=== block 1 ===
### src/rtl/drop_scanner_pkg.sv
// Shared definitions for the drop scanner: board defaults, 4x4 mask layout,
// scan FSM encoding and the game-level state codes used around it.
package drop_scanner_pkg;

  localparam int COLS_DEF  = 10;
  localparam int ROWS_DEF  = 20;

  // Mask bit 4*r+c covers the cell r rows below and c columns right of the anchor.
  localparam int MASK_DIM  = 4;
  localparam int MASK_BITS = MASK_DIM * MASK_DIM;

  typedef enum logic [1:0] {
    S_IDLE  = 2'd0,
    S_CHECK = 2'd1,
    S_STEP  = 2'd2,
    S_DONE  = 2'd3
  } scan_state_e;

  typedef enum logic [2:0] {
    GS_IDLE  = 3'd0,
    GS_SPAWN = 3'd1,
    GS_FALL  = 3'd2,
    GS_LOCK  = 3'd3,
    GS_CLEAR = 3'd4,
    GS_OVER  = 3'd5
  } game_state_e;

  function automatic int mask_bit(input int r, input int c);
    return r * MASK_DIM + c;
  endfunction

endpackage

### src/rtl/drop_scanner_piece_fit_check.sv
// Combinational fit test of a 4x4 piece mask at (row, col) against a board map.
// A set cell collides when below the floor, above the top, past the right edge or occupied.
module piece_fit_check
  import drop_scanner_pkg::*;
#(
  parameter int COLS  = COLS_DEF,
  parameter int ROWS  = ROWS_DEF,
  parameter int ROW_W = $clog2(ROWS),
  parameter int COL_W = $clog2(COLS)
) (
  input  logic [MASK_BITS-1:0]  i_mask,
  input  logic signed [ROW_W:0] i_row,
  input  logic [COL_W-1:0]      i_col,
  input  logic [COLS*ROWS-1:0]  i_map,
  output logic                  o_fits
);

  localparam int IDX_W = $clog2(COLS * ROWS);

  logic [MASK_BITS-1:0] w_hit;

  for (genvar r = 0; r < MASK_DIM; r++) begin : g_row
    for (genvar c = 0; c < MASK_DIM; c++) begin : g_col
      localparam int K = mask_bit(r, c);
      int   w_cr;
      int   w_cc;
      logic w_cell_hit;

      always_comb begin
        w_cr       = int'(i_row) - r;
        w_cc       = int'(i_col) + c;
        w_cell_hit = 1'b0;
        if (i_mask[K]) begin
          if (w_cr < 0 || w_cr >= ROWS || w_cc >= COLS) w_cell_hit = 1'b1;
          else w_cell_hit = i_map[IDX_W'(w_cr * COLS + w_cc)];
        end
      end

      assign w_hit[K] = w_cell_hit;
    end
  end

  assign o_fits = ~|w_hit;

endmodule

### src/rtl/drop_scanner.sv
// Hard-drop / ghost-preview scanner: latches a piece and board snapshot, then
// walks the piece down one row per cycle until the next row would collide.
module drop_scanner
  import drop_scanner_pkg::*;
#(
  parameter  int COLS  = COLS_DEF,
  parameter  int ROWS  = ROWS_DEF,
  localparam int ROW_W = $clog2(ROWS),
  localparam int COL_W = $clog2(COLS)
) (
  input  logic                 clk,
  input  logic                 rst_n,
  input  logic                 start,
  input  logic                 abort,
  input  logic                 mode,
  input  logic [COLS*ROWS-1:0] blocks_exist,
  input  logic [15:0]          piece_mask,
  input  logic [ROW_W-1:0]     anchor_row,
  input  logic [COL_W-1:0]     anchor_col,
  output logic                 busy,
  output logic                 done,
  output logic                 blocked,
  output logic [ROW_W-1:0]     result_row,
  output logic [ROW_W-1:0]     drop_rows,
  output logic                 result_mode
);

  scan_state_e r_state, w_state_nxt;

  logic [MASK_BITS-1:0]  r_mask;
  logic [COL_W-1:0]      r_col;
  logic [COLS*ROWS-1:0]  r_map;
  logic                  r_mode;
  logic [ROW_W-1:0]      r_cur_row;
  logic [ROW_W-1:0]      r_drop;

  logic                  r_blocked;
  logic [ROW_W-1:0]      r_result_row;
  logic [ROW_W-1:0]      r_drop_rows;
  logic                  r_result_mode;

  logic                  w_load;
  logic                  w_step;
  logic                  w_fin;
  logic                  w_fin_blk;
  logic                  w_fits;
  logic signed [ROW_W:0] w_fit_row;

  // CHECK tests the start row itself; STEP probes one row lower (may be -1 at the floor).
  assign w_fit_row = (r_state == S_STEP) ? $signed({1'b0, r_cur_row}) - $signed((ROW_W+1)'(1))
                                         : $signed({1'b0, r_cur_row});

  piece_fit_check #(
    .COLS  (COLS),
    .ROWS  (ROWS),
    .ROW_W (ROW_W),
    .COL_W (COL_W)
  ) u_fit (
    .i_mask (r_mask),
    .i_row  (w_fit_row),
    .i_col  (r_col),
    .i_map  (r_map),
    .o_fits (w_fits)
  );

  always_ff @(posedge clk or negedge rst_n) begin
    if (!rst_n) r_state <= S_IDLE;
    else        r_state <= w_state_nxt;
  end

  always_comb begin
    w_state_nxt = r_state;
    w_load      = 1'b0;
    w_step      = 1'b0;
    w_fin       = 1'b0;
    w_fin_blk   = 1'b0;
    unique case (r_state)
      S_IDLE: begin
        if (start) begin
          w_state_nxt = S_CHECK;
          w_load      = 1'b1;
        end
      end
      S_CHECK: begin
        if (abort) begin
          w_state_nxt = S_IDLE;
        end else if (!w_fits) begin
          w_state_nxt = S_DONE;
          w_fin       = 1'b1;
          w_fin_blk   = 1'b1;
        end else begin
          w_state_nxt = S_STEP;
        end
      end
      S_STEP: begin
        if (abort) begin
          w_state_nxt = S_IDLE;
        end else if (r_cur_row != '0 && w_fits) begin
          w_step = 1'b1;
        end else begin
          w_state_nxt = S_DONE;
          w_fin       = 1'b1;
        end
      end
      S_DONE:  w_state_nxt = S_IDLE;
      default: w_state_nxt = S_IDLE;
    endcase
  end

  always_ff @(posedge clk or negedge rst_n) begin
    if (!rst_n) begin
      r_mask    <= '0;
      r_col     <= '0;
      r_map     <= '0;
      r_mode    <= 1'b0;
      r_cur_row <= '0;
      r_drop    <= '0;
    end else if (w_load) begin
      r_mask    <= piece_mask;
      r_col     <= anchor_col;
      r_map     <= blocks_exist;
      r_mode    <= mode;
      r_cur_row <= anchor_row;
      r_drop    <= '0;
    end else if (w_step) begin
      r_cur_row <= r_cur_row - ROW_W'(1);
      r_drop    <= r_drop + ROW_W'(1);
    end
  end

  // Results only move on entry to DONE, so an aborted scan leaves the last result visible.
  always_ff @(posedge clk or negedge rst_n) begin
    if (!rst_n) begin
      r_blocked     <= 1'b0;
      r_result_row  <= ROW_W'(ROWS - 1);
      r_drop_rows   <= '0;
      r_result_mode <= 1'b0;
    end else if (w_fin) begin
      r_blocked     <= w_fin_blk;
      r_result_row  <= r_cur_row;
      r_drop_rows   <= r_drop;
      r_result_mode <= r_mode;
    end
  end

  assign busy        = (r_state == S_CHECK) || (r_state == S_STEP);
  assign done        = (r_state == S_DONE);
  assign blocked     = r_blocked;
  assign result_row  = r_result_row;
  assign drop_rows   = r_drop_rows;
  assign result_mode = r_result_mode;

endmodule

### config.mk
export PLATFORM = sky130hd
export DESIGN_NAME = drop_scanner
export DESIGN_NICKNAME = d
export VERILOG_FILES = /design/src/rtl/drop_scanner_pkg.sv /design/src/rtl/drop_scanner_piece_fit_check.sv /design/src/rtl/drop_scanner.sv
export SDC_FILE = /design/constraint.sdc
export NUM_CORES = 1
export LEC_CHECK = 0
export ABC_AREA = 0
export CAP_MARGIN = 20
export CORE_AREA = 2 2 342 344
export CTS_CLUSTER_DIAMETER = 60
export DETAILED_ROUTE_END_ITERATION = 10
export DIE_AREA = 0 0 344 346
export PLACE_DENSITY = 0.55
export SLEW_MARGIN = 20
export SYNTH_ARGS = -nofsm -noshare
export SYNTH_HDL_FRONTEND = slang
export SYNTH_SLANG_ARGS = --single-unit
### constraint.sdc
create_clock -name clk -period 9.1 [get_ports clk]
set_input_delay 1.365 -clock clk [delete_from_list [all_inputs] [get_ports clk]]
set_output_delay 1.365 -clock clk [all_outputs]
set_load 0.1 [all_outputs]
==> block_1/registers.png <==
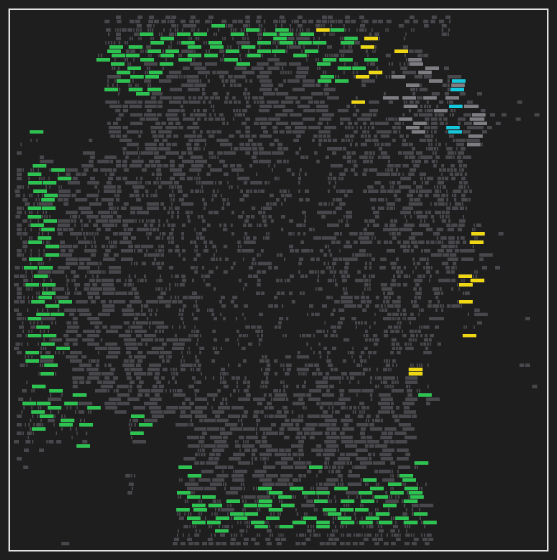
Key: r_mask = yellow [flops 16]; r_cur_row = cyan [flops 5, where upper right]; r_map = green [flops 200, where all over the die]

==> results.txt <==
Results of the full flow below.

Outcome:
- The run finished with clean final reports.

Detailed routing:
- The run puts the via count at 32,881.
- The run puts the average routed wire per standard cell at roughly 33 um.

Layout:
- The run puts the number of nets in the layout at ~4,000.

CTS:
- The run gives the clock transition at the register clock pins on the worst setup and hold paths after CTS as roughly 0.060 ns.
- TritonCTS built the clock tree.
- The run gives the number of buffers inserted for hold repair after clock tree synthesis as 0.

Yosys:
- According to the Yosys statistics, the synthesized design has a chip area of between 30,000 and 40,000 sq um.
- The run gives the instance count of the mapped netlist as approximately 3,600.
- The run gives the count of cell types in the netlist as around 100.
- The run gives the mean instance size in the synthesized netlist as roughly 9.5 sq um.
- The cell type that accounts for the most area after synthesis is sky130_fd_sc_hd__mux4_2.
- The run puts the post-synthesis sequential area ratio at 17.8%.
- The run puts the area share of the leading cell type in the synthesized netlist at about 29%.

Setup path:
- The run puts the largest fanout of any net on the critical path at 12.
- The run gives the end of the critical path as drop_rows[0]$_DFFE_PN0P_.
- The run gives the number of buffers and inverters on the critical path as 3.

Worst hold path:
- The startpoint identified for the worst hold timing path is r_mask[10]$_DFFE_PN0P_.
- The run gives the number of stages on the worst hold path as 2.
- The run gives the class of the most critical hold timing path as reg -> reg.

GRT:
- The run puts the first-pass GRT wire length at 246,000 um.
- The run puts the all-layer global routing usage at 28.8%.

Final timing:
- The run gives the number of hold violations in the final report as 0.
- Setup total negative slack on the finished layout was measured at 0 ns.
- Clock skew on the completed layout was measured at approximately 0.021 ns.
- The run gives the worst slew slack as a fraction of its limit as between 10% and 20%.
- Timing would allow up to between 100 and 150 MHz.
- Setup repair after global routing left no endpoint under its margin.

Floorplanning:
- The run gives the initial core utilization as between 20 and 30%.
- From bottom edge to top edge, the die measures roughly 350 um.
==> block_1/pdn.png <==
Pins as bars on the die edge.
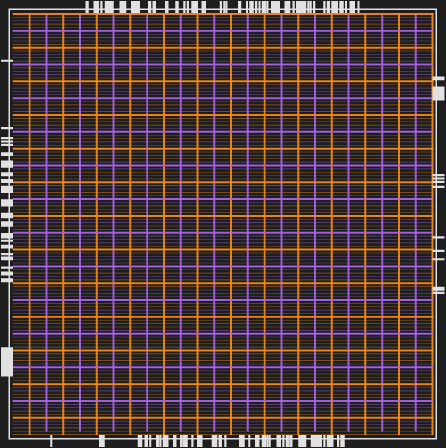
Key: VDD = purple; VSS = orange
126 met1 rails follow the rows. 244 signal pins sit on the boundary. The core has 125 rows. 25 straps on met5.

==> flip-flops by register name, indices dropped and copies added, names as in the netlist <==
name         flops
blocked          1
r_state          2
r_mask          16
drop_rows        5
r_col            4
r_mode           1
r_map          200
r_drop           5
result_mode      1
result_row       5
r_cur_row        5
==> cells in the mapped netlist, drive strengths merged, types with 14 or more instances <==
cell	n
and3	21
fa	20
o22ai	17
dfrtp	242
a21o	17
inv	72
o2111ai	15
mux2i	331
mux2	87
nand3	85
nor3	42
nor4	16
xor2	42
nand4	36
nor2	113
buf	146
a211oi	39
a31oi	29
and2	17
a21oi	94
o211ai	26
o311ai	14
nand2b	16
nand2	943
clkbuf	201
a2111oi	21
o21ai	79
mux4	436
ha	105
xnor2	90
nor2b	28
==> routing by layer <==
layer,vias up,routed length (um),track usage [%]
li1,13709,-,-
met1,16530,66500,36.6
met2,2155,76700,43.4
met3,481,18500,8.17
met4,6,12400,16.5
met5,-,39,0
==> cell type report <==
type	instances	area [sq um]
Antenna cell	3	7.51
Clock buffer	46	1030
Clock inverter	15	163
Sequential cell	245	6140
Timing Repair Buffer	375	3550
Fill cell	11856	75700
Inverter	75	287
Multi-Input combinational cell	2958	26700
Tap cell	1524	1910

=== block 2 ===
==> block_2/registers.png <==
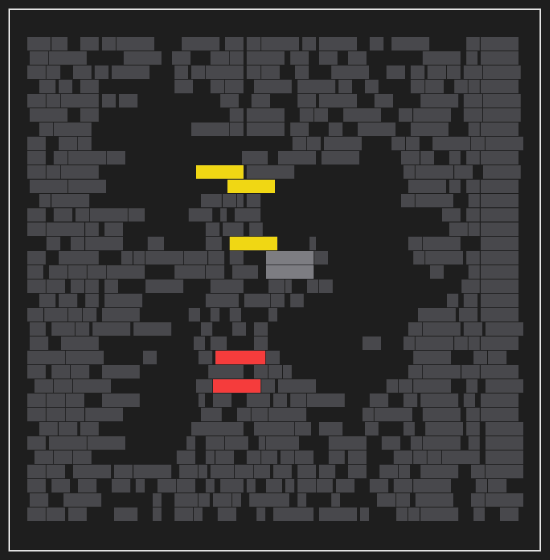
==> block_2/final_clocks.png <==
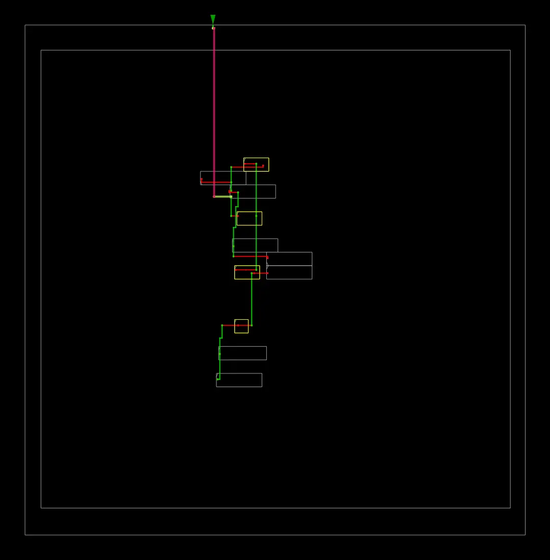
<file path="config.mk">
export PLATFORM = sky130hd
export DESIGN_NAME = mem_port_arbiter_flat
export DESIGN_NICKNAME = d
export VERILOG_FILES = /design/src/rtl/mem_port_arbiter_if.sv /design/src/rtl/mem_port_arbiter.sv /design/src/flat_wrapper.sv
export SDC_FILE = /design/constraint.sdc
export NUM_CORES = 1
export LEC_CHECK = 0
export CAP_MARGIN = 20
export CORE_AREA = 3 3 98 100
export CTS_BUF_LIST = sky130_fd_sc_hd__clkbuf_4 sky130_fd_sc_hd__clkbuf_8
export CTS_CLUSTER_DIAMETER = 30
export CTS_CLUSTER_SIZE = 10
export DETAILED_ROUTE_END_ITERATION = 6
export DIE_AREA = 0 0 101 103
export PLACE_DENSITY = 0.74
export SYNTH_ARGS = -nofsm -noshare
export SYNTH_HDL_FRONTEND = slang
export SYNTH_SLANG_ARGS = --single-unit
</file>
<file path="constraint.sdc">
create_clock -name clk -period 2.31 [get_ports clk]
set_input_delay 0.462 -clock clk [delete_from_list [all_inputs] [get_ports clk]]
set_output_delay 0.462 -clock clk [all_outputs]
set_load 0.1 [all_outputs]
</file>
<file path="src/rtl/mem_port_arbiter_if.sv">
`default_nettype none
// ============================================================================
//  Module      : mem_port_arbiter_if
//  Description : Bundle of the instruction-fetch port, the load/store port
//                and the unified single-port RAM port served by
//                mem_port_arbiter.
//                  i_req/i_addr            -> instruction read request
//                  i_rdata/i_ack/i_err     <- instruction response
//                  d_req/d_we/d_be/d_addr/
//                  d_wdata                 -> load/store request
//                  d_rdata/d_ack/d_err     <- load/store response
//                  m_ce/m_we/m_addr/
//                  m_wdata                 <- RAM control (from arbiter)
//                  m_rdata                 -> RAM read data (1-cycle latency)
//                "slave" is the arbiter's view; "master" is the core+RAM
//                side that drives requests and read data.
//  Revision    : 1.0 - initial release
// ============================================================================
interface mem_port_arbiter_if #(
    parameter int ADDR_W = 10
);
    // Instruction port
    logic              i_req;
    logic [31:0]       i_addr;
    logic [31:0]       i_rdata;
    logic              i_ack;
    logic              i_err;
    // Data port
    logic              d_req;
    logic              d_we;
    logic [3:0]        d_be;
    logic [31:0]       d_addr;
    logic [31:0]       d_wdata;
    logic [31:0]       d_rdata;
    logic              d_ack;
    logic              d_err;
    // RAM port
    logic              m_ce;
    logic [3:0]        m_we;
    logic [ADDR_W-1:0] m_addr;
    logic [31:0]       m_wdata;
    logic [31:0]       m_rdata;

    modport slave (
        input  i_req, i_addr,
        output i_rdata, i_ack, i_err,
        input  d_req, d_we, d_be, d_addr, d_wdata,
        output d_rdata, d_ack, d_err,
        output m_ce, m_we, m_addr, m_wdata,
        input  m_rdata
    );

    modport master (
        output i_req, i_addr,
        input  i_rdata, i_ack, i_err,
        output d_req, d_we, d_be, d_addr, d_wdata,
        input  d_rdata, d_ack, d_err,
        input  m_ce, m_we, m_addr, m_wdata,
        output m_rdata
    );
endinterface
`default_nettype wire

</file>
<file path="src/rtl/mem_port_arbiter.sv">
`default_nettype none
// ============================================================================
//  Module      : mem_port_arbiter
//  Description : Shares one single-port, synchronous-read word RAM between the
//                instruction-fetch port (I) and the load/store port (D).
//                Every access takes two cycles: the grant/RAM-drive cycle in
//                IDLE, then the response cycle (RESP_I / RESP_D) in which the
//                RAM read data is returned together with a one-cycle ack.
//                D has priority; after MAX_D_STREAK consecutive D grants made
//                while I was waiting, I wins once.
//  Ports       : clk  - clock, all state on rising edge
//                rst  - asynchronous active-high reset
//                bus  - mem_port_arbiter_if.slave (I port, D port, RAM port)
//  Parameters  : ADDR_W       - RAM word-address width (depth 2**ADDR_W)
//                MAX_D_STREAK - D grants tolerated while I waits
//  Revision    : 1.0 - initial release
// ============================================================================
module mem_port_arbiter #(
    parameter int ADDR_W       = 10,
    parameter int MAX_D_STREAK = 4
) (
    input  wire                  clk,
    input  wire                  rst,
    mem_port_arbiter_if.slave    bus
);

    typedef enum logic [1:0] {
        ST_IDLE   = 2'd0,
        ST_RESP_I = 2'd1,
        ST_RESP_D = 2'd2
    } state_t;

    localparam logic [2:0] c_MAX_STREAK = 3'(MAX_D_STREAK);
    localparam logic [2:0] c_STREAK_SAT = 3'd7;

    state_t      r_state;
    logic [2:0]  r_streak;     // consecutive D grants while I was waiting
    logic        r_err;        // granted access was out of range
    logic        r_d_read;     // granted D access was a read

    logic        w_idle;
    logic        w_i_oor;
    logic        w_d_oor;
    logic        w_i_starved;
    logic        w_grant_d;
    logic        w_grant_i;

    // Byte-offset bits never select anything in a word RAM.
    logic        w_unused_ok;
    assign w_unused_ok = &{1'b0, bus.i_addr[1:0], bus.d_addr[1:0]};

    // ------------------------------------------------------------------------
    // Arbitration (only meaningful in IDLE)
    // ------------------------------------------------------------------------
    assign w_idle      = (r_state == ST_IDLE);
    assign w_i_oor     = |(bus.i_addr >> (ADDR_W + 2));
    assign w_d_oor     = |(bus.d_addr >> (ADDR_W + 2));
    assign w_i_starved = bus.i_req && (r_streak == c_MAX_STREAK);
    assign w_grant_d   = w_idle && bus.d_req && !w_i_starved;
    assign w_grant_i   = w_idle && bus.i_req && !w_grant_d;

    // ------------------------------------------------------------------------
    // RAM drive: combinational from the granted port in the grant cycle.
    // Gated by rst so an asynchronous reset drops the RAM strobes at once,
    // even while a request is still held on the inputs.
    // ------------------------------------------------------------------------
    always_comb begin
        bus.m_ce    = 1'b0;
        bus.m_we    = 4'b0000;
        bus.m_addr  = '0;
        bus.m_wdata = 32'h0;
        if (!rst) begin
            if (w_grant_d) begin
                bus.m_addr  = bus.d_addr[ADDR_W+1:2];
                bus.m_wdata = bus.d_wdata;
                // Out-of-range accesses advance the FSM but never touch RAM.
                bus.m_ce    = !w_d_oor;
                bus.m_we    = (!w_d_oor && bus.d_we) ? bus.d_be : 4'b0000;
            end else if (w_grant_i) begin
                bus.m_addr  = bus.i_addr[ADDR_W+1:2];
                bus.m_ce    = !w_i_oor;
            end
        end
    end

    // ------------------------------------------------------------------------
    // Response: acks come straight from the state register; read data is the
    // RAM output of the response cycle, forced to zero for writes and errors.
    // ------------------------------------------------------------------------
    always_comb begin
        bus.i_ack   = (r_state == ST_RESP_I);
        bus.d_ack   = (r_state == ST_RESP_D);
        bus.i_err   = bus.i_ack && r_err;
        bus.d_err   = bus.d_ack && r_err;
        bus.i_rdata = (bus.i_ack && !r_err) ? bus.m_rdata : 32'h0;
        bus.d_rdata = (bus.d_ack && r_d_read && !r_err) ? bus.m_rdata : 32'h0;
    end

    // ------------------------------------------------------------------------
    // FSM and streak counter
    // ------------------------------------------------------------------------
    always_ff @(posedge clk or posedge rst) begin
        if (rst) begin
            r_state  <= ST_IDLE;
            r_streak <= 3'd0;
            r_err    <= 1'b0;
            r_d_read <= 1'b0;
        end else begin
            case (r_state)
                ST_IDLE: begin
                    if (w_grant_d) begin
                        r_state  <= ST_RESP_D;
                        r_err    <= w_d_oor;
                        r_d_read <= !bus.d_we;
                        // Only grants made while I is waiting count toward
                        // starvation; the counter saturates rather than wraps.
                        if (!bus.i_req) begin
                            r_streak <= 3'd0;
                        end else if (r_streak != c_STREAK_SAT) begin
                            r_streak <= r_streak + 3'd1;
                        end
                    end else if (w_grant_i) begin
                        r_state  <= ST_RESP_I;
                        r_err    <= w_i_oor;
                        r_d_read <= 1'b0;
                        r_streak <= 3'd0;
                    end
                end
                ST_RESP_I,
                ST_RESP_D: begin
                    r_state <= ST_IDLE;
                end
                default: begin
                    r_state <= ST_IDLE;
                end
            endcase
        end
    end

endmodule
`default_nettype wire
</file>
<file path="src/flat_wrapper.sv">
// flat-port wrapper written by rule: the top's interface ports become plain ports
module mem_port_arbiter_flat 
#(
    parameter int ADDR_W       = 10,
    parameter int MAX_D_STREAK = 4
)
  (clk, rst, bus_i_req, bus_i_addr, bus_i_rdata, bus_i_ack, bus_i_err, bus_d_req, bus_d_we, bus_d_be, bus_d_addr, bus_d_wdata, bus_d_rdata, bus_d_ack, bus_d_err, bus_m_ce, bus_m_we, bus_m_addr, bus_m_wdata, bus_m_rdata);
  mem_port_arbiter_if #(.ADDR_W(ADDR_W)) bus_i ();
  input  wire clk;
  input  wire rst;
  input wire logic [$bits(bus_i.i_req)-1:0] bus_i_req;
  input wire logic [$bits(bus_i.i_addr)-1:0] bus_i_addr;
  output wire logic [$bits(bus_i.i_rdata)-1:0] bus_i_rdata;
  output wire logic [$bits(bus_i.i_ack)-1:0] bus_i_ack;
  output wire logic [$bits(bus_i.i_err)-1:0] bus_i_err;
  input wire logic [$bits(bus_i.d_req)-1:0] bus_d_req;
  input wire logic [$bits(bus_i.d_we)-1:0] bus_d_we;
  input wire logic [$bits(bus_i.d_be)-1:0] bus_d_be;
  input wire logic [$bits(bus_i.d_addr)-1:0] bus_d_addr;
  input wire logic [$bits(bus_i.d_wdata)-1:0] bus_d_wdata;
  output wire logic [$bits(bus_i.d_rdata)-1:0] bus_d_rdata;
  output wire logic [$bits(bus_i.d_ack)-1:0] bus_d_ack;
  output wire logic [$bits(bus_i.d_err)-1:0] bus_d_err;
  output wire logic [$bits(bus_i.m_ce)-1:0] bus_m_ce;
  output wire logic [$bits(bus_i.m_we)-1:0] bus_m_we;
  output wire logic [$bits(bus_i.m_addr)-1:0] bus_m_addr;
  output wire logic [$bits(bus_i.m_wdata)-1:0] bus_m_wdata;
  input wire logic [$bits(bus_i.m_rdata)-1:0] bus_m_rdata;
  assign bus_i.i_req = bus_i_req;
  assign bus_i.i_addr = bus_i_addr;
  assign bus_i_rdata = bus_i.i_rdata;
  assign bus_i_ack = bus_i.i_ack;
  assign bus_i_err = bus_i.i_err;
  assign bus_i.d_req = bus_d_req;
  assign bus_i.d_we = bus_d_we;
  assign bus_i.d_be = bus_d_be;
  assign bus_i.d_addr = bus_d_addr;
  assign bus_i.d_wdata = bus_d_wdata;
  assign bus_d_rdata = bus_i.d_rdata;
  assign bus_d_ack = bus_i.d_ack;
  assign bus_d_err = bus_i.d_err;
  assign bus_m_ce = bus_i.m_ce;
  assign bus_m_we = bus_i.m_we;
  assign bus_m_addr = bus_i.m_addr;
  assign bus_m_wdata = bus_i.m_wdata;
  assign bus_i.m_rdata = bus_m_rdata;
  mem_port_arbiter #(.ADDR_W(ADDR_W), .MAX_D_STREAK(MAX_D_STREAK)) u_core (.clk(clk), .rst(rst), .bus(bus_i));
endmodule
</file>
==> results.txt <==
Results of the full flow below.

Layout:
- Per the final report, the share of cell area in clock cells is less than 1%.
- The layout summary lists the proportion of cells stronger than drive strength 1 as between 60% and 70%.
- The run puts the final-layout non-clock buffer area share at ~70%.
- The run gives the count of non-filler cells in the finished layout as between 500 and 600.

CTS:
- The run puts the CTS sink count at 7.
- The run gives the H-tree level count as 1.
- The run gives the clock transition at the register clock pins on the worst setup and hold paths after CTS as approximately 0.040 ns.

Final timing:
- The run puts the number of slew-limit violations in the final report at 0.

Yosys:
- The commonest cells after synthesis are sky130_fd_sc_hd__and3_1 (66), sky130_fd_sc_hd__and2_1 (40), sky130_fd_sc_hd__a22o_1 (12).
- sky130_fd_sc_hd__and3_1 is the most common cell in the netlist.
- The run gives the post-synthesis sequential area ratio as a little over an eighth.
- Ranked by total cell area, the synthesized netlist is headed by sky130_fd_sc_hd__and3_1 (32%), sky130_fd_sc_hd__and2_1 (20%), sky130_fd_sc_hd__dfrtp_1 (14%), sky130_fd_sc_hd__a22o_1 (8.2%), sky130_fd_sc_hd__nor4_1 (4.9%).
- The run puts the number of synthesized register bits at 7.

Setup path:
- The timing report gives the worst reg2reg path a setup slack of roughly 0.13 ns.
- The run gives the end of the critical path as bus_m_ce.
- According to the timing report, the critical path is launched from bus_i_addr[22].

Outcome:
- The flow ran to the end, and the final reports show no timing, DRC or antenna violations.

Power:
- The run puts the static leakage at around 2.4 nW.
- The script computed a power per unit cell area of 213 nW/um^2.

GRT:
- The run gives the global-route met3 utilization as about 4.7%.
- The run puts the global-route met1 utilization at 16.2%.

Floorplanning:
- The run gives the number of well taps as between 100 and 150.
- The floorplan step set the die width to roughly 100 um.
- The die is 103 um tall.
- The run puts the overall die area at 10,400 sq um.
- The run puts the number of top-level pins at 252.
Notes on block_2/registers.png above:
Key: u_core.r_streak = yellow [flops 3]; u_core.r_state = red [flops 2]
Another 2 sequential cells are not coloured.
Seq power: 143 uW
FF+latch area: 176 sq um
utilization after layout: 61.6%
register share of the cell area: 3.27%

Notes on block_2/final_clocks.png above:
total CTS buffers: 3
number of clock buffer instances in the layout: 4

## cells in the final DEF, fill, tap and decap left out, types with 5 or more instances in the layout
master	synthesis	routed
sky130_fd_sc_hd__and3_2	0	37
sky130_fd_sc_hd__clkdlybuf4s50_1	0	98
sky130_fd_sc_hd__nor4_2	1	6
sky130_fd_sc_hd__and3_1	66	29
sky130_fd_sc_hd__and2_2	0	33
sky130_fd_sc_hd__and2_4	0	5
sky130_fd_sc_hd__dlygate4sd2_1	0	13
sky130_fd_sc_hd__buf_12	0	114
sky130_fd_sc_hd__buf_4	0	21
sky130_fd_sc_hd__a22o_2	0	10
sky130_fd_sc_hd__dfrtp_1	7	6
sky130_fd_sc_hd__clkbuf_2	2	11
## power by group
group | switching [mW] | leakage [nW] | total, mW | internal [mW]
registers | 0.0106 | 0.0873 | 0.143 | 0.132
clock network | 0.0521 | 0.0262 | 0.183 | 0.131
logic | 0.442 | 2.32 | 0.824 | 0.382
## registers in the layout, summed over array words and instances, names as in the netlist
name             count
u_core.r_streak      3
u_core.r_err         1
u_core.r_state       2
u_core.r_d_read      1
## critical path: cells and delay by family
family	cells	cell delay, ns
buf+inv	2	0.57
compound gates	1	0.13
simple gates	3	0.65

=== block 3 ===
[src/rtl/riscv_decode_pipe_ctrl.sv]
// RV32I decode controller: D-stage decode, D/E control register,
// illegal-op drain/halt FSM and saturating decoded-instruction counter.
module riscv_decode_pipe_ctrl #(
  parameter int DRAIN_CYCLES       = 3,
  parameter int ENABLE_SHIFT       = 1,
  parameter int ENABLE_UNSIGNED_BR = 1,
  parameter int CNT_W              = 8
) (
  input  logic             clk,
  input  logic             rst,
  input  logic [31:0]      InstrD,
  input  logic             ValidD,
  input  logic             StallE,
  input  logic             FlushE,
  output logic             ValidE,
  output logic             RegWriteE,
  output logic [1:0]       ResultSrcE,
  output logic             MemWriteE,
  output logic             JumpE,
  output logic             JumpSelE,
  output logic             BranchE,
  output logic [2:0]       BrCondE,
  output logic [3:0]       ALUControlE,
  output logic             ALUSrcE,
  output logic [2:0]       ImmSrcE,
  output logic             done,
  output logic [CNT_W-1:0] DecodedCnt
);

  localparam int DW = (DRAIN_CYCLES > 1) ? $clog2(DRAIN_CYCLES) : 1;

  localparam logic [6:0] OP_LW    = 7'b0000011;
  localparam logic [6:0] OP_SW    = 7'b0100011;
  localparam logic [6:0] OP_R     = 7'b0110011;
  localparam logic [6:0] OP_B     = 7'b1100011;
  localparam logic [6:0] OP_I     = 7'b0010011;
  localparam logic [6:0] OP_JALR  = 7'b1100111;
  localparam logic [6:0] OP_JAL   = 7'b1101111;
  localparam logic [6:0] OP_LUI   = 7'b0110111;
  localparam logic [6:0] OP_AUIPC = 7'b0010111;

  localparam logic [3:0] A_ADD  = 4'b0000;
  localparam logic [3:0] A_SUB  = 4'b0001;
  localparam logic [3:0] A_AND  = 4'b0010;
  localparam logic [3:0] A_OR   = 4'b0011;
  localparam logic [3:0] A_PASS = 4'b0100;
  localparam logic [3:0] A_SLT  = 4'b0101;
  localparam logic [3:0] A_SLTU = 4'b0110;
  localparam logic [3:0] A_XOR  = 4'b0111;
  localparam logic [3:0] A_SLL  = 4'b1000;
  localparam logic [3:0] A_SRL  = 4'b1001;
  localparam logic [3:0] A_SRA  = 4'b1010;

  typedef struct packed {
    logic       reg_write;
    logic [1:0] result_src;
    logic       mem_write;
    logic       jump;
    logic       jump_sel;
    logic       branch;
    logic [2:0] br_cond;
    logic [3:0] alu_ctl;
    logic       alu_src;
    logic [2:0] imm_src;
  } ctl_t;

  typedef enum logic [1:0] {
    RUN,
    DRAIN,
    HALTED
  } state_t;

  state_t           state, state_n;
  logic [DW-1:0]    dcnt, dcnt_n;
  logic             done_n;
  ctl_t             dec, e_q, e_n;
  logic             v_q, v_n;
  logic             known, bad, illegal, inc;
  logic [3:0]       alu_ri;
  logic [CNT_W-1:0] cnt_n;

  logic [6:0] op;
  logic [2:0] f3;
  logic [6:0] f7;
  logic       alt, is_r, is_shift;
  logic       unused;

  assign op       = InstrD[6:0];
  assign f3       = InstrD[14:12];
  assign f7       = InstrD[31:25];
  assign alt      = (f7 == 7'b0100000);
  assign is_r     = (op == OP_R);
  assign is_shift = (f3 == 3'b001) || (f3 == 3'b101);
  assign unused   = ^{InstrD[24:15], InstrD[11:7]};

  // ALU operation for register and immediate arithmetic
  always_comb begin
    alu_ri = A_ADD;
    unique case (f3)
      3'b000:  alu_ri = (is_r && alt) ? A_SUB : A_ADD;
      3'b001:  alu_ri = A_SLL;
      3'b010:  alu_ri = A_SLT;
      3'b011:  alu_ri = A_SLTU;
      3'b100:  alu_ri = A_XOR;
      3'b101:  alu_ri = alt ? A_SRA : A_SRL;
      3'b110:  alu_ri = A_OR;
      default: alu_ri = A_AND;
    endcase
  end

  // opcode decode into the control bundle plus legality
  always_comb begin
    dec   = '0;
    known = 1'b1;
    bad   = 1'b0;
    unique case (op)
      OP_LW: begin
        dec.reg_write  = 1'b1;
        dec.result_src = 2'b01;
        dec.alu_src    = 1'b1;
      end
      OP_SW: begin
        dec.mem_write = 1'b1;
        dec.alu_src   = 1'b1;
        dec.imm_src   = 3'b001;
      end
      OP_R: begin
        dec.reg_write = 1'b1;
        dec.alu_ctl   = alu_ri;
        bad = is_shift && (ENABLE_SHIFT == 0);
      end
      OP_I: begin
        dec.reg_write = 1'b1;
        dec.alu_ctl   = alu_ri;
        dec.alu_src   = 1'b1;
        bad = is_shift && (ENABLE_SHIFT == 0);
      end
      OP_B: begin
        dec.branch  = 1'b1;
        dec.br_cond = f3;
        dec.alu_ctl = A_SUB;
        dec.imm_src = 3'b010;
        bad = (f3[2:1] == 2'b01) ||
              ((f3[2:1] == 2'b11) && (ENABLE_UNSIGNED_BR == 0));
      end
      OP_JALR: begin
        dec.reg_write  = 1'b1;
        dec.result_src = 2'b10;
        dec.jump       = 1'b1;
        dec.jump_sel   = 1'b1;
        dec.alu_src    = 1'b1;
      end
      OP_JAL: begin
        dec.reg_write  = 1'b1;
        dec.result_src = 2'b10;
        dec.jump       = 1'b1;
        dec.imm_src    = 3'b011;
      end
      OP_LUI: begin
        dec.reg_write = 1'b1;
        dec.alu_ctl   = A_PASS;
        dec.alu_src   = 1'b1;
        dec.imm_src   = 3'b100;
      end
      OP_AUIPC: begin
        dec.reg_write  = 1'b1;
        dec.result_src = 2'b11;
        dec.alu_src    = 1'b1;
        dec.imm_src    = 3'b100;
      end
      default: known = 1'b0;
    endcase
    illegal = ValidD && (!known || bad);
  end

  // halt FSM next state and D/E register next value
  always_comb begin
    state_n = state;
    dcnt_n  = dcnt;
    done_n  = done;
    e_n     = e_q;
    v_n     = v_q;
    inc     = 1'b0;
    unique case (state)
      RUN: begin
        if (!StallE) begin
          e_n = '0;
          v_n = 1'b0;
          if (!FlushE) begin
            if (illegal) begin
              state_n = DRAIN;
              dcnt_n  = DW'(DRAIN_CYCLES - 1);
            end else if (ValidD) begin
              e_n = dec;
              v_n = 1'b1;
              inc = 1'b1;
            end
          end
        end
      end
      DRAIN: begin
        if (!StallE) begin
          e_n = '0;
          v_n = 1'b0;
          if (dcnt == '0) begin
            state_n = HALTED;
            done_n  = 1'b1;
          end else begin
            dcnt_n = dcnt - DW'(1);
          end
        end
      end
      default: begin
        if (!StallE) begin
          e_n = '0;
          v_n = 1'b0;
        end
      end
    endcase
    cnt_n = DecodedCnt;
    if (inc && (DecodedCnt != '1)) begin
      cnt_n = DecodedCnt + CNT_W'(1);
    end
  end

  // state, D/E register, done flag and counter
  always_ff @(posedge clk) begin
    if (rst) begin
      state      <= RUN;
      dcnt       <= '0;
      done       <= 1'b0;
      e_q        <= '0;
      v_q        <= 1'b0;
      DecodedCnt <= '0;
    end else begin
      state      <= state_n;
      dcnt       <= dcnt_n;
      done       <= done_n;
      e_q        <= e_n;
      v_q        <= v_n;
      DecodedCnt <= cnt_n;
    end
  end

  assign ValidE      = v_q;
  assign RegWriteE   = e_q.reg_write;
  assign ResultSrcE  = e_q.result_src;
  assign MemWriteE   = e_q.mem_write;
  assign JumpE       = e_q.jump;
  assign JumpSelE    = e_q.jump_sel;
  assign BranchE     = e_q.branch;
  assign BrCondE     = e_q.br_cond;
  assign ALUControlE = e_q.alu_ctl;
  assign ALUSrcE     = e_q.alu_src;
  assign ImmSrcE     = e_q.imm_src;

endmodule

[config.mk]
export PLATFORM = sky130hd
export DESIGN_NAME = riscv_decode_pipe_ctrl
export DESIGN_NICKNAME = d
export VERILOG_FILES = /design/src/rtl/riscv_decode_pipe_ctrl.sv
export SDC_FILE = /design/constraint.sdc
export NUM_CORES = 1
export LEC_CHECK = 0
export ABC_CLOCK_PERIOD_IN_PS = 2200
export CAP_MARGIN = 20
export CORE_MARGIN = 4
export CORE_UTILIZATION = 43
export CTS_CLUSTER_DIAMETER = 60
export DETAILED_ROUTE_END_ITERATION = 10
export GPL_ROUTABILITY_DRIVEN = 0
export PLACE_DENSITY = 0.79
export SYNTH_ARGS = -nofsm -noshare
export SYNTH_HDL_FRONTEND = slang
export SYNTH_SLANG_ARGS = --single-unit
[constraint.sdc]
create_clock -name clk -period 2.2 [get_ports clk]
set_input_delay 0.22 -clock clk [delete_from_list [all_inputs] [get_ports clk]]
set_output_delay 0.22 -clock clk [all_outputs]
set_load 0.01 [all_outputs]
==> block_3/pdn.png <==
Pins as bars on the die edge.
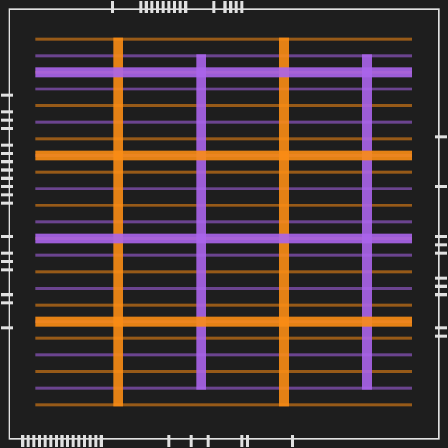
Key: VDD = purple; VSS = orange
4 straps on met5. The core has 22 rows. 23 met1 rails follow the rows.

==> block_3/met1.png <==
Supply wires on this layer in grey.
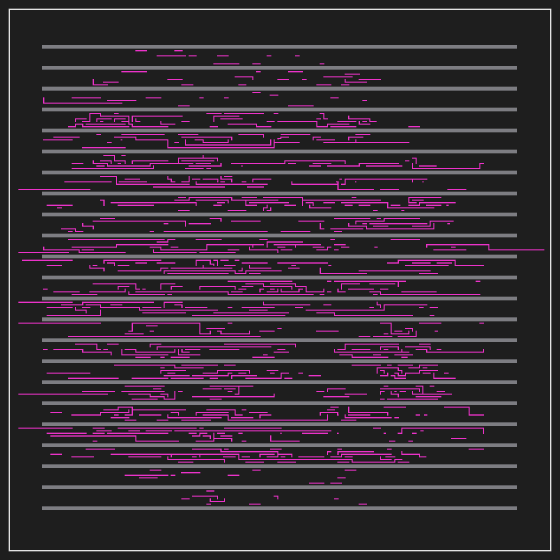
The longest straight run is 24.8 um. 261 nets have wire on it.

==> block_3/gate_families.png <==
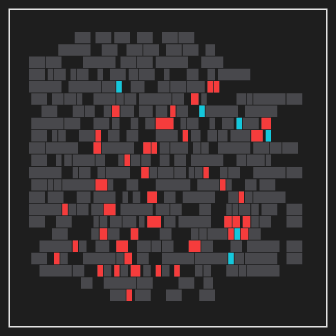
Key: NAND gates = red [cells 41, most used nand2_1]; inverters = cyan [cells 6, most used inv_1]
number of non-filler instances in the completed layout: 316
fraction of area in multi-input gates: 38.9%
Top cell excl fill/tap: sky130_fd_sc_hd__clkdlybuf4s50_1

cells in the final DEF (no fill, tap or decap), types with 5 or more instances in the layout:
cell type,synthesis,routed
sky130_fd_sc_hd__a21oi_1,23,23
sky130_fd_sc_hd__a22oi_1,5,5
sky130_fd_sc_hd__a31oi_1,6,6
sky130_fd_sc_hd__buf_4,0,20
sky130_fd_sc_hd__clkbuf_8,0,6
sky130_fd_sc_hd__clkdlybuf4s50_1,0,49
sky130_fd_sc_hd__dfxtp_1,32,32
sky130_fd_sc_hd__inv_1,6,6
sky130_fd_sc_hd__nand2_1,19,19
sky130_fd_sc_hd__nand3_1,12,12
sky130_fd_sc_hd__nand3b_1,5,5
sky130_fd_sc_hd__nor2_1,21,21
sky130_fd_sc_hd__o21ai_0,8,8
sky130_fd_sc_hd__or4_1,7,7
logic make-up after synthesis:
family	after synthesis	share of synthesized area, %
adders and majority gates	2	1.51
and+or+nand+nor	89	29.6
AOI/OAI and AO/OA	59	23.0
DFF	32	38.7
xor gates and xnor gates	1	0.529
muxes	2	1.28
buffers and inverters	20	5.37
==> results.txt <==
Results of the full flow below.

Outcome:
- The flow ran to the end, and the final reports show no timing, DRC or antenna violations.

Worst hold path:
- The launch point of the worst min-delay path is recorded as JumpSelE$_SDFFE_PP0N_.

GRT:
- The global routing stage identified its most utilized layer as met2.
- The number of global-route vias before repair is 1,741.
- The run gives the all-layer global routing usage as 18.4%.
- The run gives the total congestion overflow after global routing as 0.
- Entering global routing, the biggest net connects 35 pins.

Detailed routing:
- The run gives the total length of routed met2 wires as between 2000 and 2500 um.
- The run puts the detailed-routed wire length on met3 at 238 um.
- The run gives the antenna violation net count after detailed routing as 0.

Yosys:
- By count the netlist is led by sky130_fd_sc_hd__dfxtp_1 (32), sky130_fd_sc_hd__a21oi_1 (23), sky130_fd_sc_hd__nor2_1 (21).
- The synth_stat.txt file lists the number of cells as roughly 210.
- The run puts the post-synthesis sequential area ratio at 38.7%.
- The run gives the mean instance size in the synthesized netlist as 8.07 sq um.
- The run puts the count of library flops with an enable pin at 0.
- For reference, the top cells by area after synthesis are sky130_fd_sc_hd__dfxtp_1 (39%), sky130_fd_sc_hd__a21oi_1 (7.0%), sky130_fd_sc_hd__nor2_1 (4.8%), sky130_fd_sc_hd__nand2_1 (4.3%), sky130_fd_sc_hd__nand3_1 (3.6%).

Layout:
- The run puts the fraction of layout cells with a size suffix above 1 at around an eighth.
- The run gives the clock-cell share of area as 3.79%.
- The run puts the finished layout cell area at roughly 2400 sq um.
- The run gives the antenna diode count as 0.
- The run gives the final-layout non-clock buffer area share as a little over a quarter.
- The run puts the share of cell area taken by flip-flops and latches at 26.9%.
- The run gives the area of combinational cells with multiple inputs as slightly above 900 sq um.
- The run puts the final-layout clock buffer total at 8.
- The run puts the non-clock buffer total of the final layout at between 60 and 70.
- The run puts the core occupancy in the finished layout at 64.5%.

Power:
- The run puts the portion of total power attributed to combinational logic at 13.1%.
- The power report puts the leakage power at ~0.83 nW.
- The run gives the power spent charging and discharging nets as 287 uW.
- The run gives the post-layout total power as approximately 1.2 mW.
- The run puts the flip-flop and latch power at just under 600 uW.
- The run puts the combinational power at 157 uW.

Final timing:
- The run gives the achievable frequency as ~500 MHz.
- On the final layout, the worst hold slack is about 0.46 ns.
- The worst path in the final design needs a cycle of 1.98 ns, including I/O delays and setup.
- Adding up every negative setup slack in the final design gives 0 ns.
- The run puts the setup slack of the critical path after layout at 0.220 ns.
- Setup repair after global routing left no endpoint under its margin.
- Between clock sinks in the finished design, the worst skew comes to between 0.002 and 0.0025 ns.

Setup path:
- The data required time reported for the critical path is about 2.4 ns.
- The run puts the number of buffers and inverters on the critical path at 1.
- The run puts the largest fanout of any net on the critical path at 14.
- The run gives the terminus of the critical flop-to-flop path as DecodedCnt[3]$_SDFFE_PP0P_.
- STA classifies the critical path startpoint as an input pin.
- Logic depth along the worst register-to-register path is recorded as 5.
- Among all stages on the critical path, the largest delay is contributed by sky130_fd_sc_hd__or4_1.
- The run puts the arrival time at the worst endpoint at 2.18 ns.
- Listed in order, past its start point the critical path passes clkdlybuf4s50_1, or2_1, a21oi_2, o211ai_4, or4_1, a21oi_1.
- STA reports a reg2reg setup slack of 0.27 ns.

Placed design:
- The run puts the area of placed instances at around 2300 sq um.
- The run puts the pre-CTS worst setup slack at -0.0357 ns.
- The run gives the number of buffers inserted by port buffering as 49.
- In the placement report, post-DP HPWL is listed as roughly 3200 um.

CTS:
- TritonCTS built the clock tree.
- The later pin in the worst-skew pair is clocked with a latency of ~0.28 ns.
- The run puts the buffer count from post-CTS setup fixing at 0.
- The run puts the H-tree level count at 2.
- After clock tree synthesis, the flow added hold-fix buffers numbering 0.
- The run gives the clock transition at the register clock pins on the worst setup and hold paths after CTS as roughly 0.06 ns.

Run:
- The run puts the number of logged tool warnings at approximately 41.
- The run puts the number of maximum-capacitance constraint violations at 0.

Floorplanning:
- The die covers just under 5000 sq um.
- Per the OpenROAD floorplan log, the height of the die is 70.0 um.
- The run puts the core footprint at around 3700 sq um.

=== block 4 ===
--- config.mk ---
export PLATFORM = sky130hd
export DESIGN_NAME = instruction_loader
export DESIGN_NICKNAME = d
export VERILOG_FILES = /design/src/rtl/instruction_loader.sv
export SDC_FILE = /design/constraint.sdc
export NUM_CORES = 1
export LEC_CHECK = 0
export ABC_CLOCK_PERIOD_IN_PS = 2340
export CORE_MARGIN = 2
export CORE_UTILIZATION = 49
export CTS_CLUSTER_SIZE = 14
export DETAILED_ROUTE_END_ITERATION = 6
export HOLD_SLACK_MARGIN = 0.06
export PLACE_DENSITY = 0.77
export SYNTH_ARGS = -nofsm -noshare
export SYNTH_HDL_FRONTEND = slang
export SYNTH_SLANG_ARGS = --single-unit
--- constraint.sdc ---
create_clock -name clock -period 2.34 [get_ports clock]
set_input_delay 0.468 -clock clock [delete_from_list [all_inputs] [get_ports clock]]
set_output_delay 0.468 -clock clock [all_outputs]
set_load 0.03 [all_outputs]
--- src/rtl/instruction_loader.sv ---
// Boot-time instruction memory loader: byte stream -> big-endian words at addresses 0..N-1.
// Optional trailing XOR checksum byte enabled by defining LOADER_CHECKSUM_EN.
//
// state    | meaning
// ---------+-------------------------------------------------------------
// IDLE     | reset state, waiting for start
// LEN_HI   | expecting word count bits [15:8]
// LEN_LO   | expecting word count bits [7:0], range-checked here
// DATA     | assembling words, one memory write per 4 bytes
// CHECK    | expecting checksum byte (LOADER_CHECKSUM_EN only)
// FINISH   | one-cycle settle so DONE/ERROR trail the last write or byte
// DONE     | image loaded, fetch stage released
// ERROR    | load aborted, fetch stage held
module instruction_loader #(
    parameter int PC_WIDTH          = 32,
    parameter int INSTRUCTION_WIDTH = 32,
    parameter int MEM_DEPTH         = 256
) (
    input  logic                         clock,
    input  logic                         reset,
    input  logic                         start,
    input  logic [7:0]                   byte_in,
    input  logic                         byte_valid,
    output logic                         byte_ready,
    output logic                         wr_en,
    output logic [PC_WIDTH-1:0]          wr_addr,
    output logic [INSTRUCTION_WIDTH-1:0] wr_data,
    output logic                         busy,
    output logic                         done,
    output logic                         error,
    output logic                         cpu_enable
);

    typedef enum logic [2:0] {
        S_IDLE   = 3'd0,
        S_LEN_HI = 3'd1,
        S_LEN_LO = 3'd2,
        S_DATA   = 3'd3,
`ifdef LOADER_CHECKSUM_EN
        S_CHECK  = 3'd4,
`endif
        S_FINISH = 3'd5,
        S_DONE   = 3'd6,
        S_ERROR  = 3'd7
    } state_t;

`ifdef LOADER_CHECKSUM_EN
    localparam state_t AFTER_DATA = S_CHECK;
`else
    localparam state_t AFTER_DATA = S_FINISH;
`endif

    localparam logic [16:0] DEPTH_LIMIT = 17'(MEM_DEPTH);

    state_t      state;
    state_t      next_state;
    logic [15:0] len;
    logic [15:0] word_idx;
    logic [1:0]  byte_cnt;
    logic [23:0] assembly;
    logic        fail;
`ifdef LOADER_CHECKSUM_EN
    logic [7:0]  xor_acc;
`endif

    logic        accept;
    logic [15:0] len_full;
    logic        len_over;
    logic        last_byte;
    logic        last_word;

    assign accept    = byte_valid && byte_ready;
    assign len_full  = {len[15:8], byte_in};
    assign len_over  = {1'b0, len_full} > DEPTH_LIMIT;
    assign last_byte = (byte_cnt == 2'd3);
    assign last_word = ((word_idx + 16'd1) == len);

    always_ff @(posedge clock or negedge reset) begin
        if (!reset) begin
            state <= S_IDLE;
        end else begin
            state <= next_state;
        end
    end

    always_comb begin
        next_state = state;
        case (state)
            S_IDLE, S_DONE, S_ERROR: begin
                if (start) next_state = S_LEN_HI;
            end
            S_LEN_HI: begin
                if (accept) next_state = S_LEN_LO;
            end
            S_LEN_LO: begin
                if (accept) begin
                    if (len_over)              next_state = S_FINISH;
                    else if (len_full == 16'd0) next_state = AFTER_DATA;
                    else                        next_state = S_DATA;
                end
            end
            S_DATA: begin
                if (accept && last_byte && last_word) next_state = AFTER_DATA;
            end
`ifdef LOADER_CHECKSUM_EN
            S_CHECK: begin
                if (accept) next_state = S_FINISH;
            end
`endif
            S_FINISH: begin
                next_state = fail ? S_ERROR : S_DONE;
            end
            default: next_state = S_IDLE;
        endcase
    end

    always_comb begin
        byte_ready = 1'b0;
        busy       = 1'b0;
        done       = 1'b0;
        error      = 1'b0;
        cpu_enable = 1'b0;
        case (state)
            S_LEN_HI, S_LEN_LO, S_DATA: begin
                byte_ready = 1'b1;
                busy       = 1'b1;
            end
`ifdef LOADER_CHECKSUM_EN
            S_CHECK: begin
                byte_ready = 1'b1;
                busy       = 1'b1;
            end
`endif
            S_FINISH: busy = 1'b1;
            S_DONE: begin
                done       = 1'b1;
                cpu_enable = 1'b1;
            end
            S_ERROR: error = 1'b1;
            default: ;
        endcase
    end

    always_ff @(posedge clock or negedge reset) begin
        if (!reset) begin
            len      <= '0;
            word_idx <= '0;
            byte_cnt <= '0;
            assembly <= '0;
            fail     <= 1'b0;
            wr_en    <= 1'b0;
            wr_addr  <= '0;
            wr_data  <= '0;
`ifdef LOADER_CHECKSUM_EN
            xor_acc  <= '0;
`endif
        end else begin
            wr_en <= 1'b0;
            case (state)
                S_LEN_HI: begin
                    if (accept) len[15:8] <= byte_in;
                end
                S_LEN_LO: begin
                    if (accept) begin
                        len[7:0] <= byte_in;
                        byte_cnt <= '0;
                        word_idx <= '0;
                        fail     <= len_over;
                    end
                end
                S_DATA: begin
                    if (accept) begin
                        byte_cnt <= byte_cnt + 2'd1;
                        if (last_byte) begin
                            wr_en    <= 1'b1;
                            wr_addr  <= PC_WIDTH'(word_idx);
                            wr_data  <= INSTRUCTION_WIDTH'({assembly, byte_in});
                            word_idx <= word_idx + 16'd1;
                        end else begin
                            assembly <= {assembly[15:0], byte_in};
                        end
`ifdef LOADER_CHECKSUM_EN
                        xor_acc <= xor_acc ^ byte_in;
`endif
                    end
                end
`ifdef LOADER_CHECKSUM_EN
                S_CHECK: begin
                    if (accept) fail <= (byte_in != xor_acc);
                end
                S_IDLE, S_DONE, S_ERROR: begin
                    if (start) xor_acc <= '0;
                end
`endif
                default: ;
            endcase
        end
    end

endmodule

==> results.txt <==
Results of the full flow below.

Layout:
- Per the cell usage report, the commonest logic cells after layout are sky130_fd_sc_hd__nand2_1 (166), sky130_fd_sc_hd__dfrtp_1 (110), sky130_fd_sc_hd__clkdlybuf4s50_1 (59), sky130_fd_sc_hd__buf_4 (44), sky130_fd_sc_hd__mux2_2 (40).
- The run gives the layout overhead on the synthesized area as 24.3%.
- The run gives the antenna diode count as 0.

Setup path:
- The run gives the critical path class as in -> reg.
- Looking at the reg2reg group, the worst path starts from word_idx[9]$_DFFE_PN0P_.
- For reference, the critical path is launched at byte_in[5].
- STA shows the worst reg2reg path with a cell count of 7.
- The timing report shows that the slowest cell on the worst path is sky130_fd_sc_hd__or3b_2.
- The worst setup path is launched from an input pin.

Final timing:
- The run gives the transition at the pin with the smallest max-transition slack as around 0.51 ns.
- The run gives the final tally of setup violations as 0.

Placed design:
- The post-placement cell area is around 6300 sq um.

GRT:
- Looking at the global route congestion table, the highest-usage layer is met2.
- The run gives the number of global-route vias before repair as 4,166.
- The run gives the global-route met1 utilization as between 30 and 40%.
- The run gives the maximum number of pins on one net before global-route repair as 68.
- For this run the aggregate overflow at the end of global routing stands at 0.

Yosys:
- The run puts the portion of netlist area occupied by mux cells at about 8.9%.
- Counting flops with a built-in enable in the synthesized netlist gives 0.
- The run gives the number of cells in the yosys synthesis report as roughly 540.
- The run gives the mean instance size in the synthesized netlist as around 10 sq um.
- After Yosys synthesis, and, or, nand and nor cells account for between 20% and 30% of the synthesized area.
- Per the synthesis report, the adder-cell share of the synthesized area is less than 1%.

CTS:
- The run puts the clock transition at the register clock pins on the worst setup and hold paths after CTS at around 0.11 ns.
- The tree is rooted in a sky130_fd_sc_hd__clkbuf_8.
- The clock tree has to reach 111 sinks.

Floorplanning:
- For this configuration, the core starts out at a cell density of 50.8%.
- The run gives the core footprint as approximately 10,000 sq um.

Detailed routing:
- The run puts the detailed-routed wire length on met3 at 610 um.
- The run gives the number of iterations in the first detailed-routing pass as 4.
- The run gives the number of violations reported at the end of detailed-routing iteration 0 as 261.

Outcome:
- The flow ran to the end, and the final reports show no timing, DRC or antenna violations.

Power:
- The run puts the internal power at 4.52 mW.
-- final cells by class --
type | count | area (sq um)
clock buffer | 9 | 124
multi-input combinational | 385 | 2280
sequential | 111 | 2780
timing repair buffer | 115 | 1090
fill | 874 | 3820
clock inverter | 6 | 62.6
inverter | 9 | 33.8
tap | 136 | 170
-- Yosys cell counts, drive strengths merged (2+ instances only) --
master  number
a21oi        9
a221oi       2
a31oi        2
and3         4
and4         2
buf         29
clkbuf      17
dfrtp      111
ha           2
inv          8
mux2        40
mux2i        2
nand2      167
nand2b       3
nand3        7
nand4        9
nor2        21
nor2b        3
nor3         8
nor3b        5
nor4        10
o21ai       29
o31ai        8
or4          2
xnor2        9
xor2        10
-- per-stage QoR --
| step | setup WS (ns) | std cells | power (mW) | TNS, ns |
|---|---|---|---|---|
| floorplan | 0.161 | 551 | 5.20 | 0 |
| global placement | -0.291 | 754 | 6.37 | -0.422 |
| detailed placement | -0.313 | 754 | 6.48 | -0.818 |
| CTS | 0.0269 | 770 | 7.58 | 0 |
| global route | 0.00279 | 771 | 8.01 | 0 |
| finish | 0.134 | 771 | 7.57 | 0 |
==> block_4/registers.png <==
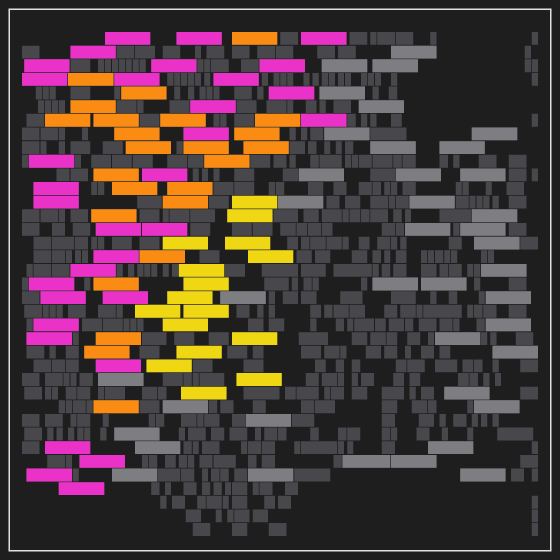
Key: wr_data = magenta [flops 32]; len = yellow [flops 16]; assembly = orange [flops 24]

==> block_4/gate_families.png <==
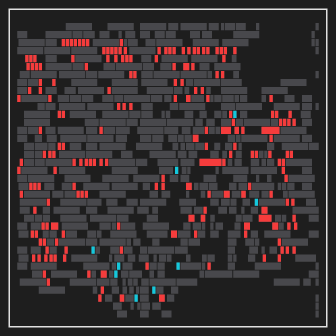
Key: inverters = cyan [cells 9, most used inv_1]; NAND gates = red [cells 187, most used nand2_1, where all over the die]
number of non-filler instances in the completed layout: 771
fraction of area in multi-input gates: 34.9%
Top cell excl fill/tap: sky130_fd_sc_hd__nand2_1


=== block 5 ===
==> block_5/pdn.png <==
Pins as bars on the die edge.
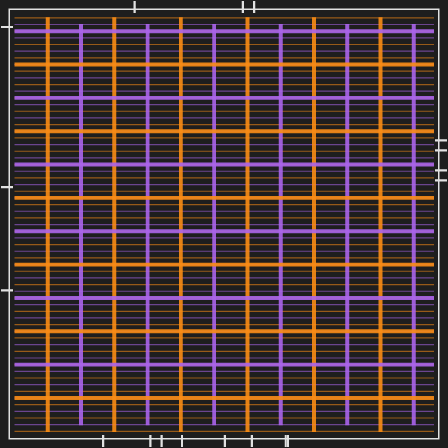
==> config.mk <==
export PLATFORM = sky130hd
export DESIGN_NAME = key_repeat_ctrl
export DESIGN_NICKNAME = d
export VERILOG_FILES = /design/src/rtl/key_repeat_pkg.sv /design/src/rtl/key_repeat_ch.sv /design/src/rtl/key_repeat_ctrl.sv
export SDC_FILE = /design/constraint.sdc
export NUM_CORES = 1
export LEC_CHECK = 0
export ABC_AREA = 1
export CORE_MARGIN = 1.5
export CORE_UTILIZATION = 55
export DETAILED_ROUTE_END_ITERATION = 10
export PLACE_DENSITY = 0.81
export SLEW_MARGIN = 15
export SYNTH_ARGS = -nofsm -noshare
export SYNTH_HDL_FRONTEND = slang
export SYNTH_SLANG_ARGS = --single-unit
==> constraint.sdc <==
create_clock -name clk -period 11.9 [get_ports clk]
set_input_delay 3.57 -clock clk [delete_from_list [all_inputs] [get_ports clk]]
set_output_delay 3.57 -clock clk [all_outputs]
set_load 0.05 [all_outputs]
==> src/rtl/key_repeat_pkg.sv <==
// Shared types and defaults for the key_repeat_ctrl key-command generator.
package key_repeat_pkg;

  typedef enum logic [2:0] {
    IDLE,
    PRESS_DB,
    HOLD,
    REPEAT,
    REL_DB
  } key_state_e;

  localparam int DEF_N_CH          = 4;
  localparam int DEF_SYNC_STAGES   = 2;
  localparam int DEF_DEBOUNCE      = 250000;
  localparam int DEF_FIRST_DELAY   = 1250000;
  localparam int DEF_REPEAT_PERIOD = 625000;

  // Timer width large enough to hold the largest limit itself (saturated value).
  function automatic int cnt_width(input int a, input int b, input int c);
    int m;
    m = a;
    if (b > m) m = b;
    if (c > m) m = c;
    return $clog2(m + 1);
  endfunction

endpackage

==> src/rtl/key_repeat_ch.sv <==
// One key channel: input synchroniser, press/release debounce, hold/repeat
// timing and registered command/held outputs.
module key_repeat_ch
  import key_repeat_pkg::*;
#(
  parameter int SYNC_STAGES   = DEF_SYNC_STAGES,
  parameter int DEBOUNCE      = DEF_DEBOUNCE,
  parameter int FIRST_DELAY   = DEF_FIRST_DELAY,
  parameter int REPEAT_PERIOD = DEF_REPEAT_PERIOD,
  parameter int CNT_W         = cnt_width(DEBOUNCE, FIRST_DELAY, REPEAT_PERIOD)
) (
  input  logic clk,
  input  logic rst,
  input  logic key_i,
  input  logic repeat_en_i,
  output logic cmd_o,
  output logic held_o
);

  localparam logic [CNT_W-1:0] ONE    = CNT_W'(1);
  localparam logic [CNT_W-1:0] DB_LIM = CNT_W'(DEBOUNCE);
  localparam logic [CNT_W-1:0] FD_LIM = CNT_W'(FIRST_DELAY);
  localparam logic [CNT_W-1:0] RP_LIM = CNT_W'(REPEAT_PERIOD);

  logic [SYNC_STAGES-1:0] sync_q;
  key_state_e             state_q;
  logic                   rep_origin_q;
  logic [CNT_W-1:0]       timer_q;
  logic [CNT_W-1:0]       rel_q;
  logic                   cmd_q;
  logic                   held_q;

  logic             key_s;
  logic             in_repeat;
  logic [CNT_W-1:0] run_lim;
  logic [CNT_W-1:0] run_inc;
  logic             fire;

  // The hold/repeat step is shared by HOLD, REPEAT and the resume edge out of
  // REL_DB, so the limit follows the originating state while debouncing.
  always_comb begin
    key_s     = sync_q[SYNC_STAGES-1];
    in_repeat = (state_q == REPEAT) || ((state_q == REL_DB) && rep_origin_q);
    run_lim   = in_repeat ? RP_LIM : FD_LIM;
    run_inc   = (timer_q >= run_lim) ? run_lim : timer_q + ONE;
    fire      = (run_inc == run_lim) && repeat_en_i;
  end

  // NOTE: all state here uses non-blocking assignments so every register
  // samples pre-edge values regardless of statement order.
  always_ff @(posedge clk or posedge rst) begin
    if (rst) begin
      sync_q       <= '0;
      state_q      <= IDLE;
      rep_origin_q <= 1'b0;
      timer_q      <= '0;
      rel_q        <= '0;
      cmd_q        <= 1'b0;
      held_q       <= 1'b0;
    end else begin
      sync_q <= {sync_q[SYNC_STAGES-2:0], key_i};
      cmd_q  <= 1'b0;
      case (state_q)
        IDLE: begin
          timer_q <= '0;
          if (key_s) state_q <= PRESS_DB;
        end
        PRESS_DB: begin
          if (!key_s) begin
            state_q <= IDLE;
            timer_q <= '0;
          end else if (timer_q + ONE == DB_LIM) begin
            state_q <= HOLD;
            cmd_q   <= 1'b1;
            held_q  <= 1'b1;
            timer_q <= '0;
          end else begin
            timer_q <= timer_q + ONE;
          end
        end
        HOLD, REPEAT: begin
          if (!key_s) begin
            state_q      <= REL_DB;
            rep_origin_q <= (state_q == REPEAT);
            rel_q        <= '0;
          end else if (fire) begin
            state_q <= REPEAT;
            cmd_q   <= 1'b1;
            timer_q <= '0;
          end else begin
            timer_q <= run_inc;
          end
        end
        REL_DB: begin
          if (key_s) begin
            state_q <= (rep_origin_q || fire) ? REPEAT : HOLD;
            if (fire) begin
              cmd_q   <= 1'b1;
              timer_q <= '0;
            end else begin
              timer_q <= run_inc;
            end
          end else if (rel_q + ONE == DB_LIM) begin
            state_q <= IDLE;
            held_q  <= 1'b0;
            timer_q <= '0;
            rel_q   <= '0;
          end else begin
            rel_q <= rel_q + ONE;
          end
        end
        default: state_q <= IDLE;
      endcase
    end
  end

  assign cmd_o  = cmd_q;
  assign held_o = held_q;

endmodule

==> src/rtl/key_repeat_ctrl.sv <==
// Multi-channel key-command generator: N_CH independent debounced press and
// auto-repeat channels with one-cycle command pulses.
module key_repeat_ctrl
  import key_repeat_pkg::*;
#(
  parameter int N_CH          = DEF_N_CH,
  parameter int SYNC_STAGES   = DEF_SYNC_STAGES,
  parameter int DEBOUNCE      = DEF_DEBOUNCE,
  parameter int FIRST_DELAY   = DEF_FIRST_DELAY,
  parameter int REPEAT_PERIOD = DEF_REPEAT_PERIOD,
  parameter int CNT_W         = cnt_width(DEBOUNCE, FIRST_DELAY, REPEAT_PERIOD)
) (
  input  logic            clk,
  input  logic            rst,
  input  logic [N_CH-1:0] key,
  input  logic [N_CH-1:0] repeat_en,
  output logic [N_CH-1:0] cmd,
  output logic [N_CH-1:0] held
);

  for (genvar g = 0; g < N_CH; g++) begin : g_ch
    key_repeat_ch #(
      .SYNC_STAGES  (SYNC_STAGES),
      .DEBOUNCE     (DEBOUNCE),
      .FIRST_DELAY  (FIRST_DELAY),
      .REPEAT_PERIOD(REPEAT_PERIOD),
      .CNT_W        (CNT_W)
    ) u_ch (
      .clk        (clk),
      .rst        (rst),
      .key_i      (key[g]),
      .repeat_en_i(repeat_en[g]),
      .cmd_o      (cmd[g]),
      .held_o     (held[g])
    );
  end

endmodule

==> results.txt <==
Results of the full flow below.

Outcome:
- The flow ran to the end, and the final reports show no timing, DRC or antenna violations.

Yosys:
- The run puts the area share of the leading cell type in the synthesized netlist at between 30% and 40%.
- The run puts the instance count of the mapped netlist at 2,469.

Final timing:
- The run puts the worst hold-check slack at ~0.35 ns.
- Headroom to the max-slew limit came out at between 20% and 30%.

Floorplanning:
- The region available for standard cell placement spans between 20,000 and 30,000 sq um.
- The run gives the number of top-level pins as 18.
- The die is roughly 170 um tall.

Setup path:
- Broken down by cell family, the worst path's largest delay share belongs to buffers and inverters.
- All stages included, the depth of the critical timing path comes to 1.

CTS:
- The run gives the number of resized instances in the post-cts repair step as 0.

Detailed routing:
- The run gives the routed via count divided by cell count as around 5.7.
- The run puts the remaining routing DRC violations at 0.

Power:
- The run gives the post-layout total power as between 1.5 and 2 mW.
- The run puts the part of the total power dissipated in the clock network at between 30% and 40%.
Notes on block_5/pdn.png above:
Key: VDD = purple; VSS = orange
12 straps on met4. 63 met1 rails follow the rows. 18 signal pins sit on the boundary. The core has 62 rows.

==> kinds of logic (layout without fill, tap and decap cells) <==
logic type / after synthesis / count (layout) / synth area share [%]
compound gates: 268 / 268 / 9.11
buf+inv: 424 / 414 / 10.8
xor+xnor: 108 / 108 / 5.89
simple gates: 1429 / 1429 / 40.2
fa+ha+maj: 40 / 40 / 3.09
flops: 200 / 200 / 30.9
==> state kept, by name, indices dropped and copies added, names as in the netlist <==
register                count
g_ch.u_ch.rel_q            84
g_ch.u_ch.timer_q          84
g_ch.u_ch.state_q          12
g_ch.u_ch.sync_q            8
g_ch.u_ch.cmd_o             4
g_ch.u_ch.held_o            4
g_ch.u_ch.rep_origin_q      4
==> layout make-up <==
| cell class | instances | area, sq um | area share (%) |
|---|---|---|---|
| timing repair buffer | 20 | 193 | 1.13 |
| multi-input combinational | 1845 | 9440 | 55.3 |
| clock buffer | 18 | 439 | 2.57 |
| tap | 384 | 480 | 2.81 |
| sequential | 200 | 5000 | 29.3 |
| clock inverter | 14 | 163 | 0.952 |
| inverter | 362 | 1370 | 7.99 |

=== block 6 ===
==> block_6/gate_families.png <==
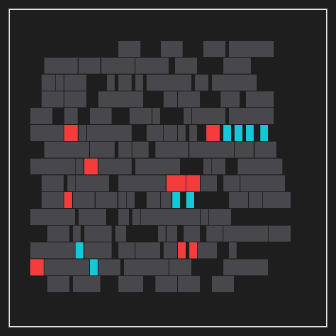
==> block_6/met1.png <==
Supply wires on this layer in grey.
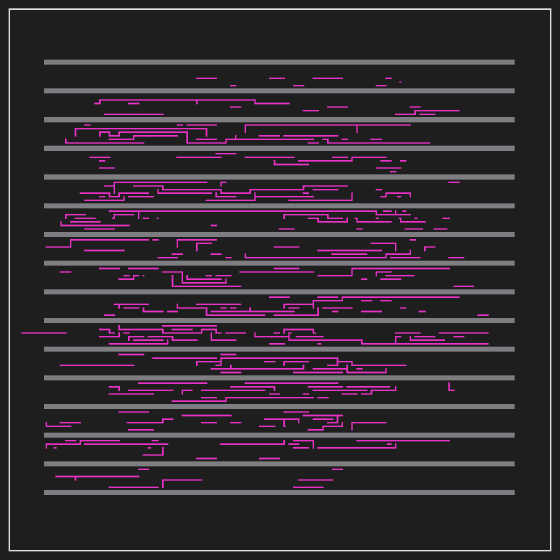
## src/rtl/piso_tx_pkg.sv

```systemverilog
// Shared types and defaults for the parallel-in serial-out transmitter.
// The state encoding is exported so checkers can decode the debug state bus.
package piso_tx_pkg;

  localparam int DEFAULT_DATA_WIDTH   = 8;
  localparam int DEFAULT_CLKS_PER_BIT = 4;

  typedef enum logic [1:0] {
    S_IDLE  = 2'd0,
    S_START = 2'd1,
    S_DATA  = 2'd2,
    S_STOP  = 2'd3
  } state_t;

  // Counter width able to hold 0..n-1, never narrower than one bit.
  function automatic int width_for(input int n);
    return (n > 1) ? $clog2(n) : 1;
  endfunction

endpackage

```

## src/rtl/bit_timer.sv

```systemverilog
// Per-bit cycle counter: counts 0..CLKS_PER_BIT-1 and flags the last cycle.
// wrap is high during the final cycle of a bit, so the owner advances on that edge.
module bit_timer
  import piso_tx_pkg::*;
#(
  parameter int CLKS_PER_BIT = DEFAULT_CLKS_PER_BIT
) (
  input  logic clk,
  input  logic rst,
  input  logic clear,
  output logic wrap
);

  localparam int            TW   = width_for(CLKS_PER_BIT);
  localparam logic [TW-1:0] LAST = TW'(CLKS_PER_BIT - 1);

  logic [TW-1:0] cnt;

  always_ff @(posedge clk) begin
    if (rst || clear) begin
      cnt <= '0;
    end else if (cnt == LAST) begin
      cnt <= '0;
    end else begin
      cnt <= cnt + 1'b1;
    end
  end

  assign wrap = (cnt == LAST);

endmodule

```

## src/rtl/piso_tx.sv

```systemverilog
// Frames a parallel word as start bit, LSB-first data bits and stop bit on an
// idle-high serial line; each bit lasts CLKS_PER_BIT clock cycles.
//
// Handshake: LOAD is a request sampled on a rising edge; it is accepted only
// when the FSM is in IDLE (BUSY low, including the DONE cycle) and is silently
// dropped otherwise. There is no backpressure beyond BUSY.
module piso_tx
  import piso_tx_pkg::*;
#(
  parameter int DATA_WIDTH   = DEFAULT_DATA_WIDTH,
  parameter int CLKS_PER_BIT = DEFAULT_CLKS_PER_BIT
) (
  input  logic                  clk,
  input  logic                  rst,
  input  logic                  LOAD,
  input  logic [DATA_WIDTH-1:0] DATA,
  output logic                  SERIAL_OUT,
  output logic                  BUSY,
  output logic                  DONE,
  output logic [1:0]            dbg_state
);

  localparam int            IW       = width_for(DATA_WIDTH);
  localparam logic [IW-1:0] LAST_IDX = IW'(DATA_WIDTH - 1);

  state_t                state;
  logic [DATA_WIDTH-1:0] shreg;
  logic [IW-1:0]         idx;
  logic                  timer_clear;
  logic                  wrap;

  // Holding the timer at zero throughout IDLE means the accept edge always
  // starts the START bit with a fresh count.
  assign timer_clear = (state == S_IDLE);

  bit_timer #(
    .CLKS_PER_BIT(CLKS_PER_BIT)
  ) u_bit_timer (
    .clk  (clk),
    .rst  (rst),
    .clear(timer_clear),
    .wrap (wrap)
  );

  always_ff @(posedge clk) begin
    if (rst) begin
      state      <= S_IDLE;
      shreg      <= '0;
      idx        <= '0;
      SERIAL_OUT <= 1'b1;
      BUSY       <= 1'b0;
      DONE       <= 1'b0;
    end else begin
      DONE <= 1'b0;
      case (state)
        S_IDLE: begin
          SERIAL_OUT <= 1'b1;
          BUSY       <= 1'b0;
          if (LOAD) begin
            state      <= S_START;
            shreg      <= DATA;
            idx        <= '0;
            SERIAL_OUT <= 1'b0;
            BUSY       <= 1'b1;
          end
        end
        S_START: begin
          if (wrap) begin
            state      <= S_DATA;
            SERIAL_OUT <= shreg[0];
            shreg      <= shreg >> 1;
          end
        end
        S_DATA: begin
          if (wrap) begin
            if (idx == LAST_IDX) begin
              state      <= S_STOP;
              SERIAL_OUT <= 1'b1;
            end else begin
              idx        <= idx + 1'b1;
              SERIAL_OUT <= shreg[0];
              shreg      <= shreg >> 1;
            end
          end
        end
        S_STOP: begin
          if (wrap) begin
            state      <= S_IDLE;
            SERIAL_OUT <= 1'b1;
            BUSY       <= 1'b0;
            DONE       <= 1'b1;
          end
        end
        default: begin
          state      <= S_IDLE;
          SERIAL_OUT <= 1'b1;
          BUSY       <= 1'b0;
        end
      endcase
    end
  end

  assign dbg_state = state;

endmodule

```

## config.mk

```make
export PLATFORM = sky130hd
export DESIGN_NAME = piso_tx
export DESIGN_NICKNAME = d
export VERILOG_FILES = /design/src/rtl/piso_tx_pkg.sv /design/src/rtl/bit_timer.sv /design/src/rtl/piso_tx.sv
export SDC_FILE = /design/constraint.sdc
export NUM_CORES = 1
export LEC_CHECK = 0
export ABC_CLOCK_PERIOD_IN_PS = 2330
export CORE_MARGIN = 3
export CORE_UTILIZATION = 52
export DETAILED_ROUTE_END_ITERATION = 12
export GPL_TIMING_DRIVEN = 0
export PLACE_DENSITY_LB_ADDON = 0.3
export SKIP_CTS_REPAIR_TIMING = 1
export SLEW_MARGIN = 20
export SYNTH_ARGS = -nofsm -noshare
export SYNTH_HDL_FRONTEND = slang
export SYNTH_SLANG_ARGS = --single-unit
```

## constraint.sdc

```tcl
create_clock -name clk -period 2.33 [get_ports clk]
set_clock_uncertainty 0.1 [all_clocks]
set_input_delay 0.466 -clock clk [delete_from_list [all_inputs] [get_ports clk]]
set_output_delay 0.466 -clock clk [all_outputs]
set_load 0.02 [all_outputs]
```

==> results.txt <==
Results of the full flow below.

Layout:
- After the last flow step, the layout net total stands at about 150.
- The run gives the layout overhead on the synthesized area as 19.2%.
- The run gives the antenna diode count as 0.

Setup path:
- Listed in order, past its start point the critical path passes inv_1, ha_1, buf_6, or3_4, a221oi_4, mux2_4.
- Per the timing report, the biggest fanout along the worst path comes to 10.

Outcome:
- The flow ran to the end, and the final reports show no timing, DRC or antenna violations.

Detailed routing:
- The run puts the number of violations reported at the end of detailed-routing iteration 0 at 5.

Yosys:
- The commonest cells after synthesis are sky130_fd_sc_hd__dfxtp_1 (18), sky130_fd_sc_hd__nor2_1 (14), sky130_fd_sc_hd__mux2i_1 (10).
- Summing the areas of all xor and xnor instances in the mapped netlist gives 0% of the synthesized area.
- The run gives the total nets after synthesis as approximately 130.
- The run gives the number of synthesized register bits as 18.
- The run puts the mean instance size in the synthesized netlist at 9.93 sq um.
- The run gives the instance count of the mapped netlist as between 100 and 150.

Final timing:
- The run puts the achievable frequency at between 400 and 500 MHz.

Power:
- The run puts the cell area power density at around 1200 nW/um^2.

Floorplanning:
- The run puts the initial core utilization at ~58%.
## Picture notes: block_6/gate_families.png
Key: inverters = cyan [cells 8, most used inv_1]; NAND gates = red [cells 9, most used nand2b_1]

## Picture notes: block_6/met1.png
The layer carries 867 um of wire. The longest straight run is 25.3 um.

[layer usage]
metal / vias up / wire [um]
met5: - / 0
met4: 0 / 25
met3: 5 / 68
met2: 10 / 906
met1: 372 / 867
li1: 403 / -
[layout by cell type, fill, tap and decap left out, drive strengths merged, types with 2 or more instances in the layout]
cell           instances
o32ai                  2
dfxtp                 18
nand2                  3
nor2                  14
inv                    8
clkbuf                 6
clkdlybuf4s50         15
ha                     7
nand2b                 6
buf                    3
mux2i                 10
mux2                   8
nor2b                  8
[area by class of cell]
type,instances,share of cell area (%)
clock buffer,3,1.78
sequential,18,28.5
multi-input combinational,75,50.6
buffer,6,2.47
timing repair buffer,15,11.9
tap,25,2.47
inverter,8,2.37
[through the flow]
| stage | std cells | cell area (sq um) |
|---|---|---|
| 5_1_grt | 150 | 1270 |
| 3_3_place_gp | 147 | 1240 |
| 6_report | 150 | 1270 |
| 2_1_floorplan | 107 | 1060 |
| 3_5_place_dp | 147 | 1240 |
| 4_1_cts | 150 | 1270 |
[logic make-up (layout without fill, tap and decap cells)]
family,count (synthesis),count (layout)
compound gates,11,11
mux,18,18
buf+inv,14,32
fa+ha+maj,7,7
flops,18,18
simple gates,39,39

=== block 7 ===
==> block_7/final_clocks.png <==
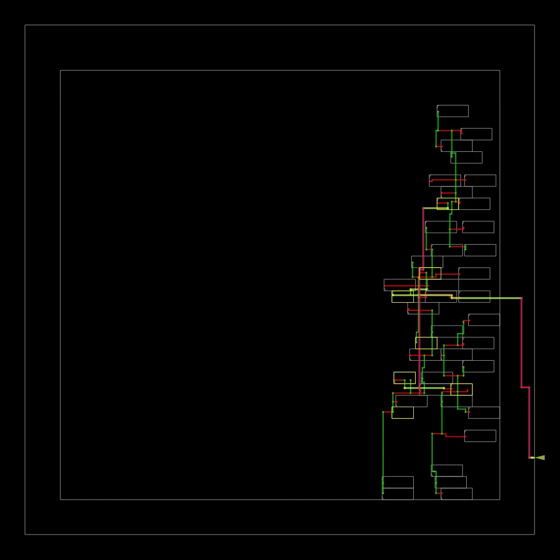
==> block_7/met1.png <==
Supply wires on this layer in grey.
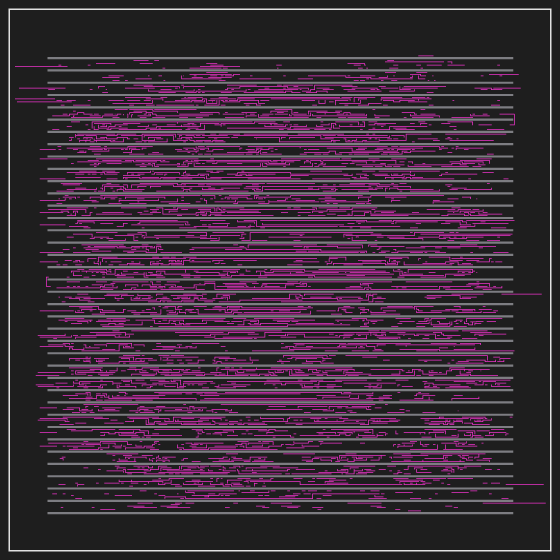
`config.mk`:
```
export PLATFORM = sky130hd
export DESIGN_NAME = alu_multicycle
export DESIGN_NICKNAME = d
export VERILOG_FILES = /design/src/rtl/alu_multicycle.sv
export SDC_FILE = /design/constraint.sdc
export NUM_CORES = 1
export LEC_CHECK = 0
export CAP_MARGIN = 20
export CORE_MARGIN = 8
export CORE_UTILIZATION = 59
export CTS_CLUSTER_DIAMETER = 100
export DETAILED_ROUTE_END_ITERATION = 8
export DONT_BUFFER_PORTS = 1
export GPL_TIMING_DRIVEN = 0
export HOLD_SLACK_MARGIN = 0.02
export PLACE_DENSITY = 0.75
export SLEW_MARGIN = 20
export SYNTH_ARGS = -nofsm -noshare
export SYNTH_HDL_FRONTEND = slang
export SYNTH_SLANG_ARGS = --single-unit
export TNS_END_PERCENT = 50
```
`constraint.sdc`:
```
create_clock -name Clock -period 6.05 [get_ports Clock]
set_input_delay 0.9075 -clock Clock [delete_from_list [all_inputs] [get_ports Clock]]
set_output_delay 0.9075 -clock Clock [all_outputs]
set_load 0.01 [all_outputs]
```
`src/rtl/alu_multicycle.sv`:
```
// rtl/alu_multicycle.sv - multi-cycle ALU with registered results; ALU_MULDIV_EN builds iterative MULU/DIVU
module alu_multicycle #(
  parameter int WIDTH = 32
) (
  input  logic             Clock,
  input  logic             Reset,
  input  logic             Start,
  input  logic [2:0]       ALUControl,
  input  logic [WIDTH-1:0] BusA,
  input  logic [WIDTH-1:0] BusB,
  output logic [WIDTH-1:0] Output,
  output logic [WIDTH-1:0] Hi,
  output logic             CarryOut,
  output logic             Zero,
  output logic             Overflow,
  output logic             Negative,
  output logic             Busy,
  output logic             Done
);

  localparam logic [2:0] op_xor  = 3'b001;
  localparam logic [2:0] op_sub  = 3'b010;
  localparam logic [2:0] op_slt  = 3'b011;
  localparam logic [2:0] op_mulu = 3'b100;
  localparam logic [2:0] op_divu = 3'b101;
  localparam logic [2:0] op_sltu = 3'b110;
  localparam logic [WIDTH:0] one_w = 1;

  logic [WIDTH:0]   add_sum, sub_sum;
  logic             add_v, sub_v;
  logic [WIDTH-1:0] sc_out;
  logic             sc_c, sc_v;

  logic             res_load;
  logic [WIDTH-1:0] res_out, res_hi;
  logic             res_c, res_v;

  // Single-cycle operations straight from the bus operands
  always_comb begin
    sc_out  = '0;
    sc_c    = 1'b0;
    sc_v    = 1'b0;
    add_sum = {1'b0, BusA} + {1'b0, BusB};
    sub_sum = {1'b0, BusA} + {1'b0, ~BusB} + one_w;
    add_v   = (BusA[WIDTH-1] ^ BusB[WIDTH-1] ^ add_sum[WIDTH-1]) ^ add_sum[WIDTH];
    sub_v   = (BusA[WIDTH-1] ^ ~BusB[WIDTH-1] ^ sub_sum[WIDTH-1]) ^ sub_sum[WIDTH];
    case (ALUControl)
      op_xor:  sc_out = BusA ^ BusB;
      op_sub: begin
        sc_out = sub_sum[WIDTH-1:0];
        sc_c   = ~sub_sum[WIDTH];
        sc_v   = sub_v;
      end
      op_slt:  sc_out = {{(WIDTH-1){1'b0}}, sub_sum[WIDTH-1] ^ sub_v};
      op_sltu: sc_out = {{(WIDTH-1){1'b0}}, ~sub_sum[WIDTH]};
      op_mulu, op_divu: sc_out = '0;
      default: begin
        sc_out = add_sum[WIDTH-1:0];
        sc_c   = add_sum[WIDTH];
        sc_v   = add_v;
      end
    endcase
  end

`ifdef ALU_MULDIV_EN
  localparam int CW = $clog2(WIDTH) + 1;
  localparam logic [CW-1:0] last_cnt = CW'(WIDTH - 1);

  typedef enum logic [1:0] {IDLE, MUL, DIV} state_t;

  state_t             state, state_next;
  logic [2*WIDTH-1:0] acc, mul_acc;
  logic [WIDTH-1:0]   op_a, op_b, div_rem, div_quo;
  logic [WIDTH:0]     mul_sum, div_shift, div_diff;
  logic               div_ge;
  logic [CW-1:0]      cnt;

  assign Busy = (state != IDLE);

  // State register; reset abandons any iteration in flight
  always_ff @(posedge Clock) begin
    if (Reset) state <= IDLE;
    else       state <= state_next;
  end

  // Next state, iteration arithmetic and result selection
  always_comb begin
    state_next = state;
    res_load   = 1'b0;
    res_out    = sc_out;
    res_hi     = '0;
    res_c      = sc_c;
    res_v      = sc_v;
    mul_sum    = {1'b0, acc[2*WIDTH-1:WIDTH]} + (op_a[0] ? {1'b0, op_b} : '0);
    mul_acc    = {mul_sum, acc[WIDTH-1:1]};
    div_shift  = {acc[2*WIDTH-1:WIDTH], op_a[WIDTH-1]};
    div_ge     = (div_shift >= {1'b0, op_b});
    div_diff   = div_shift - {1'b0, op_b};
    div_rem    = div_ge ? div_diff[WIDTH-1:0] : div_shift[WIDTH-1:0];
    div_quo    = {op_a[WIDTH-2:0], div_ge};
    case (state)
      IDLE: begin
        if (Start) begin
          if (ALUControl == op_mulu)      state_next = MUL;
          else if (ALUControl == op_divu) state_next = DIV;
          else                            res_load   = 1'b1;
        end
      end
      MUL: begin
        if (cnt == last_cnt) begin
          state_next = IDLE;
          res_load   = 1'b1;
          res_out    = mul_acc[WIDTH-1:0];
          res_hi     = mul_acc[2*WIDTH-1:WIDTH];
          res_c      = 1'b0;
          res_v      = (mul_acc[2*WIDTH-1:WIDTH] != '0);
        end
      end
      DIV: begin
        if (cnt == last_cnt) begin
          state_next = IDLE;
          res_load   = 1'b1;
          res_out    = div_quo;
          res_hi     = div_rem;
          res_c      = 1'b0;
          res_v      = (op_b == '0);
        end
      end
      default: state_next = IDLE;
    endcase
  end

  // Operand latch and one multiply/divide step per cycle; a zero divisor falls out as all-ones quotient, remainder A
  always_ff @(posedge Clock) begin
    if (Reset) begin
      acc  <= '0;
      op_a <= '0;
      op_b <= '0;
      cnt  <= '0;
    end else begin
      case (state)
        IDLE: begin
          if (Start && (ALUControl == op_mulu || ALUControl == op_divu)) begin
            op_a <= BusA;
            op_b <= BusB;
            acc  <= '0;
            cnt  <= '0;
          end
        end
        MUL: begin
          acc  <= mul_acc;
          op_a <= op_a >> 1;
          cnt  <= cnt + 1'b1;
        end
        DIV: begin
          acc[2*WIDTH-1:WIDTH] <= div_rem;
          op_a                 <= div_quo;
          cnt                  <= cnt + 1'b1;
        end
        default: cnt <= '0;
      endcase
    end
  end
`else
  assign Busy     = 1'b0;
  assign res_load = Start;
  assign res_out  = sc_out;
  assign res_hi   = '0;
  assign res_c    = sc_c;
  assign res_v    = sc_v;
`endif

  // Result and flag registers; they hold between Done pulses
  always_ff @(posedge Clock) begin
    if (Reset) begin
      Output   <= '0;
      Hi       <= '0;
      CarryOut <= 1'b0;
      Overflow <= 1'b0;
      Negative <= 1'b0;
      Zero     <= 1'b1;
      Done     <= 1'b0;
    end else begin
      Done <= res_load;
      if (res_load) begin
        Output   <= res_out;
        Hi       <= res_hi;
        CarryOut <= res_c;
        Overflow <= res_v;
        Zero     <= (res_out == '0);
        Negative <= res_out[WIDTH-1];
      end
    end
  end

endmodule

```
==> results.txt <==
Results of the full flow below.

Placed design:
- Per the placement report, the placed cell count is roughly 1,100.
- Summed over all nets, the half-perimeter wirelength after detailed placement is 18,000 um.

Final timing:
- The run gives the worst slew slack as a fraction of its limit as 32.9%.
- The final layout reports a setup TNS of 0 ns.
- The run gives the transition at the pin with the smallest max-transition slack as roughly 1 ns.
- The run gives the achievable frequency as between 200 and 250 MHz.
- Hold is met by 0.532 ns.

Run:
- The run puts the number of logged tool warnings at 58.

CTS:
- Clock-pin slew was measured on the worst setup and hold paths at around 0.07 ns.
- The run puts the CTS sink count at 36.
- The run gives the number of resized instances in the post-cts repair step as 0.

Setup path:
- The run gives the terminus of the critical flop-to-flop path as Overflow$_SDFFE_PP0P_.
- The worst setup path is captured at a flop.
- The worst setup path is launched from an input pin.
- The run gives the reg-to-reg critical path startpoint as Overflow$_SDFFE_PP0P_.
- The run gives the number of buffers and inverters on the critical path as 0.
- For this run, the slowest stage of the critical path takes between 0.6 and 0.7 ns.
- The run gives the highest-delay cell along the critical path as sky130_fd_sc_hd__a221oi_1.
- The run puts the depth of the worst register-to-register path at 3.
- The arrival time of data at the worst endpoint is listed as 4.67 ns.

GRT:
- The run gives the initial antenna violation count as 0.
- The run gives the total congestion overflow after global routing as 0.
- Routing resource usage on met2 recorded by global route was 48.2%.
- The run gives the maximum number of pins on one net before global-route repair as 11.
- The run puts the number of global-route vias before repair at between 6,000 and 7,000.
- The run puts the global-route met1 utilization at a little over a third.
- Summed over all routing layers, the global router reports a total usage of ~29%.
- The run puts the global-route met3 utilization at a little over 7%.

Outcome:
- The flow ran to the end, and the final reports show no timing, DRC or antenna violations.

Detailed routing:
- Wire segments on met2 add up to ~10,000 um in the final route.
- The run gives the number of iterations in the first detailed-routing pass as 6.
- The run puts the remaining routing DRC violations at 0.
- The run gives the total routed wirelength as around 22,000 um.
- The run gives the antenna violation net count after detailed routing as 0.
- The run puts the via count at between 6,000 and 7,000.

Floorplanning:
- The run puts the initial core utilization at 60.9%.
- According to the I/O placement log, the pin count is roughly 140.
- The run gives the overall die area as approximately 14,000 sq um.
- The run gives the floorplan die height as 119 um.
- The die is around 120 um wide.
- The core region is just over 10,000 sq um.
- The run puts the number of core rows at 37.

Power:
- Across the VDD grid, the largest voltage drop is ~0.13 mV.
- Power spread over the standard cell area amounts to ~170 nW/um^2.
- The run puts the part of the total power dissipated in the clock network at around 16%.
- The run puts the power spent charging and discharging nets at around 500 uW.
- Looking at the group totals, the largest power group turns out to be combinational cells.
- The run gives the flip-flop and latch power as ~280 uW.
- The leakage component of the power was reported as around 2.9 nW.
- Net switching is around 46% of the power.

Yosys:
- The run gives the count of cell types in the netlist as 89.
- The run puts the post-synthesis sequential area ratio at 11.4%.
- For reference, the top cells by count after synthesis are sky130_fd_sc_hd__nor2_1 (102), sky130_fd_sc_hd__a21oi_1 (73), sky130_fd_sc_hd__ha_1 (64).
- The run gives the mean instance size in the synthesized netlist as about 7 sq um.
- The synth_stat.txt file lists the number of cells as slightly below 900.
- Yosys instantiated no cell more often than sky130_fd_sc_hd__nor2_1.

Layout:
- For this run, the post-layout net count is approximately 1,100.
- In the layout the commonest cells are sky130_fd_sc_hd__nor2_1 (102), sky130_fd_sc_hd__a21oi_1 (73), sky130_fd_sc_hd__ha_1 (64), sky130_fd_sc_hd__inv_1 (59), sky130_fd_sc_hd__nand2_1 (51).
- The run gives the number of flip-flops in the largest register as 32.
- The run gives the most flop-heavy register as Output.
- For this run, the number of standard cells in the final layout without fillers is between 1,000 and 1,500.
- The run gives the most common logic cell in the routed design as sky130_fd_sc_hd__nor2_1.

Worst hold path:
- The launch point of the worst min-delay path is recorded as Output[9]$_SDFFE_PP0P_.
## Picture notes: block_7/final_clocks.png
Worst-Skew Late Latency: 0.28 ns
total CTS buffers: 5

## Picture notes: block_7/met1.png
The longest straight run is 38.2 um. The layer carries 8,740 um of wire. 991 nets have wire on it.

==> through the flow <==
step,setup WS [ns],area [sq um],power [mW]
6_report,1.52,6700,1.11
5_1_grt,1.47,6700,1.16
4_1_cts,1.72,6700,1.08
3_5_place_dp,1.45,6600,0.903
3_3_place_gp,1.53,6600,0.891
2_1_floorplan,2.12,6430,0.760
==> cell type report <==
class	instances	area share, %
plain buffers	89	7.62
clock buffers	7	1.44
inverters	65	3.64
multi-input cells	735	74.0
flip-flops and latches	36	10.8
well taps	136	2.54
==> cell families (layout without fill, tap and decap cells) <==
group           Yosys count  after routing  share of synthesized area [%]
compound gates          289            289                           31.7
xor+xnor                 51             51                           7.07
fa+ha+maj                66             66                           13.3
buf+inv                 154            161                           12.0
flops                    36             36                           11.4
mux                      11             11                           1.82
other cells               1             33                         0.0594
simple gates            285            285                           22.6
==> worst reg2reg max path: stages, from the launching register on <==
cell	delay [ns]
sky130_fd_sc_hd__dfxtp_1	0.35
sky130_fd_sc_hd__nor2b_1	0.15
sky130_fd_sc_hd__a31oi_1	0.15
sky130_fd_sc_hd__o22ai_1	0.09

=== block 8 ===
==> block_8/gate_families.png <==
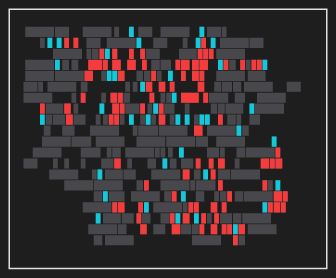
==> block_8/registers.png <==
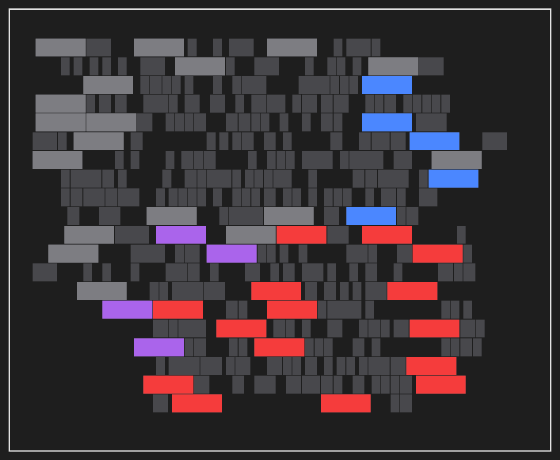
<file path="src/rtl/pll_lock_supervisor.sv">
// PLL lock supervisor: waits for a stable PLL lock, releases subsystem resets
// one stage at a time, and asks the reset generator for a PLL reset when lock
// is lost or never shows up. Gives up (sticky Fault) after MAX_RETRY timeouts.
//
// state      | meaning
// -----------+------------------------------------------------------------
// WAIT_LOCK  | waiting for lk; timeout counter running
// STABLE     | lk seen; counting consecutive locked cycles
// RELEASE    | releasing Stage_RESETn bits LSB first, STAGE_GAP apart
// RUN        | all stages released, PLL locked, SysReady high
// PLLRST     | driving PllRstReq for REQ_LEN cycles; lk ignored
// FAULT      | retries exhausted; everything held until Ext_RESET
module pll_lock_supervisor #(
    parameter int unsigned LOCK_STABLE  = 16,
    parameter int unsigned STAGE_GAP    = 8,
    parameter int unsigned REQ_LEN      = 15,
    parameter int unsigned LOCK_TIMEOUT = 12000,
    parameter int unsigned MAX_RETRY    = 3,
    parameter int unsigned NUM_STAGE    = 3
) (
    input  logic                 Ext_CLK,
    input  logic                 Ext_RESET,
    input  logic                 PllLocked,
    output logic                 PllRstReq,
    output logic [NUM_STAGE-1:0] Stage_RESETn,
    output logic                 SysReady,
    output logic                 Fault,
    output logic [1:0]           RetryCnt
);

    localparam int unsigned TMO_W = $clog2(LOCK_TIMEOUT) + 1;
    localparam int unsigned STB_W = $clog2(LOCK_STABLE) + 1;
    localparam int unsigned GAP_W = $clog2(STAGE_GAP) + 1;
    localparam int unsigned REQ_W = $clog2(REQ_LEN) + 1;

    typedef enum logic [2:0] {
        ST_WAIT_LOCK,
        ST_STABLE,
        ST_RELEASE,
        ST_RUN,
        ST_PLLRST,
        ST_FAULT
    } state_t;

    state_t               state_q,   state_d;
    logic [TMO_W-1:0]     tmo_q,     tmo_d;
    logic [STB_W-1:0]     stb_q,     stb_d;
    logic [GAP_W-1:0]     gap_q,     gap_d;
    logic [REQ_W-1:0]     req_cnt_q, req_cnt_d;
    logic [NUM_STAGE-1:0] stage_q,   stage_d;
    logic                 req_q,     req_d;
    logic                 ready_q,   ready_d;
    logic                 fault_q,   fault_d;
    logic [1:0]           retry_q,   retry_d;

    logic                 lk_meta_q;
    logic                 lk_q;

    logic [TMO_W-1:0]     tmo_inc;
    logic [STB_W-1:0]     stb_inc;
    logic [GAP_W-1:0]     gap_inc;
    logic [NUM_STAGE-1:0] stage_next;

    assign tmo_inc    = tmo_q + TMO_W'(1);
    assign stb_inc    = stb_q + STB_W'(1);
    assign gap_inc    = gap_q + GAP_W'(1);
    assign stage_next = (stage_q << 1) | NUM_STAGE'(1);

    // Two-flop synchronizer for the PLL lock pin; left unreset so it keeps
    // tracking the pin straight through Ext_RESET.
    always_ff @(posedge Ext_CLK) begin
        lk_meta_q <= PllLocked;
        lk_q      <= lk_meta_q;
    end

    // State, counters and registered outputs, with synchronous reset.
    always_ff @(posedge Ext_CLK) begin
        if (Ext_RESET) begin
            state_q   <= ST_WAIT_LOCK;
            tmo_q     <= '0;
            stb_q     <= '0;
            gap_q     <= '0;
            req_cnt_q <= '0;
            stage_q   <= '0;
            req_q     <= 1'b0;
            ready_q   <= 1'b0;
            fault_q   <= 1'b0;
            retry_q   <= 2'd0;
        end else begin
            state_q   <= state_d;
            tmo_q     <= tmo_d;
            stb_q     <= stb_d;
            gap_q     <= gap_d;
            req_cnt_q <= req_cnt_d;
            stage_q   <= stage_d;
            req_q     <= req_d;
            ready_q   <= ready_d;
            fault_q   <= fault_d;
            retry_q   <= retry_d;
        end
    end

    // Next-state and next-output logic; counters default to clear so each
    // one only survives while its own state keeps it going.
    always_comb begin
        state_d   = state_q;
        tmo_d     = '0;
        stb_d     = '0;
        gap_d     = '0;
        req_cnt_d = '0;
        stage_d   = stage_q;
        req_d     = 1'b0;
        ready_d   = ready_q;
        fault_d   = fault_q;
        retry_d   = retry_q;

        case (state_q)
            ST_WAIT_LOCK: begin
                if (lk_q) begin
                    state_d = ST_STABLE;
                    stb_d   = STB_W'(1);
                end else if (tmo_inc >= TMO_W'(LOCK_TIMEOUT)) begin
                    if (retry_q >= 2'(MAX_RETRY)) begin
                        state_d = ST_FAULT;
                        fault_d = 1'b1;
                        stage_d = '0;
                        ready_d = 1'b0;
                    end else begin
                        state_d   = ST_PLLRST;
                        retry_d   = retry_q + 2'd1;
                        req_d     = 1'b1;
                        req_cnt_d = REQ_W'(1);
                    end
                end else begin
                    tmo_d = tmo_inc;
                end
            end

            ST_STABLE: begin
                if (!lk_q) begin
                    state_d = ST_WAIT_LOCK;
                end else if (stb_inc >= STB_W'(LOCK_STABLE)) begin
                    state_d = ST_RELEASE;
                end else begin
                    stb_d = stb_inc;
                end
            end

            ST_RELEASE: begin
                // Lock loss is checked first so it wins over a last-stage release.
                if (!lk_q) begin
                    state_d   = ST_PLLRST;
                    stage_d   = '0;
                    ready_d   = 1'b0;
                    req_d     = 1'b1;
                    req_cnt_d = REQ_W'(1);
                end else if (gap_inc >= GAP_W'(STAGE_GAP)) begin
                    stage_d = stage_next;
                    if (stage_next == {NUM_STAGE{1'b1}}) begin
                        state_d = ST_RUN;
                        ready_d = 1'b1;
                        retry_d = 2'd0;
                    end
                end else begin
                    gap_d = gap_inc;
                end
            end

            ST_RUN: begin
                if (!lk_q) begin
                    state_d   = ST_PLLRST;
                    stage_d   = '0;
                    ready_d   = 1'b0;
                    req_d     = 1'b1;
                    req_cnt_d = REQ_W'(1);
                end
            end

            ST_PLLRST: begin
                // req_cnt_q holds how many request cycles have already been driven.
                if (req_cnt_q >= REQ_W'(REQ_LEN)) begin
                    state_d = ST_WAIT_LOCK;
                end else begin
                    req_d     = 1'b1;
                    req_cnt_d = req_cnt_q + REQ_W'(1);
                end
            end

            ST_FAULT: begin
                fault_d = 1'b1;
                stage_d = '0;
                ready_d = 1'b0;
            end

            default: begin
                state_d = ST_WAIT_LOCK;
            end
        endcase
    end

    assign PllRstReq    = req_q;
    assign Stage_RESETn = stage_q;
    assign SysReady     = ready_q;
    assign Fault        = fault_q;
    assign RetryCnt     = retry_q;

endmodule

</file>
<file path="config.mk">
export PLATFORM = sky130hd
export DESIGN_NAME = pll_lock_supervisor
export DESIGN_NICKNAME = d
export VERILOG_FILES = /design/src/rtl/pll_lock_supervisor.sv
export SDC_FILE = /design/constraint.sdc
export NUM_CORES = 1
export LEC_CHECK = 0
export ABC_AREA = 1
export CAP_MARGIN = 25
export CORE_ASPECT_RATIO = 0.8
export CORE_MARGIN = 3
export CORE_UTILIZATION = 48
export CTS_CLUSTER_SIZE = 8
export DETAILED_ROUTE_END_ITERATION = 7
export PLACE_DENSITY = 0.75
export SYNTH_ARGS = -nofsm -noshare
export SYNTH_HDL_FRONTEND = slang
export SYNTH_SLANG_ARGS = --single-unit
</file>
<file path="constraint.sdc">
create_clock -name Ext_CLK -period 6.1 [get_ports Ext_CLK]
set_clock_uncertainty 0.15 [all_clocks]
set_input_delay 1.525 -clock Ext_CLK [delete_from_list [all_inputs] [get_ports Ext_CLK]]
set_output_delay 1.525 -clock Ext_CLK [all_outputs]
set_load 0.05 [all_outputs]
</file>
==> results.txt <==
Results of the full flow below.

Worst hold path:
- The run gives the terminating pin of the worst hold path as lk_q$_DFF_P_.

Floorplanning:
- The run puts the overall die width at slightly below 80 um.

Outcome:
- The flow ran to the end, and the final reports show no timing, DRC or antenna violations.

Layout:
- tmo_q holds more flip-flops than any other register.
- The run gives the core occupancy in the finished layout as a little under three fifths.
- The run gives the most common logic cell in the routed design as sky130_fd_sc_hd__nand2_1.
- The run puts the antenna diode count at 0.

Yosys:
- The run puts the area share of the leading cell type in the synthesized netlist at 41.8%.
- The run gives the count of cell types in the netlist as 33.
- Summed over all instances, the cell type with the most area after synthesis is sky130_fd_sc_hd__dfxtp_1.

GRT:
- The number of global-route vias before repair is roughly 1,500.
- The run gives the initial antenna violation count as 0.

Setup path:
- STA classifies the critical path endpoint as an output port.

CTS:
- The run gives the H-tree level count as 2.

Final timing:
- The worst path in the final design needs a cycle of approximately 3.2 ns, including I/O delays and setup.
Notes on block_8/gate_families.png above:
Key: NAND gates = red [cells 91, most used nand2_1]; inverters = cyan [cells 41, most used inv_1]

Notes on block_8/registers.png above:
Key: gap_q = purple [flops 4]; tmo_q = red [flops 15]; req_cnt_q = blue [flops 5]

## worst register-to-register path, stage by stage, from the launching register on
cell and delay (ns):
sky130_fd_sc_hd__dfxtp_1 0.39, sky130_fd_sc_hd__ha_1 0.22, sky130_fd_sc_hd__nand2_1 0.08, sky130_fd_sc_hd__nor2_2 0.11, sky130_fd_sc_hd__nand2_1 0.11, sky130_fd_sc_hd__nor2_1 0.18, sky130_fd_sc_hd__nand3_1 0.13, sky130_fd_sc_hd__xor2_1 0.19
sky130_fd_sc_hd__nand2_1 0.09, sky130_fd_sc_hd__nand2_2 0.09, sky130_fd_sc_hd__nand4_2 0.13, sky130_fd_sc_hd__or2_1 0.49, sky130_fd_sc_hd__a21oi_1 0.21
## kinds of logic after synthesis
family | Yosys count | synth area share, %
AND/OR/NAND/NOR | 149 | 33.4
other | 1 | 0.186
AND-OR/OR-AND | 24 | 7.15
XOR/XNOR | 11 | 4.79
flip-flops | 42 | 41.8
adder cells (fa/ha/maj) | 6 | 3.73
buffers and inverters | 44 | 8.95
## report_power, final
group          switching, mW  internal [mW]
logic                  0.183         0.0920
clock network         0.0838         0.0788
registers             0.0216          0.302

=== block 9 ===
==> config.mk <==
export PLATFORM = sky130hd
export DESIGN_NAME = instruction_fetch_unit_flat
export DESIGN_NICKNAME = d
export VERILOG_FILES = /design/src/rtl/ifetch_pkg.sv /design/src/rtl/instruction_fetch_unit_if.sv /design/src/rtl/fetch_fifo.sv /design/src/rtl/instruction_fetch_unit.sv /design/src/flat_wrapper.sv
export SDC_FILE = /design/constraint.sdc
export NUM_CORES = 1
export LEC_CHECK = 0
export ABC_AREA = 1
export CAP_MARGIN = 15
export CORE_MARGIN = 2
export CORE_UTILIZATION = 45
export CTS_CLUSTER_SIZE = 24
export DETAILED_ROUTE_END_ITERATION = 8
export PLACE_DENSITY = 0.66
export SYNTH_ARGS = -nofsm -noshare
export SYNTH_HDL_FRONTEND = slang
export SYNTH_SLANG_ARGS = --single-unit
==> constraint.sdc <==
create_clock -name CLK -period 10.8 [get_ports CLK]
set_clock_uncertainty 0.2 [all_clocks]
set_input_delay 2.16 -clock CLK [delete_from_list [all_inputs] [get_ports CLK]]
set_output_delay 2.16 -clock CLK [all_outputs]
set_load 0.05 [all_outputs]
==> src/rtl/ifetch_pkg.sv <==
// Shared types and constants for the instruction fetch unit.
// The fetch PC and instruction word are carried together as one queue entry.
package ifetch_pkg;

  localparam int unsigned ADDR_W  = 64;
  localparam int unsigned INSTR_W = 32;
  localparam logic [ADDR_W-1:0] PC_STEP = 64'd4;

  typedef enum logic [0:0] {
    S_WAIT,
    S_HOLD
  } fetch_state_e;

  typedef struct packed {
    logic [ADDR_W-1:0]  pc;
    logic [INSTR_W-1:0] instr;
  } fetch_entry_t;

  // Fetch addresses are always word aligned.
  function automatic logic [ADDR_W-1:0] align_pc(input logic [ADDR_W-1:0] pc);
    return {pc[ADDR_W-1:2], 2'b00};
  endfunction

endpackage

==> src/rtl/instruction_fetch_unit_if.sv <==
// Instruction-memory and decode-side signals of the fetch unit.
// master = fetch unit, slave = memory/decode/branch environment.
interface instruction_fetch_unit_if;

  logic [ifetch_pkg::ADDR_W-1:0]  Address;
  logic [ifetch_pkg::INSTR_W-1:0] Data;
  logic                           Redirect;
  logic [ifetch_pkg::ADDR_W-1:0]  RedirectPC;
  logic                           InstrValid;
  logic                           InstrReady;
  logic [ifetch_pkg::INSTR_W-1:0] Instr;
  logic [ifetch_pkg::ADDR_W-1:0]  InstrPC;
  logic                           FetchFault;

  modport master (
    output Address, InstrValid, Instr, InstrPC, FetchFault,
    input  Data, Redirect, RedirectPC, InstrReady
  );

  modport slave (
    input  Address, InstrValid, Instr, InstrPC, FetchFault,
    output Data, Redirect, RedirectPC, InstrReady
  );

endinterface

==> src/rtl/fetch_fifo.sv <==
// Prefetch queue of {pc, instr} entries with a registered head and a flush.
// The head register holds its last value while the queue is empty.
module fetch_fifo
  import ifetch_pkg::*;
#(
  parameter int unsigned Depth = 4
) (
  input  logic                     clk,
  input  logic                     rst_n,
  input  logic                     push,
  input  fetch_entry_t             push_entry,
  input  logic                     pop,
  input  logic                     flush,
  output fetch_entry_t             head,
  output logic                     empty,
  output logic [$clog2(Depth):0]   count
);

  localparam int unsigned PtrW = $clog2(Depth);
  localparam int unsigned CntW = PtrW + 1;

  fetch_entry_t    mem_q [Depth];
  fetch_entry_t    head_q, head_d;
  logic [PtrW-1:0] rd_ptr_q, rd_ptr_d;
  logic [PtrW-1:0] wr_ptr_q, wr_ptr_d;
  logic [CntW-1:0] count_q, count_d;
  logic [CntW-1:0] remain;
  logic            valid_q, valid_d;
  logic            do_pop;

  always_comb begin
    do_pop   = pop && valid_q;
    rd_ptr_d = rd_ptr_q + PtrW'(do_pop);
    wr_ptr_d = wr_ptr_q + PtrW'(push);
    remain   = count_q - CntW'(do_pop);
    count_d  = remain + CntW'(push);
    valid_d  = (count_d != '0);
    head_d   = head_q;
    // A push into a queue that is (or becomes) empty bypasses storage.
    if (count_d != '0) begin
      head_d = (remain == '0) ? push_entry : mem_q[rd_ptr_d];
    end
    if (flush) begin
      rd_ptr_d = '0;
      wr_ptr_d = '0;
      count_d  = '0;
      valid_d  = 1'b0;
      head_d   = head_q;
    end
  end

  always_ff @(posedge clk or negedge rst_n) begin
    if (!rst_n) begin
      rd_ptr_q <= '0;
      wr_ptr_q <= '0;
      count_q  <= '0;
      valid_q  <= 1'b0;
      head_q   <= '0;
    end else begin
      rd_ptr_q <= rd_ptr_d;
      wr_ptr_q <= wr_ptr_d;
      count_q  <= count_d;
      valid_q  <= valid_d;
      head_q   <= head_d;
    end
  end

  always_ff @(posedge clk) begin
    if (push && !flush) begin
      mem_q[wr_ptr_q] <= push_entry;
    end
  end

  assign head  = head_q;
  assign empty = ~valid_q;
  assign count = count_q;

endmodule

==> src/rtl/instruction_fetch_unit.sv <==
// Fetch initiator: owns the fetch PC, samples Data RD_WAIT edges after each Address
// change and queues {PC, word} for decode. Optional X/Z trap: IFETCH_UNDEF_TRAP_EN.
module instruction_fetch_unit
  import ifetch_pkg::*;
#(
  parameter logic [63:0] RESET_PC   = 64'h0,
  parameter int unsigned RD_WAIT    = 2,
  parameter int unsigned FIFO_DEPTH = 4
) (
  input logic                      CLK,
  input logic                      resetl,
  instruction_fetch_unit_if.master bus
);

  localparam int unsigned WaitW = $clog2(RD_WAIT) + 1;
  localparam logic [WaitW-1:0] WaitReload = WaitW'(RD_WAIT - 1);
  localparam int unsigned CntW = $clog2(FIFO_DEPTH) + 1;

  fetch_state_e      state_q, state_d;
  logic [WaitW-1:0]  wait_cnt_q, wait_cnt_d;
  logic [ADDR_W-1:0] addr_q, addr_d;
  logic              fault_q, fault_d;
  logic              push, pop, space, sample_ok, try_sample;
  logic              fifo_empty;
  logic [CntW-1:0]   fifo_count;
  fetch_entry_t      sample, head;

  assign pop   = bus.InstrReady & ~fifo_empty;
  assign space = (fifo_count < CntW'(FIFO_DEPTH)) | pop;

`ifdef IFETCH_UNDEF_TRAP_EN
  assign sample_ok = !$isunknown(bus.Data);
`else
  assign sample_ok = 1'b1;
`endif

  assign sample.pc    = addr_q;
  assign sample.instr = bus.Data;

  always_comb begin
    state_d    = state_q;
    wait_cnt_d = wait_cnt_q;
    addr_d     = addr_q;
    fault_d    = fault_q;
    push       = 1'b0;
    try_sample = 1'b0;
    if (bus.Redirect) begin
      // Pending sample is dropped; the queue is flushed alongside.
      state_d    = S_WAIT;
      wait_cnt_d = WaitReload;
      addr_d     = align_pc(bus.RedirectPC);
      fault_d    = 1'b0;
    end else begin
      unique case (state_q)
        S_WAIT: begin
          if (wait_cnt_q != '0) begin
            wait_cnt_d = wait_cnt_q - WaitW'(1);
          end else begin
            try_sample = 1'b1;
          end
        end
        S_HOLD:  try_sample = !fault_q;
        default: state_d = S_WAIT;
      endcase
      if (try_sample) begin
        if (!sample_ok) begin
          fault_d = 1'b1;
          state_d = S_HOLD;
        end else if (space) begin
          push       = 1'b1;
          addr_d     = addr_q + PC_STEP;
          wait_cnt_d = WaitReload;
          state_d    = S_WAIT;
        end else begin
          state_d = S_HOLD;
        end
      end
    end
  end

  always_ff @(posedge CLK or negedge resetl) begin
    if (!resetl) begin
      state_q    <= S_WAIT;
      wait_cnt_q <= WaitReload;
      addr_q     <= RESET_PC;
      fault_q    <= 1'b0;
    end else begin
      state_q    <= state_d;
      wait_cnt_q <= wait_cnt_d;
      addr_q     <= addr_d;
      fault_q    <= fault_d;
    end
  end

  fetch_fifo #(
    .Depth(FIFO_DEPTH)
  ) u_fifo (
    .clk        (CLK),
    .rst_n      (resetl),
    .push       (push),
    .push_entry (sample),
    .pop        (pop),
    .flush      (bus.Redirect),
    .head       (head),
    .empty      (fifo_empty),
    .count      (fifo_count)
  );

  assign bus.Address    = addr_q;
  assign bus.InstrValid = ~fifo_empty;
  assign bus.Instr      = head.instr;
  assign bus.InstrPC    = head.pc;
  assign bus.FetchFault = fault_q;

endmodule

==> src/flat_wrapper.sv <==
// flat-port wrapper written by rule: the top's interface ports become plain ports
module instruction_fetch_unit_flat import ifetch_pkg::*;
#(
  parameter logic [63:0] RESET_PC   = 64'h0,
  parameter int unsigned RD_WAIT    = 2,
  parameter int unsigned FIFO_DEPTH = 4
)
  (CLK, resetl, bus_Address, bus_InstrValid, bus_Instr, bus_InstrPC, bus_FetchFault, bus_Data, bus_Redirect, bus_RedirectPC, bus_InstrReady);
  instruction_fetch_unit_if bus_i ();
  input logic CLK;
  input logic resetl;
  output wire logic [$bits(bus_i.Address)-1:0] bus_Address;
  output wire logic [$bits(bus_i.InstrValid)-1:0] bus_InstrValid;
  output wire logic [$bits(bus_i.Instr)-1:0] bus_Instr;
  output wire logic [$bits(bus_i.InstrPC)-1:0] bus_InstrPC;
  output wire logic [$bits(bus_i.FetchFault)-1:0] bus_FetchFault;
  input wire logic [$bits(bus_i.Data)-1:0] bus_Data;
  input wire logic [$bits(bus_i.Redirect)-1:0] bus_Redirect;
  input wire logic [$bits(bus_i.RedirectPC)-1:0] bus_RedirectPC;
  input wire logic [$bits(bus_i.InstrReady)-1:0] bus_InstrReady;
  assign bus_Address = bus_i.Address;
  assign bus_InstrValid = bus_i.InstrValid;
  assign bus_Instr = bus_i.Instr;
  assign bus_InstrPC = bus_i.InstrPC;
  assign bus_FetchFault = bus_i.FetchFault;
  assign bus_i.Data = bus_Data;
  assign bus_i.Redirect = bus_Redirect;
  assign bus_i.RedirectPC = bus_RedirectPC;
  assign bus_i.InstrReady = bus_InstrReady;
  instruction_fetch_unit #(.RESET_PC(RESET_PC), .RD_WAIT(RD_WAIT), .FIFO_DEPTH(FIFO_DEPTH)) u_core (.CLK(CLK), .resetl(resetl), .bus(bus_i));
endmodule
==> block_9/met1.png <==
Supply wires on this layer in grey.
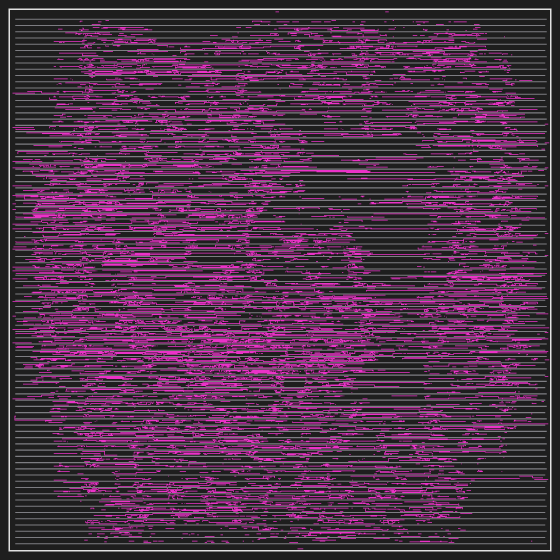
The layer carries 29.4 mm of wire. The layer holds 44% of the routed length.

==> results.txt <==
Results of the full flow below.

Floorplanning:
- The die is approximately 240 um tall.
- After floorplanning, the core was sized to cover roughly 53,000 sq um.

CTS:
- The run gives the H-tree level count as 2.
- The run puts the number of CTS-inserted buffers at around 56.
- The run gives the insertion delay of the later-clocked pin in the worst-skew pair as about 0.6 ns.

Worst hold path:
- In this run the most critical hold path is launched from u_core.u_fifo.head[16]$_DFFE_PN0P_.

GRT:
- The run puts the number of global-route vias before repair at 17,252.
- The run gives the most crowded layer after global routing as met2.
- For met1 alone, demand over resource in global routing was about 33%.

Yosys:
- The main area contributors are sky130_fd_sc_hd__edfxtp_1 (47%), sky130_fd_sc_hd__dfrtp_1 (17%), sky130_fd_sc_hd__nand2_1 (8.8%), sky130_fd_sc_hd__or2_2 (4.4%), sky130_fd_sc_hd__o211ai_1 (4.3%).
- The run puts the count of library flops with an enable pin at 376.
- In the synthesized netlist the dominant register cell turns out to be sky130_fd_sc_hd__edfxtp_1.
- By count the netlist is led by sky130_fd_sc_hd__nand2_1 (566), sky130_fd_sc_hd__edfxtp_1 (376), sky130_fd_sc_hd__nor2_1 (176).
- The run puts the share of the synthesized netlist area taken by xor and xnor gates at less than 1%.
- The run puts the number of cells in the yosys synthesis report at between 2,000 and 2,500.
- The run gives the post-synthesis sequential area ratio as 64.3%.

Power:
- The run puts the cell area power density at between 200 and 300 nW/um^2.

Detailed routing:
- The violation tally recorded at the end of detailed-routing iteration 0 is 1,565.
- After detailed routing, no signal wire sits above met5.

Layout:
- The run puts the fraction of layout cells with a size suffix above 1 at around an eighth.
- The run gives the layout overhead on the synthesized area as 20.1%.
- The run puts the number of fill cells in the layout at 4,523.
- The run gives the area of combinational cells with multiple inputs as roughly 7600 sq um.
- The run puts the multi-input combinational area share at 26.4%.

Outcome:
- The run finished with clean final reports.

Setup path:
- The worst setup path is launched from an input pin.
- The run gives the depth of the worst register-to-register path as 13.
- The endpoint identified for the worst register-to-register timing path is u_core.u_fifo.head[54]$_DFFE_PN0P_.
- The run gives the internal reg-to-reg setup slack as 6.91 ns.
- The run gives the category of the worst setup path capture point as a flop.
- The run gives the critical path class as in -> reg.
- The timing report gives the biggest stage delay along the critical path as slightly below 0.7 ns.

Final timing:
- On the final layout, the worst hold slack is 0.275 ns.
- The run puts the summed negative setup slack over all endpoints at 0 ns.
- Of the available clock period, the critical path in the final layout requires 50.6%.

Placed design:
- Buffers placed on the I/O ports in this run total about 250.
tightest hold or removal path, cell delays in order, from the launching register on:
cell	delay (ns)
sky130_fd_sc_hd__dfrtp_1	0.34
sky130_fd_sc_hd__nand2_1	0.06
sky130_fd_sc_hd__nand2_1	0.05
how the worst max path moves through the flow:
stage	slack (ns)	depth (start not counted)	end	from
2_1_floorplan	0.64	7	u_core.u_fifo.mem_q[2][0]$_DFFE_PP_	bus_InstrReady
3_3_place_gp	4.69	14	u_core.u_fifo.head[42]$_DFFE_PN0P_	bus_InstrReady
3_5_place_dp	4.64	14	u_core.u_fifo.head[64]$_DFFE_PN0P_	bus_InstrReady
4_1_cts	5.28	14	u_core.u_fifo.head[62]$_DFFE_PN0P_	bus_InstrReady
5_1_grt	5.02	13	u_core.u_fifo.head[61]$_DFFE_PN0P_	bus_InstrReady
6_report	5.33	14	u_core.u_fifo.head[54]$_DFFE_PN0P_	bus_InstrReady
where the power goes:
| part | total (mW) | internal, mW | switching (mW) |
|---|---|---|---|
| clock | 1.95 | 1.15 | 0.801 |
| combinational | 3.43 | 1.07 | 2.36 |
| sequential | 2.92 | 2.62 | 0.301 |

=== block 10 ===
==> block_10/met1.png <==
Supply wires on this layer in grey.
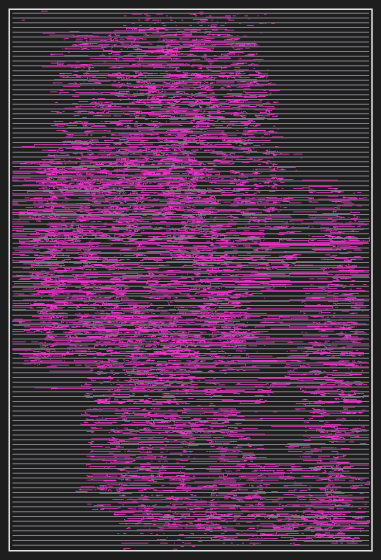
==> block_10/pdn.png <==
Pins as bars on the die edge.
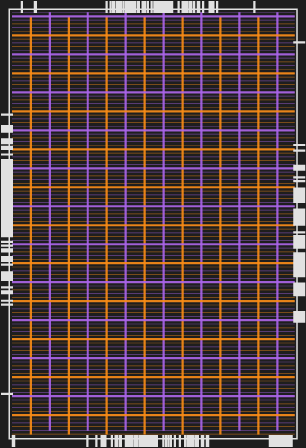
==> block_10/final_clocks.png <==
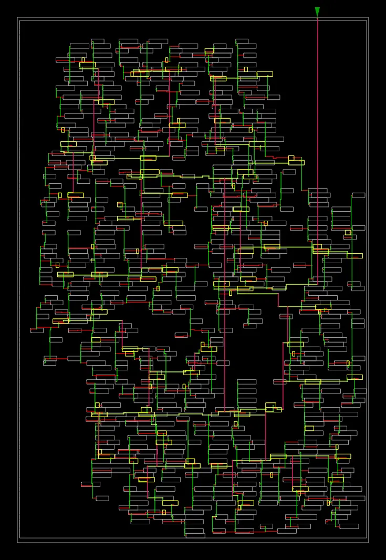
**config.mk**
```make
export PLATFORM = sky130hd
export DESIGN_NAME = ifetch_prefetch
export DESIGN_NICKNAME = d
export VERILOG_FILES = /design/src/rtl/ifetch_prefetch.sv
export SDC_FILE = /design/constraint.sdc
export NUM_CORES = 1
export LEC_CHECK = 0
export CAP_MARGIN = 20
export CORE_ASPECT_RATIO = 1.5
export CORE_UTILIZATION = 45
export DETAILED_ROUTE_END_ITERATION = 10
export HOLD_SLACK_MARGIN = 0.15
export PLACE_DENSITY = 0.74
export SLEW_MARGIN = 20
export SYNTH_ARGS = -nofsm -noshare
export SYNTH_HDL_FRONTEND = slang
export SYNTH_SLANG_ARGS = --single-unit
```
**constraint.sdc**
```tcl
create_clock -name clock -period 5 [get_ports clock]
set_input_delay 1.25 -clock clock [delete_from_list [all_inputs] [get_ports clock]]
set_output_delay 1.25 -clock clock [all_outputs]
set_load 0.01 [all_outputs]
```
**src/rtl/ifetch_prefetch.sv**
```systemverilog
// ---------------------------------------------------------------------------
// ifetch_prefetch
// Instruction fetch stage for the LEGv8 pipeline. It owns the fetch PC, keeps
// at most one read outstanding to a variable-latency instruction memory, and
// buffers returned words with their PC in a DEPTH-entry prefetch FIFO. The
// FIFO head is handed downstream over a valid/ready handshake. A taken-branch
// redirect flushes the FIFO and restarts fetch at the new address.
//
// Ports
//   clock, reset         rising-edge clock, synchronous active-high reset
//   mem_req, mem_addr    registered read request / word-aligned byte address
//   mem_ack, mem_rdata   memory response strobe and returned instruction word
//   redirect_en/_pc      branch-taken restart request and target address
//   inst_valid/_ready    downstream handshake for the FIFO head
//   instruction, inst_pc FIFO head word and its PC (registered)
//   fetch_fault          only with IFETCH_ALIGN_CHECK_EN: sticky misaligned
//                        redirect flag; once set, no further requests issue
//
// Build option: define IFETCH_ALIGN_CHECK_EN to enable the alignment check.
// Without it, redirect_pc[1:0] is ignored (treated as 0).
// ---------------------------------------------------------------------------
module ifetch_prefetch #(
  parameter int unsigned DEPTH    = 4,
  parameter logic [63:0] RESET_PC = 64'd0
) (
  input  logic        clock,
  input  logic        reset,
  output logic        mem_req,
  output logic [63:0] mem_addr,
  input  logic        mem_ack,
  input  logic [31:0] mem_rdata,
  input  logic        redirect_en,
  input  logic [63:0] redirect_pc,
  output logic        inst_valid,
  input  logic        inst_ready,
  output logic [31:0] instruction,
  output logic [63:0] inst_pc
`ifdef IFETCH_ALIGN_CHECK_EN
  ,
  output logic        fetch_fault
`endif
);

  localparam int unsigned PTR_W = (DEPTH > 1) ? $clog2(DEPTH) : 1;
  localparam int unsigned CNT_W = $clog2(DEPTH + 1);

  typedef enum logic [1:0] {
    S_IDLE    = 2'd0,
    S_WAIT    = 2'd1,
    S_DISCARD = 2'd2
  } state_t;

  typedef struct packed {
    logic [31:0] instr;
    logic [63:0] pc;
  } fifo_entry_t;

  state_t            state_q, state_d;
  logic [63:0]       fetch_pc_q, fetch_pc_d;
  logic              mem_req_q, mem_req_d;
  logic [63:0]       mem_addr_q, mem_addr_d;
  logic [PTR_W-1:0]  wr_ptr_q, wr_ptr_d;
  logic [PTR_W-1:0]  rd_ptr_q, rd_ptr_d;
  logic [CNT_W-1:0]  count_q, count_d;
  logic              inst_valid_q, inst_valid_d;
  logic [31:0]       instruction_q, instruction_d;
  logic [63:0]       inst_pc_q, inst_pc_d;
  fifo_entry_t       fifo_q [DEPTH];

  logic [63:0]       redirect_pc_w;
  logic              block_w;
  logic              pop_w;
  logic              push_w;
  logic              issue_idle_w;
  logic              rerequest_w;
  logic [63:0]       fetch_pc_inc_w;
  fifo_entry_t       push_entry_w;
  fifo_entry_t       head_w;

  // Alignment handling: either a sticky fault that stops fetch, or silent masking.
`ifdef IFETCH_ALIGN_CHECK_EN
  logic fault_q, fault_d;
  logic fault_set_w;

  assign redirect_pc_w = redirect_pc;
  assign fault_set_w   = redirect_en & (redirect_pc[1:0] != 2'b00);
  assign fault_d       = fault_q | fault_set_w;
  assign block_w       = fault_q | fault_set_w;
  assign fetch_fault   = fault_q;

  always_ff @(posedge clock) begin
    if (reset) fault_q <= 1'b0;
    else       fault_q <= fault_d;
  end
`else
  assign redirect_pc_w = redirect_pc & ~64'h3;
  assign block_w       = 1'b0;
`endif

  // Handshake qualifiers; a redirect overrides both push and pop.
  assign pop_w          = inst_valid_q & inst_ready & ~redirect_en;
  assign push_w         = (state_q == S_WAIT) & mem_ack & ~redirect_en;
  assign issue_idle_w   = (count_q < CNT_W'(DEPTH)) & ~redirect_en & ~block_w;
  // After a push, room remains if the FIFO was below DEPTH-1 or a pop frees a slot.
  assign rerequest_w    = ((count_q < CNT_W'(DEPTH - 1)) | pop_w) & ~block_w;
  assign fetch_pc_inc_w = fetch_pc_q + 64'd4;
  assign push_entry_w   = '{instr: mem_rdata, pc: fetch_pc_q};

  // FSM: state register
  always_ff @(posedge clock) begin
    if (reset) state_q <= S_IDLE;
    else       state_q <= state_d;
  end

  // FSM: next state
  always_comb begin
    state_d = state_q;
    case (state_q)
      S_IDLE: begin
        if (issue_idle_w) state_d = S_WAIT;
      end
      S_WAIT: begin
        if (mem_ack) begin
          state_d = (push_w && rerequest_w) ? S_WAIT : S_IDLE;
        end else if (redirect_en) begin
          // The request cannot be withdrawn; swallow its response later.
          state_d = S_DISCARD;
        end
      end
      S_DISCARD: begin
        if (mem_ack) state_d = S_IDLE;
      end
      default: state_d = S_IDLE;
    endcase
  end

  // FSM outputs: request line, request address and fetch PC
  always_comb begin
    mem_req_d  = (state_d != S_IDLE);
    mem_addr_d = mem_addr_q;
    fetch_pc_d = fetch_pc_q;
    if (redirect_en) begin
      fetch_pc_d = redirect_pc_w;
    end else if (push_w) begin
      fetch_pc_d = fetch_pc_inc_w;
    end
    if ((state_q == S_IDLE) && (state_d == S_WAIT)) begin
      mem_addr_d = fetch_pc_q;
    end else if (push_w && (state_d == S_WAIT)) begin
      mem_addr_d = fetch_pc_inc_w;
    end
  end

  // FIFO pointers, occupancy and registered head
  always_comb begin
    wr_ptr_d      = wr_ptr_q;
    rd_ptr_d      = rd_ptr_q;
    count_d       = count_q;
    inst_valid_d  = inst_valid_q;
    instruction_d = instruction_q;
    inst_pc_d     = inst_pc_q;
    head_w        = fifo_q[rd_ptr_q];
    if (redirect_en) begin
      wr_ptr_d     = '0;
      rd_ptr_d     = '0;
      count_d      = '0;
      inst_valid_d = 1'b0;
    end else begin
      if (push_w) wr_ptr_d = wr_ptr_q + PTR_W'(1);
      if (pop_w)  rd_ptr_d = rd_ptr_q + PTR_W'(1);
      case ({push_w, pop_w})
        2'b10:   count_d = count_q + CNT_W'(1);
        2'b01:   count_d = count_q - CNT_W'(1);
        default: count_d = count_q;
      endcase
      // The entry being written this edge is not in storage yet; forward it.
      if (push_w && (wr_ptr_q == rd_ptr_d)) head_w = push_entry_w;
      else                                   head_w = fifo_q[rd_ptr_d];
      inst_valid_d = (count_d != '0);
      if (count_d != '0) begin
        instruction_d = head_w.instr;
        inst_pc_d     = head_w.pc;
      end
    end
  end

  // Datapath and control registers
  always_ff @(posedge clock) begin
    if (reset) begin
      fetch_pc_q    <= RESET_PC;
      mem_req_q     <= 1'b0;
      mem_addr_q    <= RESET_PC;
      wr_ptr_q      <= '0;
      rd_ptr_q      <= '0;
      count_q       <= '0;
      inst_valid_q  <= 1'b0;
      instruction_q <= '0;
      inst_pc_q     <= '0;
    end else begin
      fetch_pc_q    <= fetch_pc_d;
      mem_req_q     <= mem_req_d;
      mem_addr_q    <= mem_addr_d;
      wr_ptr_q      <= wr_ptr_d;
      rd_ptr_q      <= rd_ptr_d;
      count_q       <= count_d;
      inst_valid_q  <= inst_valid_d;
      instruction_q <= instruction_d;
      inst_pc_q     <= inst_pc_d;
    end
  end

  // FIFO storage; contents are qualified by count, so no reset is needed
  always_ff @(posedge clock) begin
    if (push_w) fifo_q[wr_ptr_q] <= push_entry_w;
  end

  assign mem_req     = mem_req_q;
  assign mem_addr    = mem_addr_q;
  assign inst_valid  = inst_valid_q;
  assign instruction = instruction_q;
  assign inst_pc     = inst_pc_q;

endmodule

```
==> results.txt <==
Results of the full flow below.

GRT:
- The run puts the all-layer global routing usage at roughly a quarter.

Outcome:
- The flow ran to the end, and the final reports show no timing, DRC or antenna violations.

Setup path:
- The run gives the number of buffers and inverters on the critical path as 3.
- The run gives the maximum cell stage delay along the critical path as approximately 0.47 ns.
- The run puts the path length in cells of the critical path at 13.
- Looking at the reg2reg group, the worst path ends at fetch_pc_q[53]$_SDFFE_PP0P_.

Final timing:
- The run gives the achievable frequency as approximately 240 MHz.
- The run gives the worst setup skew after layout as roughly 0.031 ns.
- The run puts the worst hold-check slack at a little under 0.5 ns.

Layout:
- In the layout the commonest cells are sky130_fd_sc_hd__edfxtp_1 (376), sky130_fd_sc_hd__clkdlybuf4s50_1 (254), sky130_fd_sc_hd__dfxtp_1 (227), sky130_fd_sc_hd__nor2_1 (208), sky130_fd_sc_hd__mux4_2 (188).

Placed design:
- The run gives the half-perimeter wire length after detailed placement as slightly below 50,000 um.

Yosys:
- The run gives the prevailing post-synth register cell as sky130_fd_sc_hd__edfxtp_1.
- The synthesis run identifies the leading combinational cell family as multiplexers.
- The run gives the portion of netlist area occupied by mux cells as about a fifth.

CTS:
- TritonCTS built the clock tree.

Run:
- The run gives the number of maximum-capacitance constraint violations as 0.
## Picture notes: block_10/met1.png
The layer carries 29.4 mm of wire. The layer holds 37% of the routed length. The wires run mostly horizontal.

## Picture notes: block_10/pdn.png
Key: VDD = purple; VSS = orange
The core has 111 rows. 263 signal pins sit on the boundary. 14 straps on met4. 112 met1 rails follow the rows.
DIE HEIGHT: 306 um
Peak VDD IR: 0.247 mV
core area: 61,100 sq um
chip width: 205 um

## Picture notes: block_10/final_clocks.png
Worst-Skew Late Latency: 0.63 ns
clock sink count: 605
sequential cell count of the final layout: 605
clock group total power: 4.17 mW
number of clock buffer instances in the layout: 71

## metrics by stage
step / instance area [sq um] / util, % / setup slack [ns]
3_3_place_gp: 31100 / 50.9 / 0.382
3_5_place_dp: 31100 / 50.9 / 0.281
6_report: 32900 / 53.8 / 0.837
5_1_grt: 32900 / 53.8 / 0.711
4_1_cts: 32900 / 53.8 / 0.905
2_1_floorplan: 27800 / - / 0.349
## where the power goes
part / leakage (nW) / internal, mW / total [mW] / switching (mW)
Sequential: 5.30 / 5.39 / 5.56 / 0.166
Combinational: 4.05 / 0.268 / 0.572 / 0.304
Clock: 0.891 / 2.30 / 4.17 / 1.87
Total: 10.2 / 7.96 / 10.3 / 2.34
## state kept, by name, summed over array words and instances, names as in the netlist
register,flops
count_q,3
fetch_pc_q,62
fifo_q,376
inst_pc,62
inst_valid,1
instruction,32
mem_addr,62
mem_req,1
rd_ptr_q,2
state_q,2
wr_ptr_q,2
## per-layer routing
metal / wire (um) / up-vias / global-route usage, %
li1: - / 8369 / -
met1: 29400 / 9857 / 31.1
met2: 38400 / 1032 / 40.9
met3: 6340 / 234 / 3.79
met4: 4830 / 0 / 15.0
met5: 0 / - / 0


==> gallery <==
Floorplan with the power grid.
Pins as bars on the die edge.
image #1
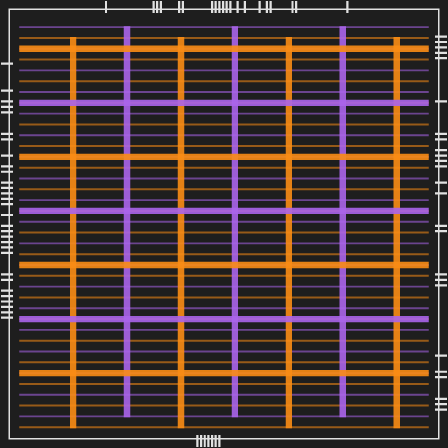
image #2
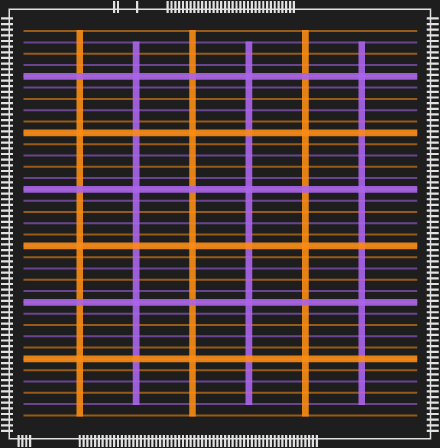
image #3
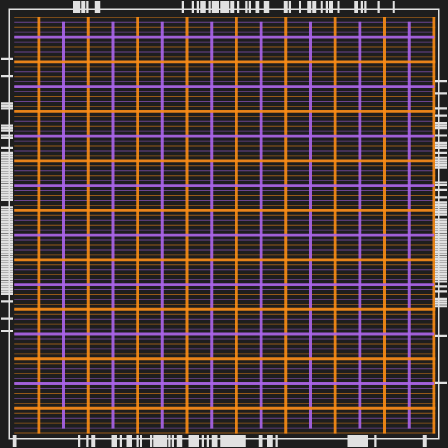
image #4
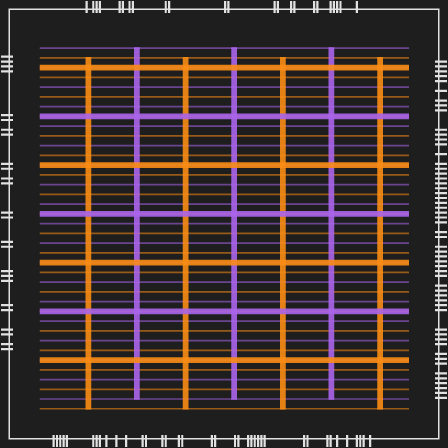
image #5
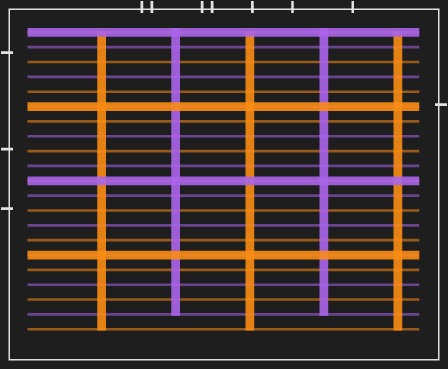
image #6
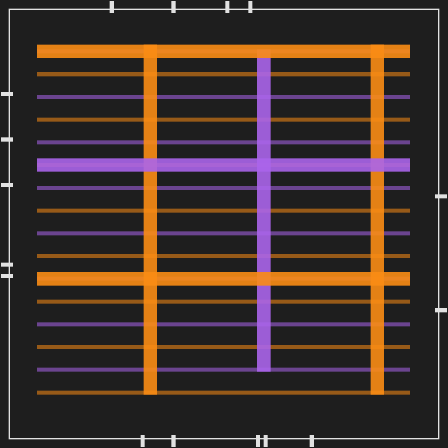
- image #5 = block 8
- image #2 = block 2
- image #3 = block 9
- image #1 = block 4
- image #4 = block 7
- image #6 = block 6
Of these, largest die: image #3
Of these, fewest pins: image #5

Key to image #5:
Key: VSS = orange; VDD = purple
5 straps on met4. 21 met1 rails follow the rows. 11 signal pins sit on the boundary.


==> gallery <==
Gate families picked out.
shot_01.png
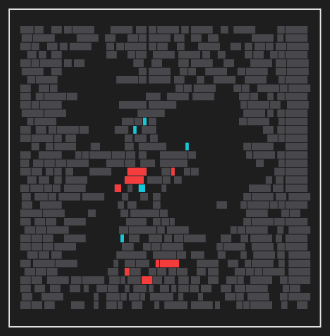
shot_02.png
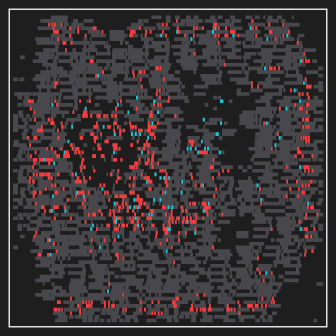
shot_03.png
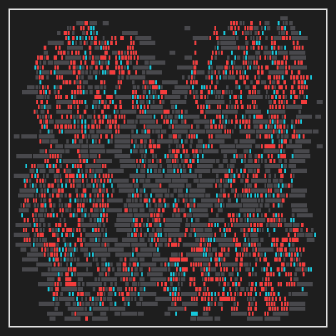
shot_04.png
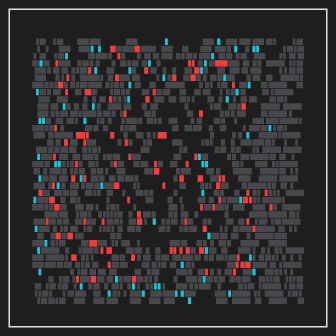
The one with the fewest cells is shot_01.png.
| from | picture |
|---|---|
| block 7 | shot_04.png |
| block 5 | shot_03.png |
| block 2 | shot_01.png |
| block 9 | shot_02.png |

Key to shot_03.png:
Key: inverters = cyan [cells 362, most used inv_1, where all over the die]; NAND gates = red [cells 1,062, most used nand2_1, where all over the die]

Power and IR drop assume default switching activity.
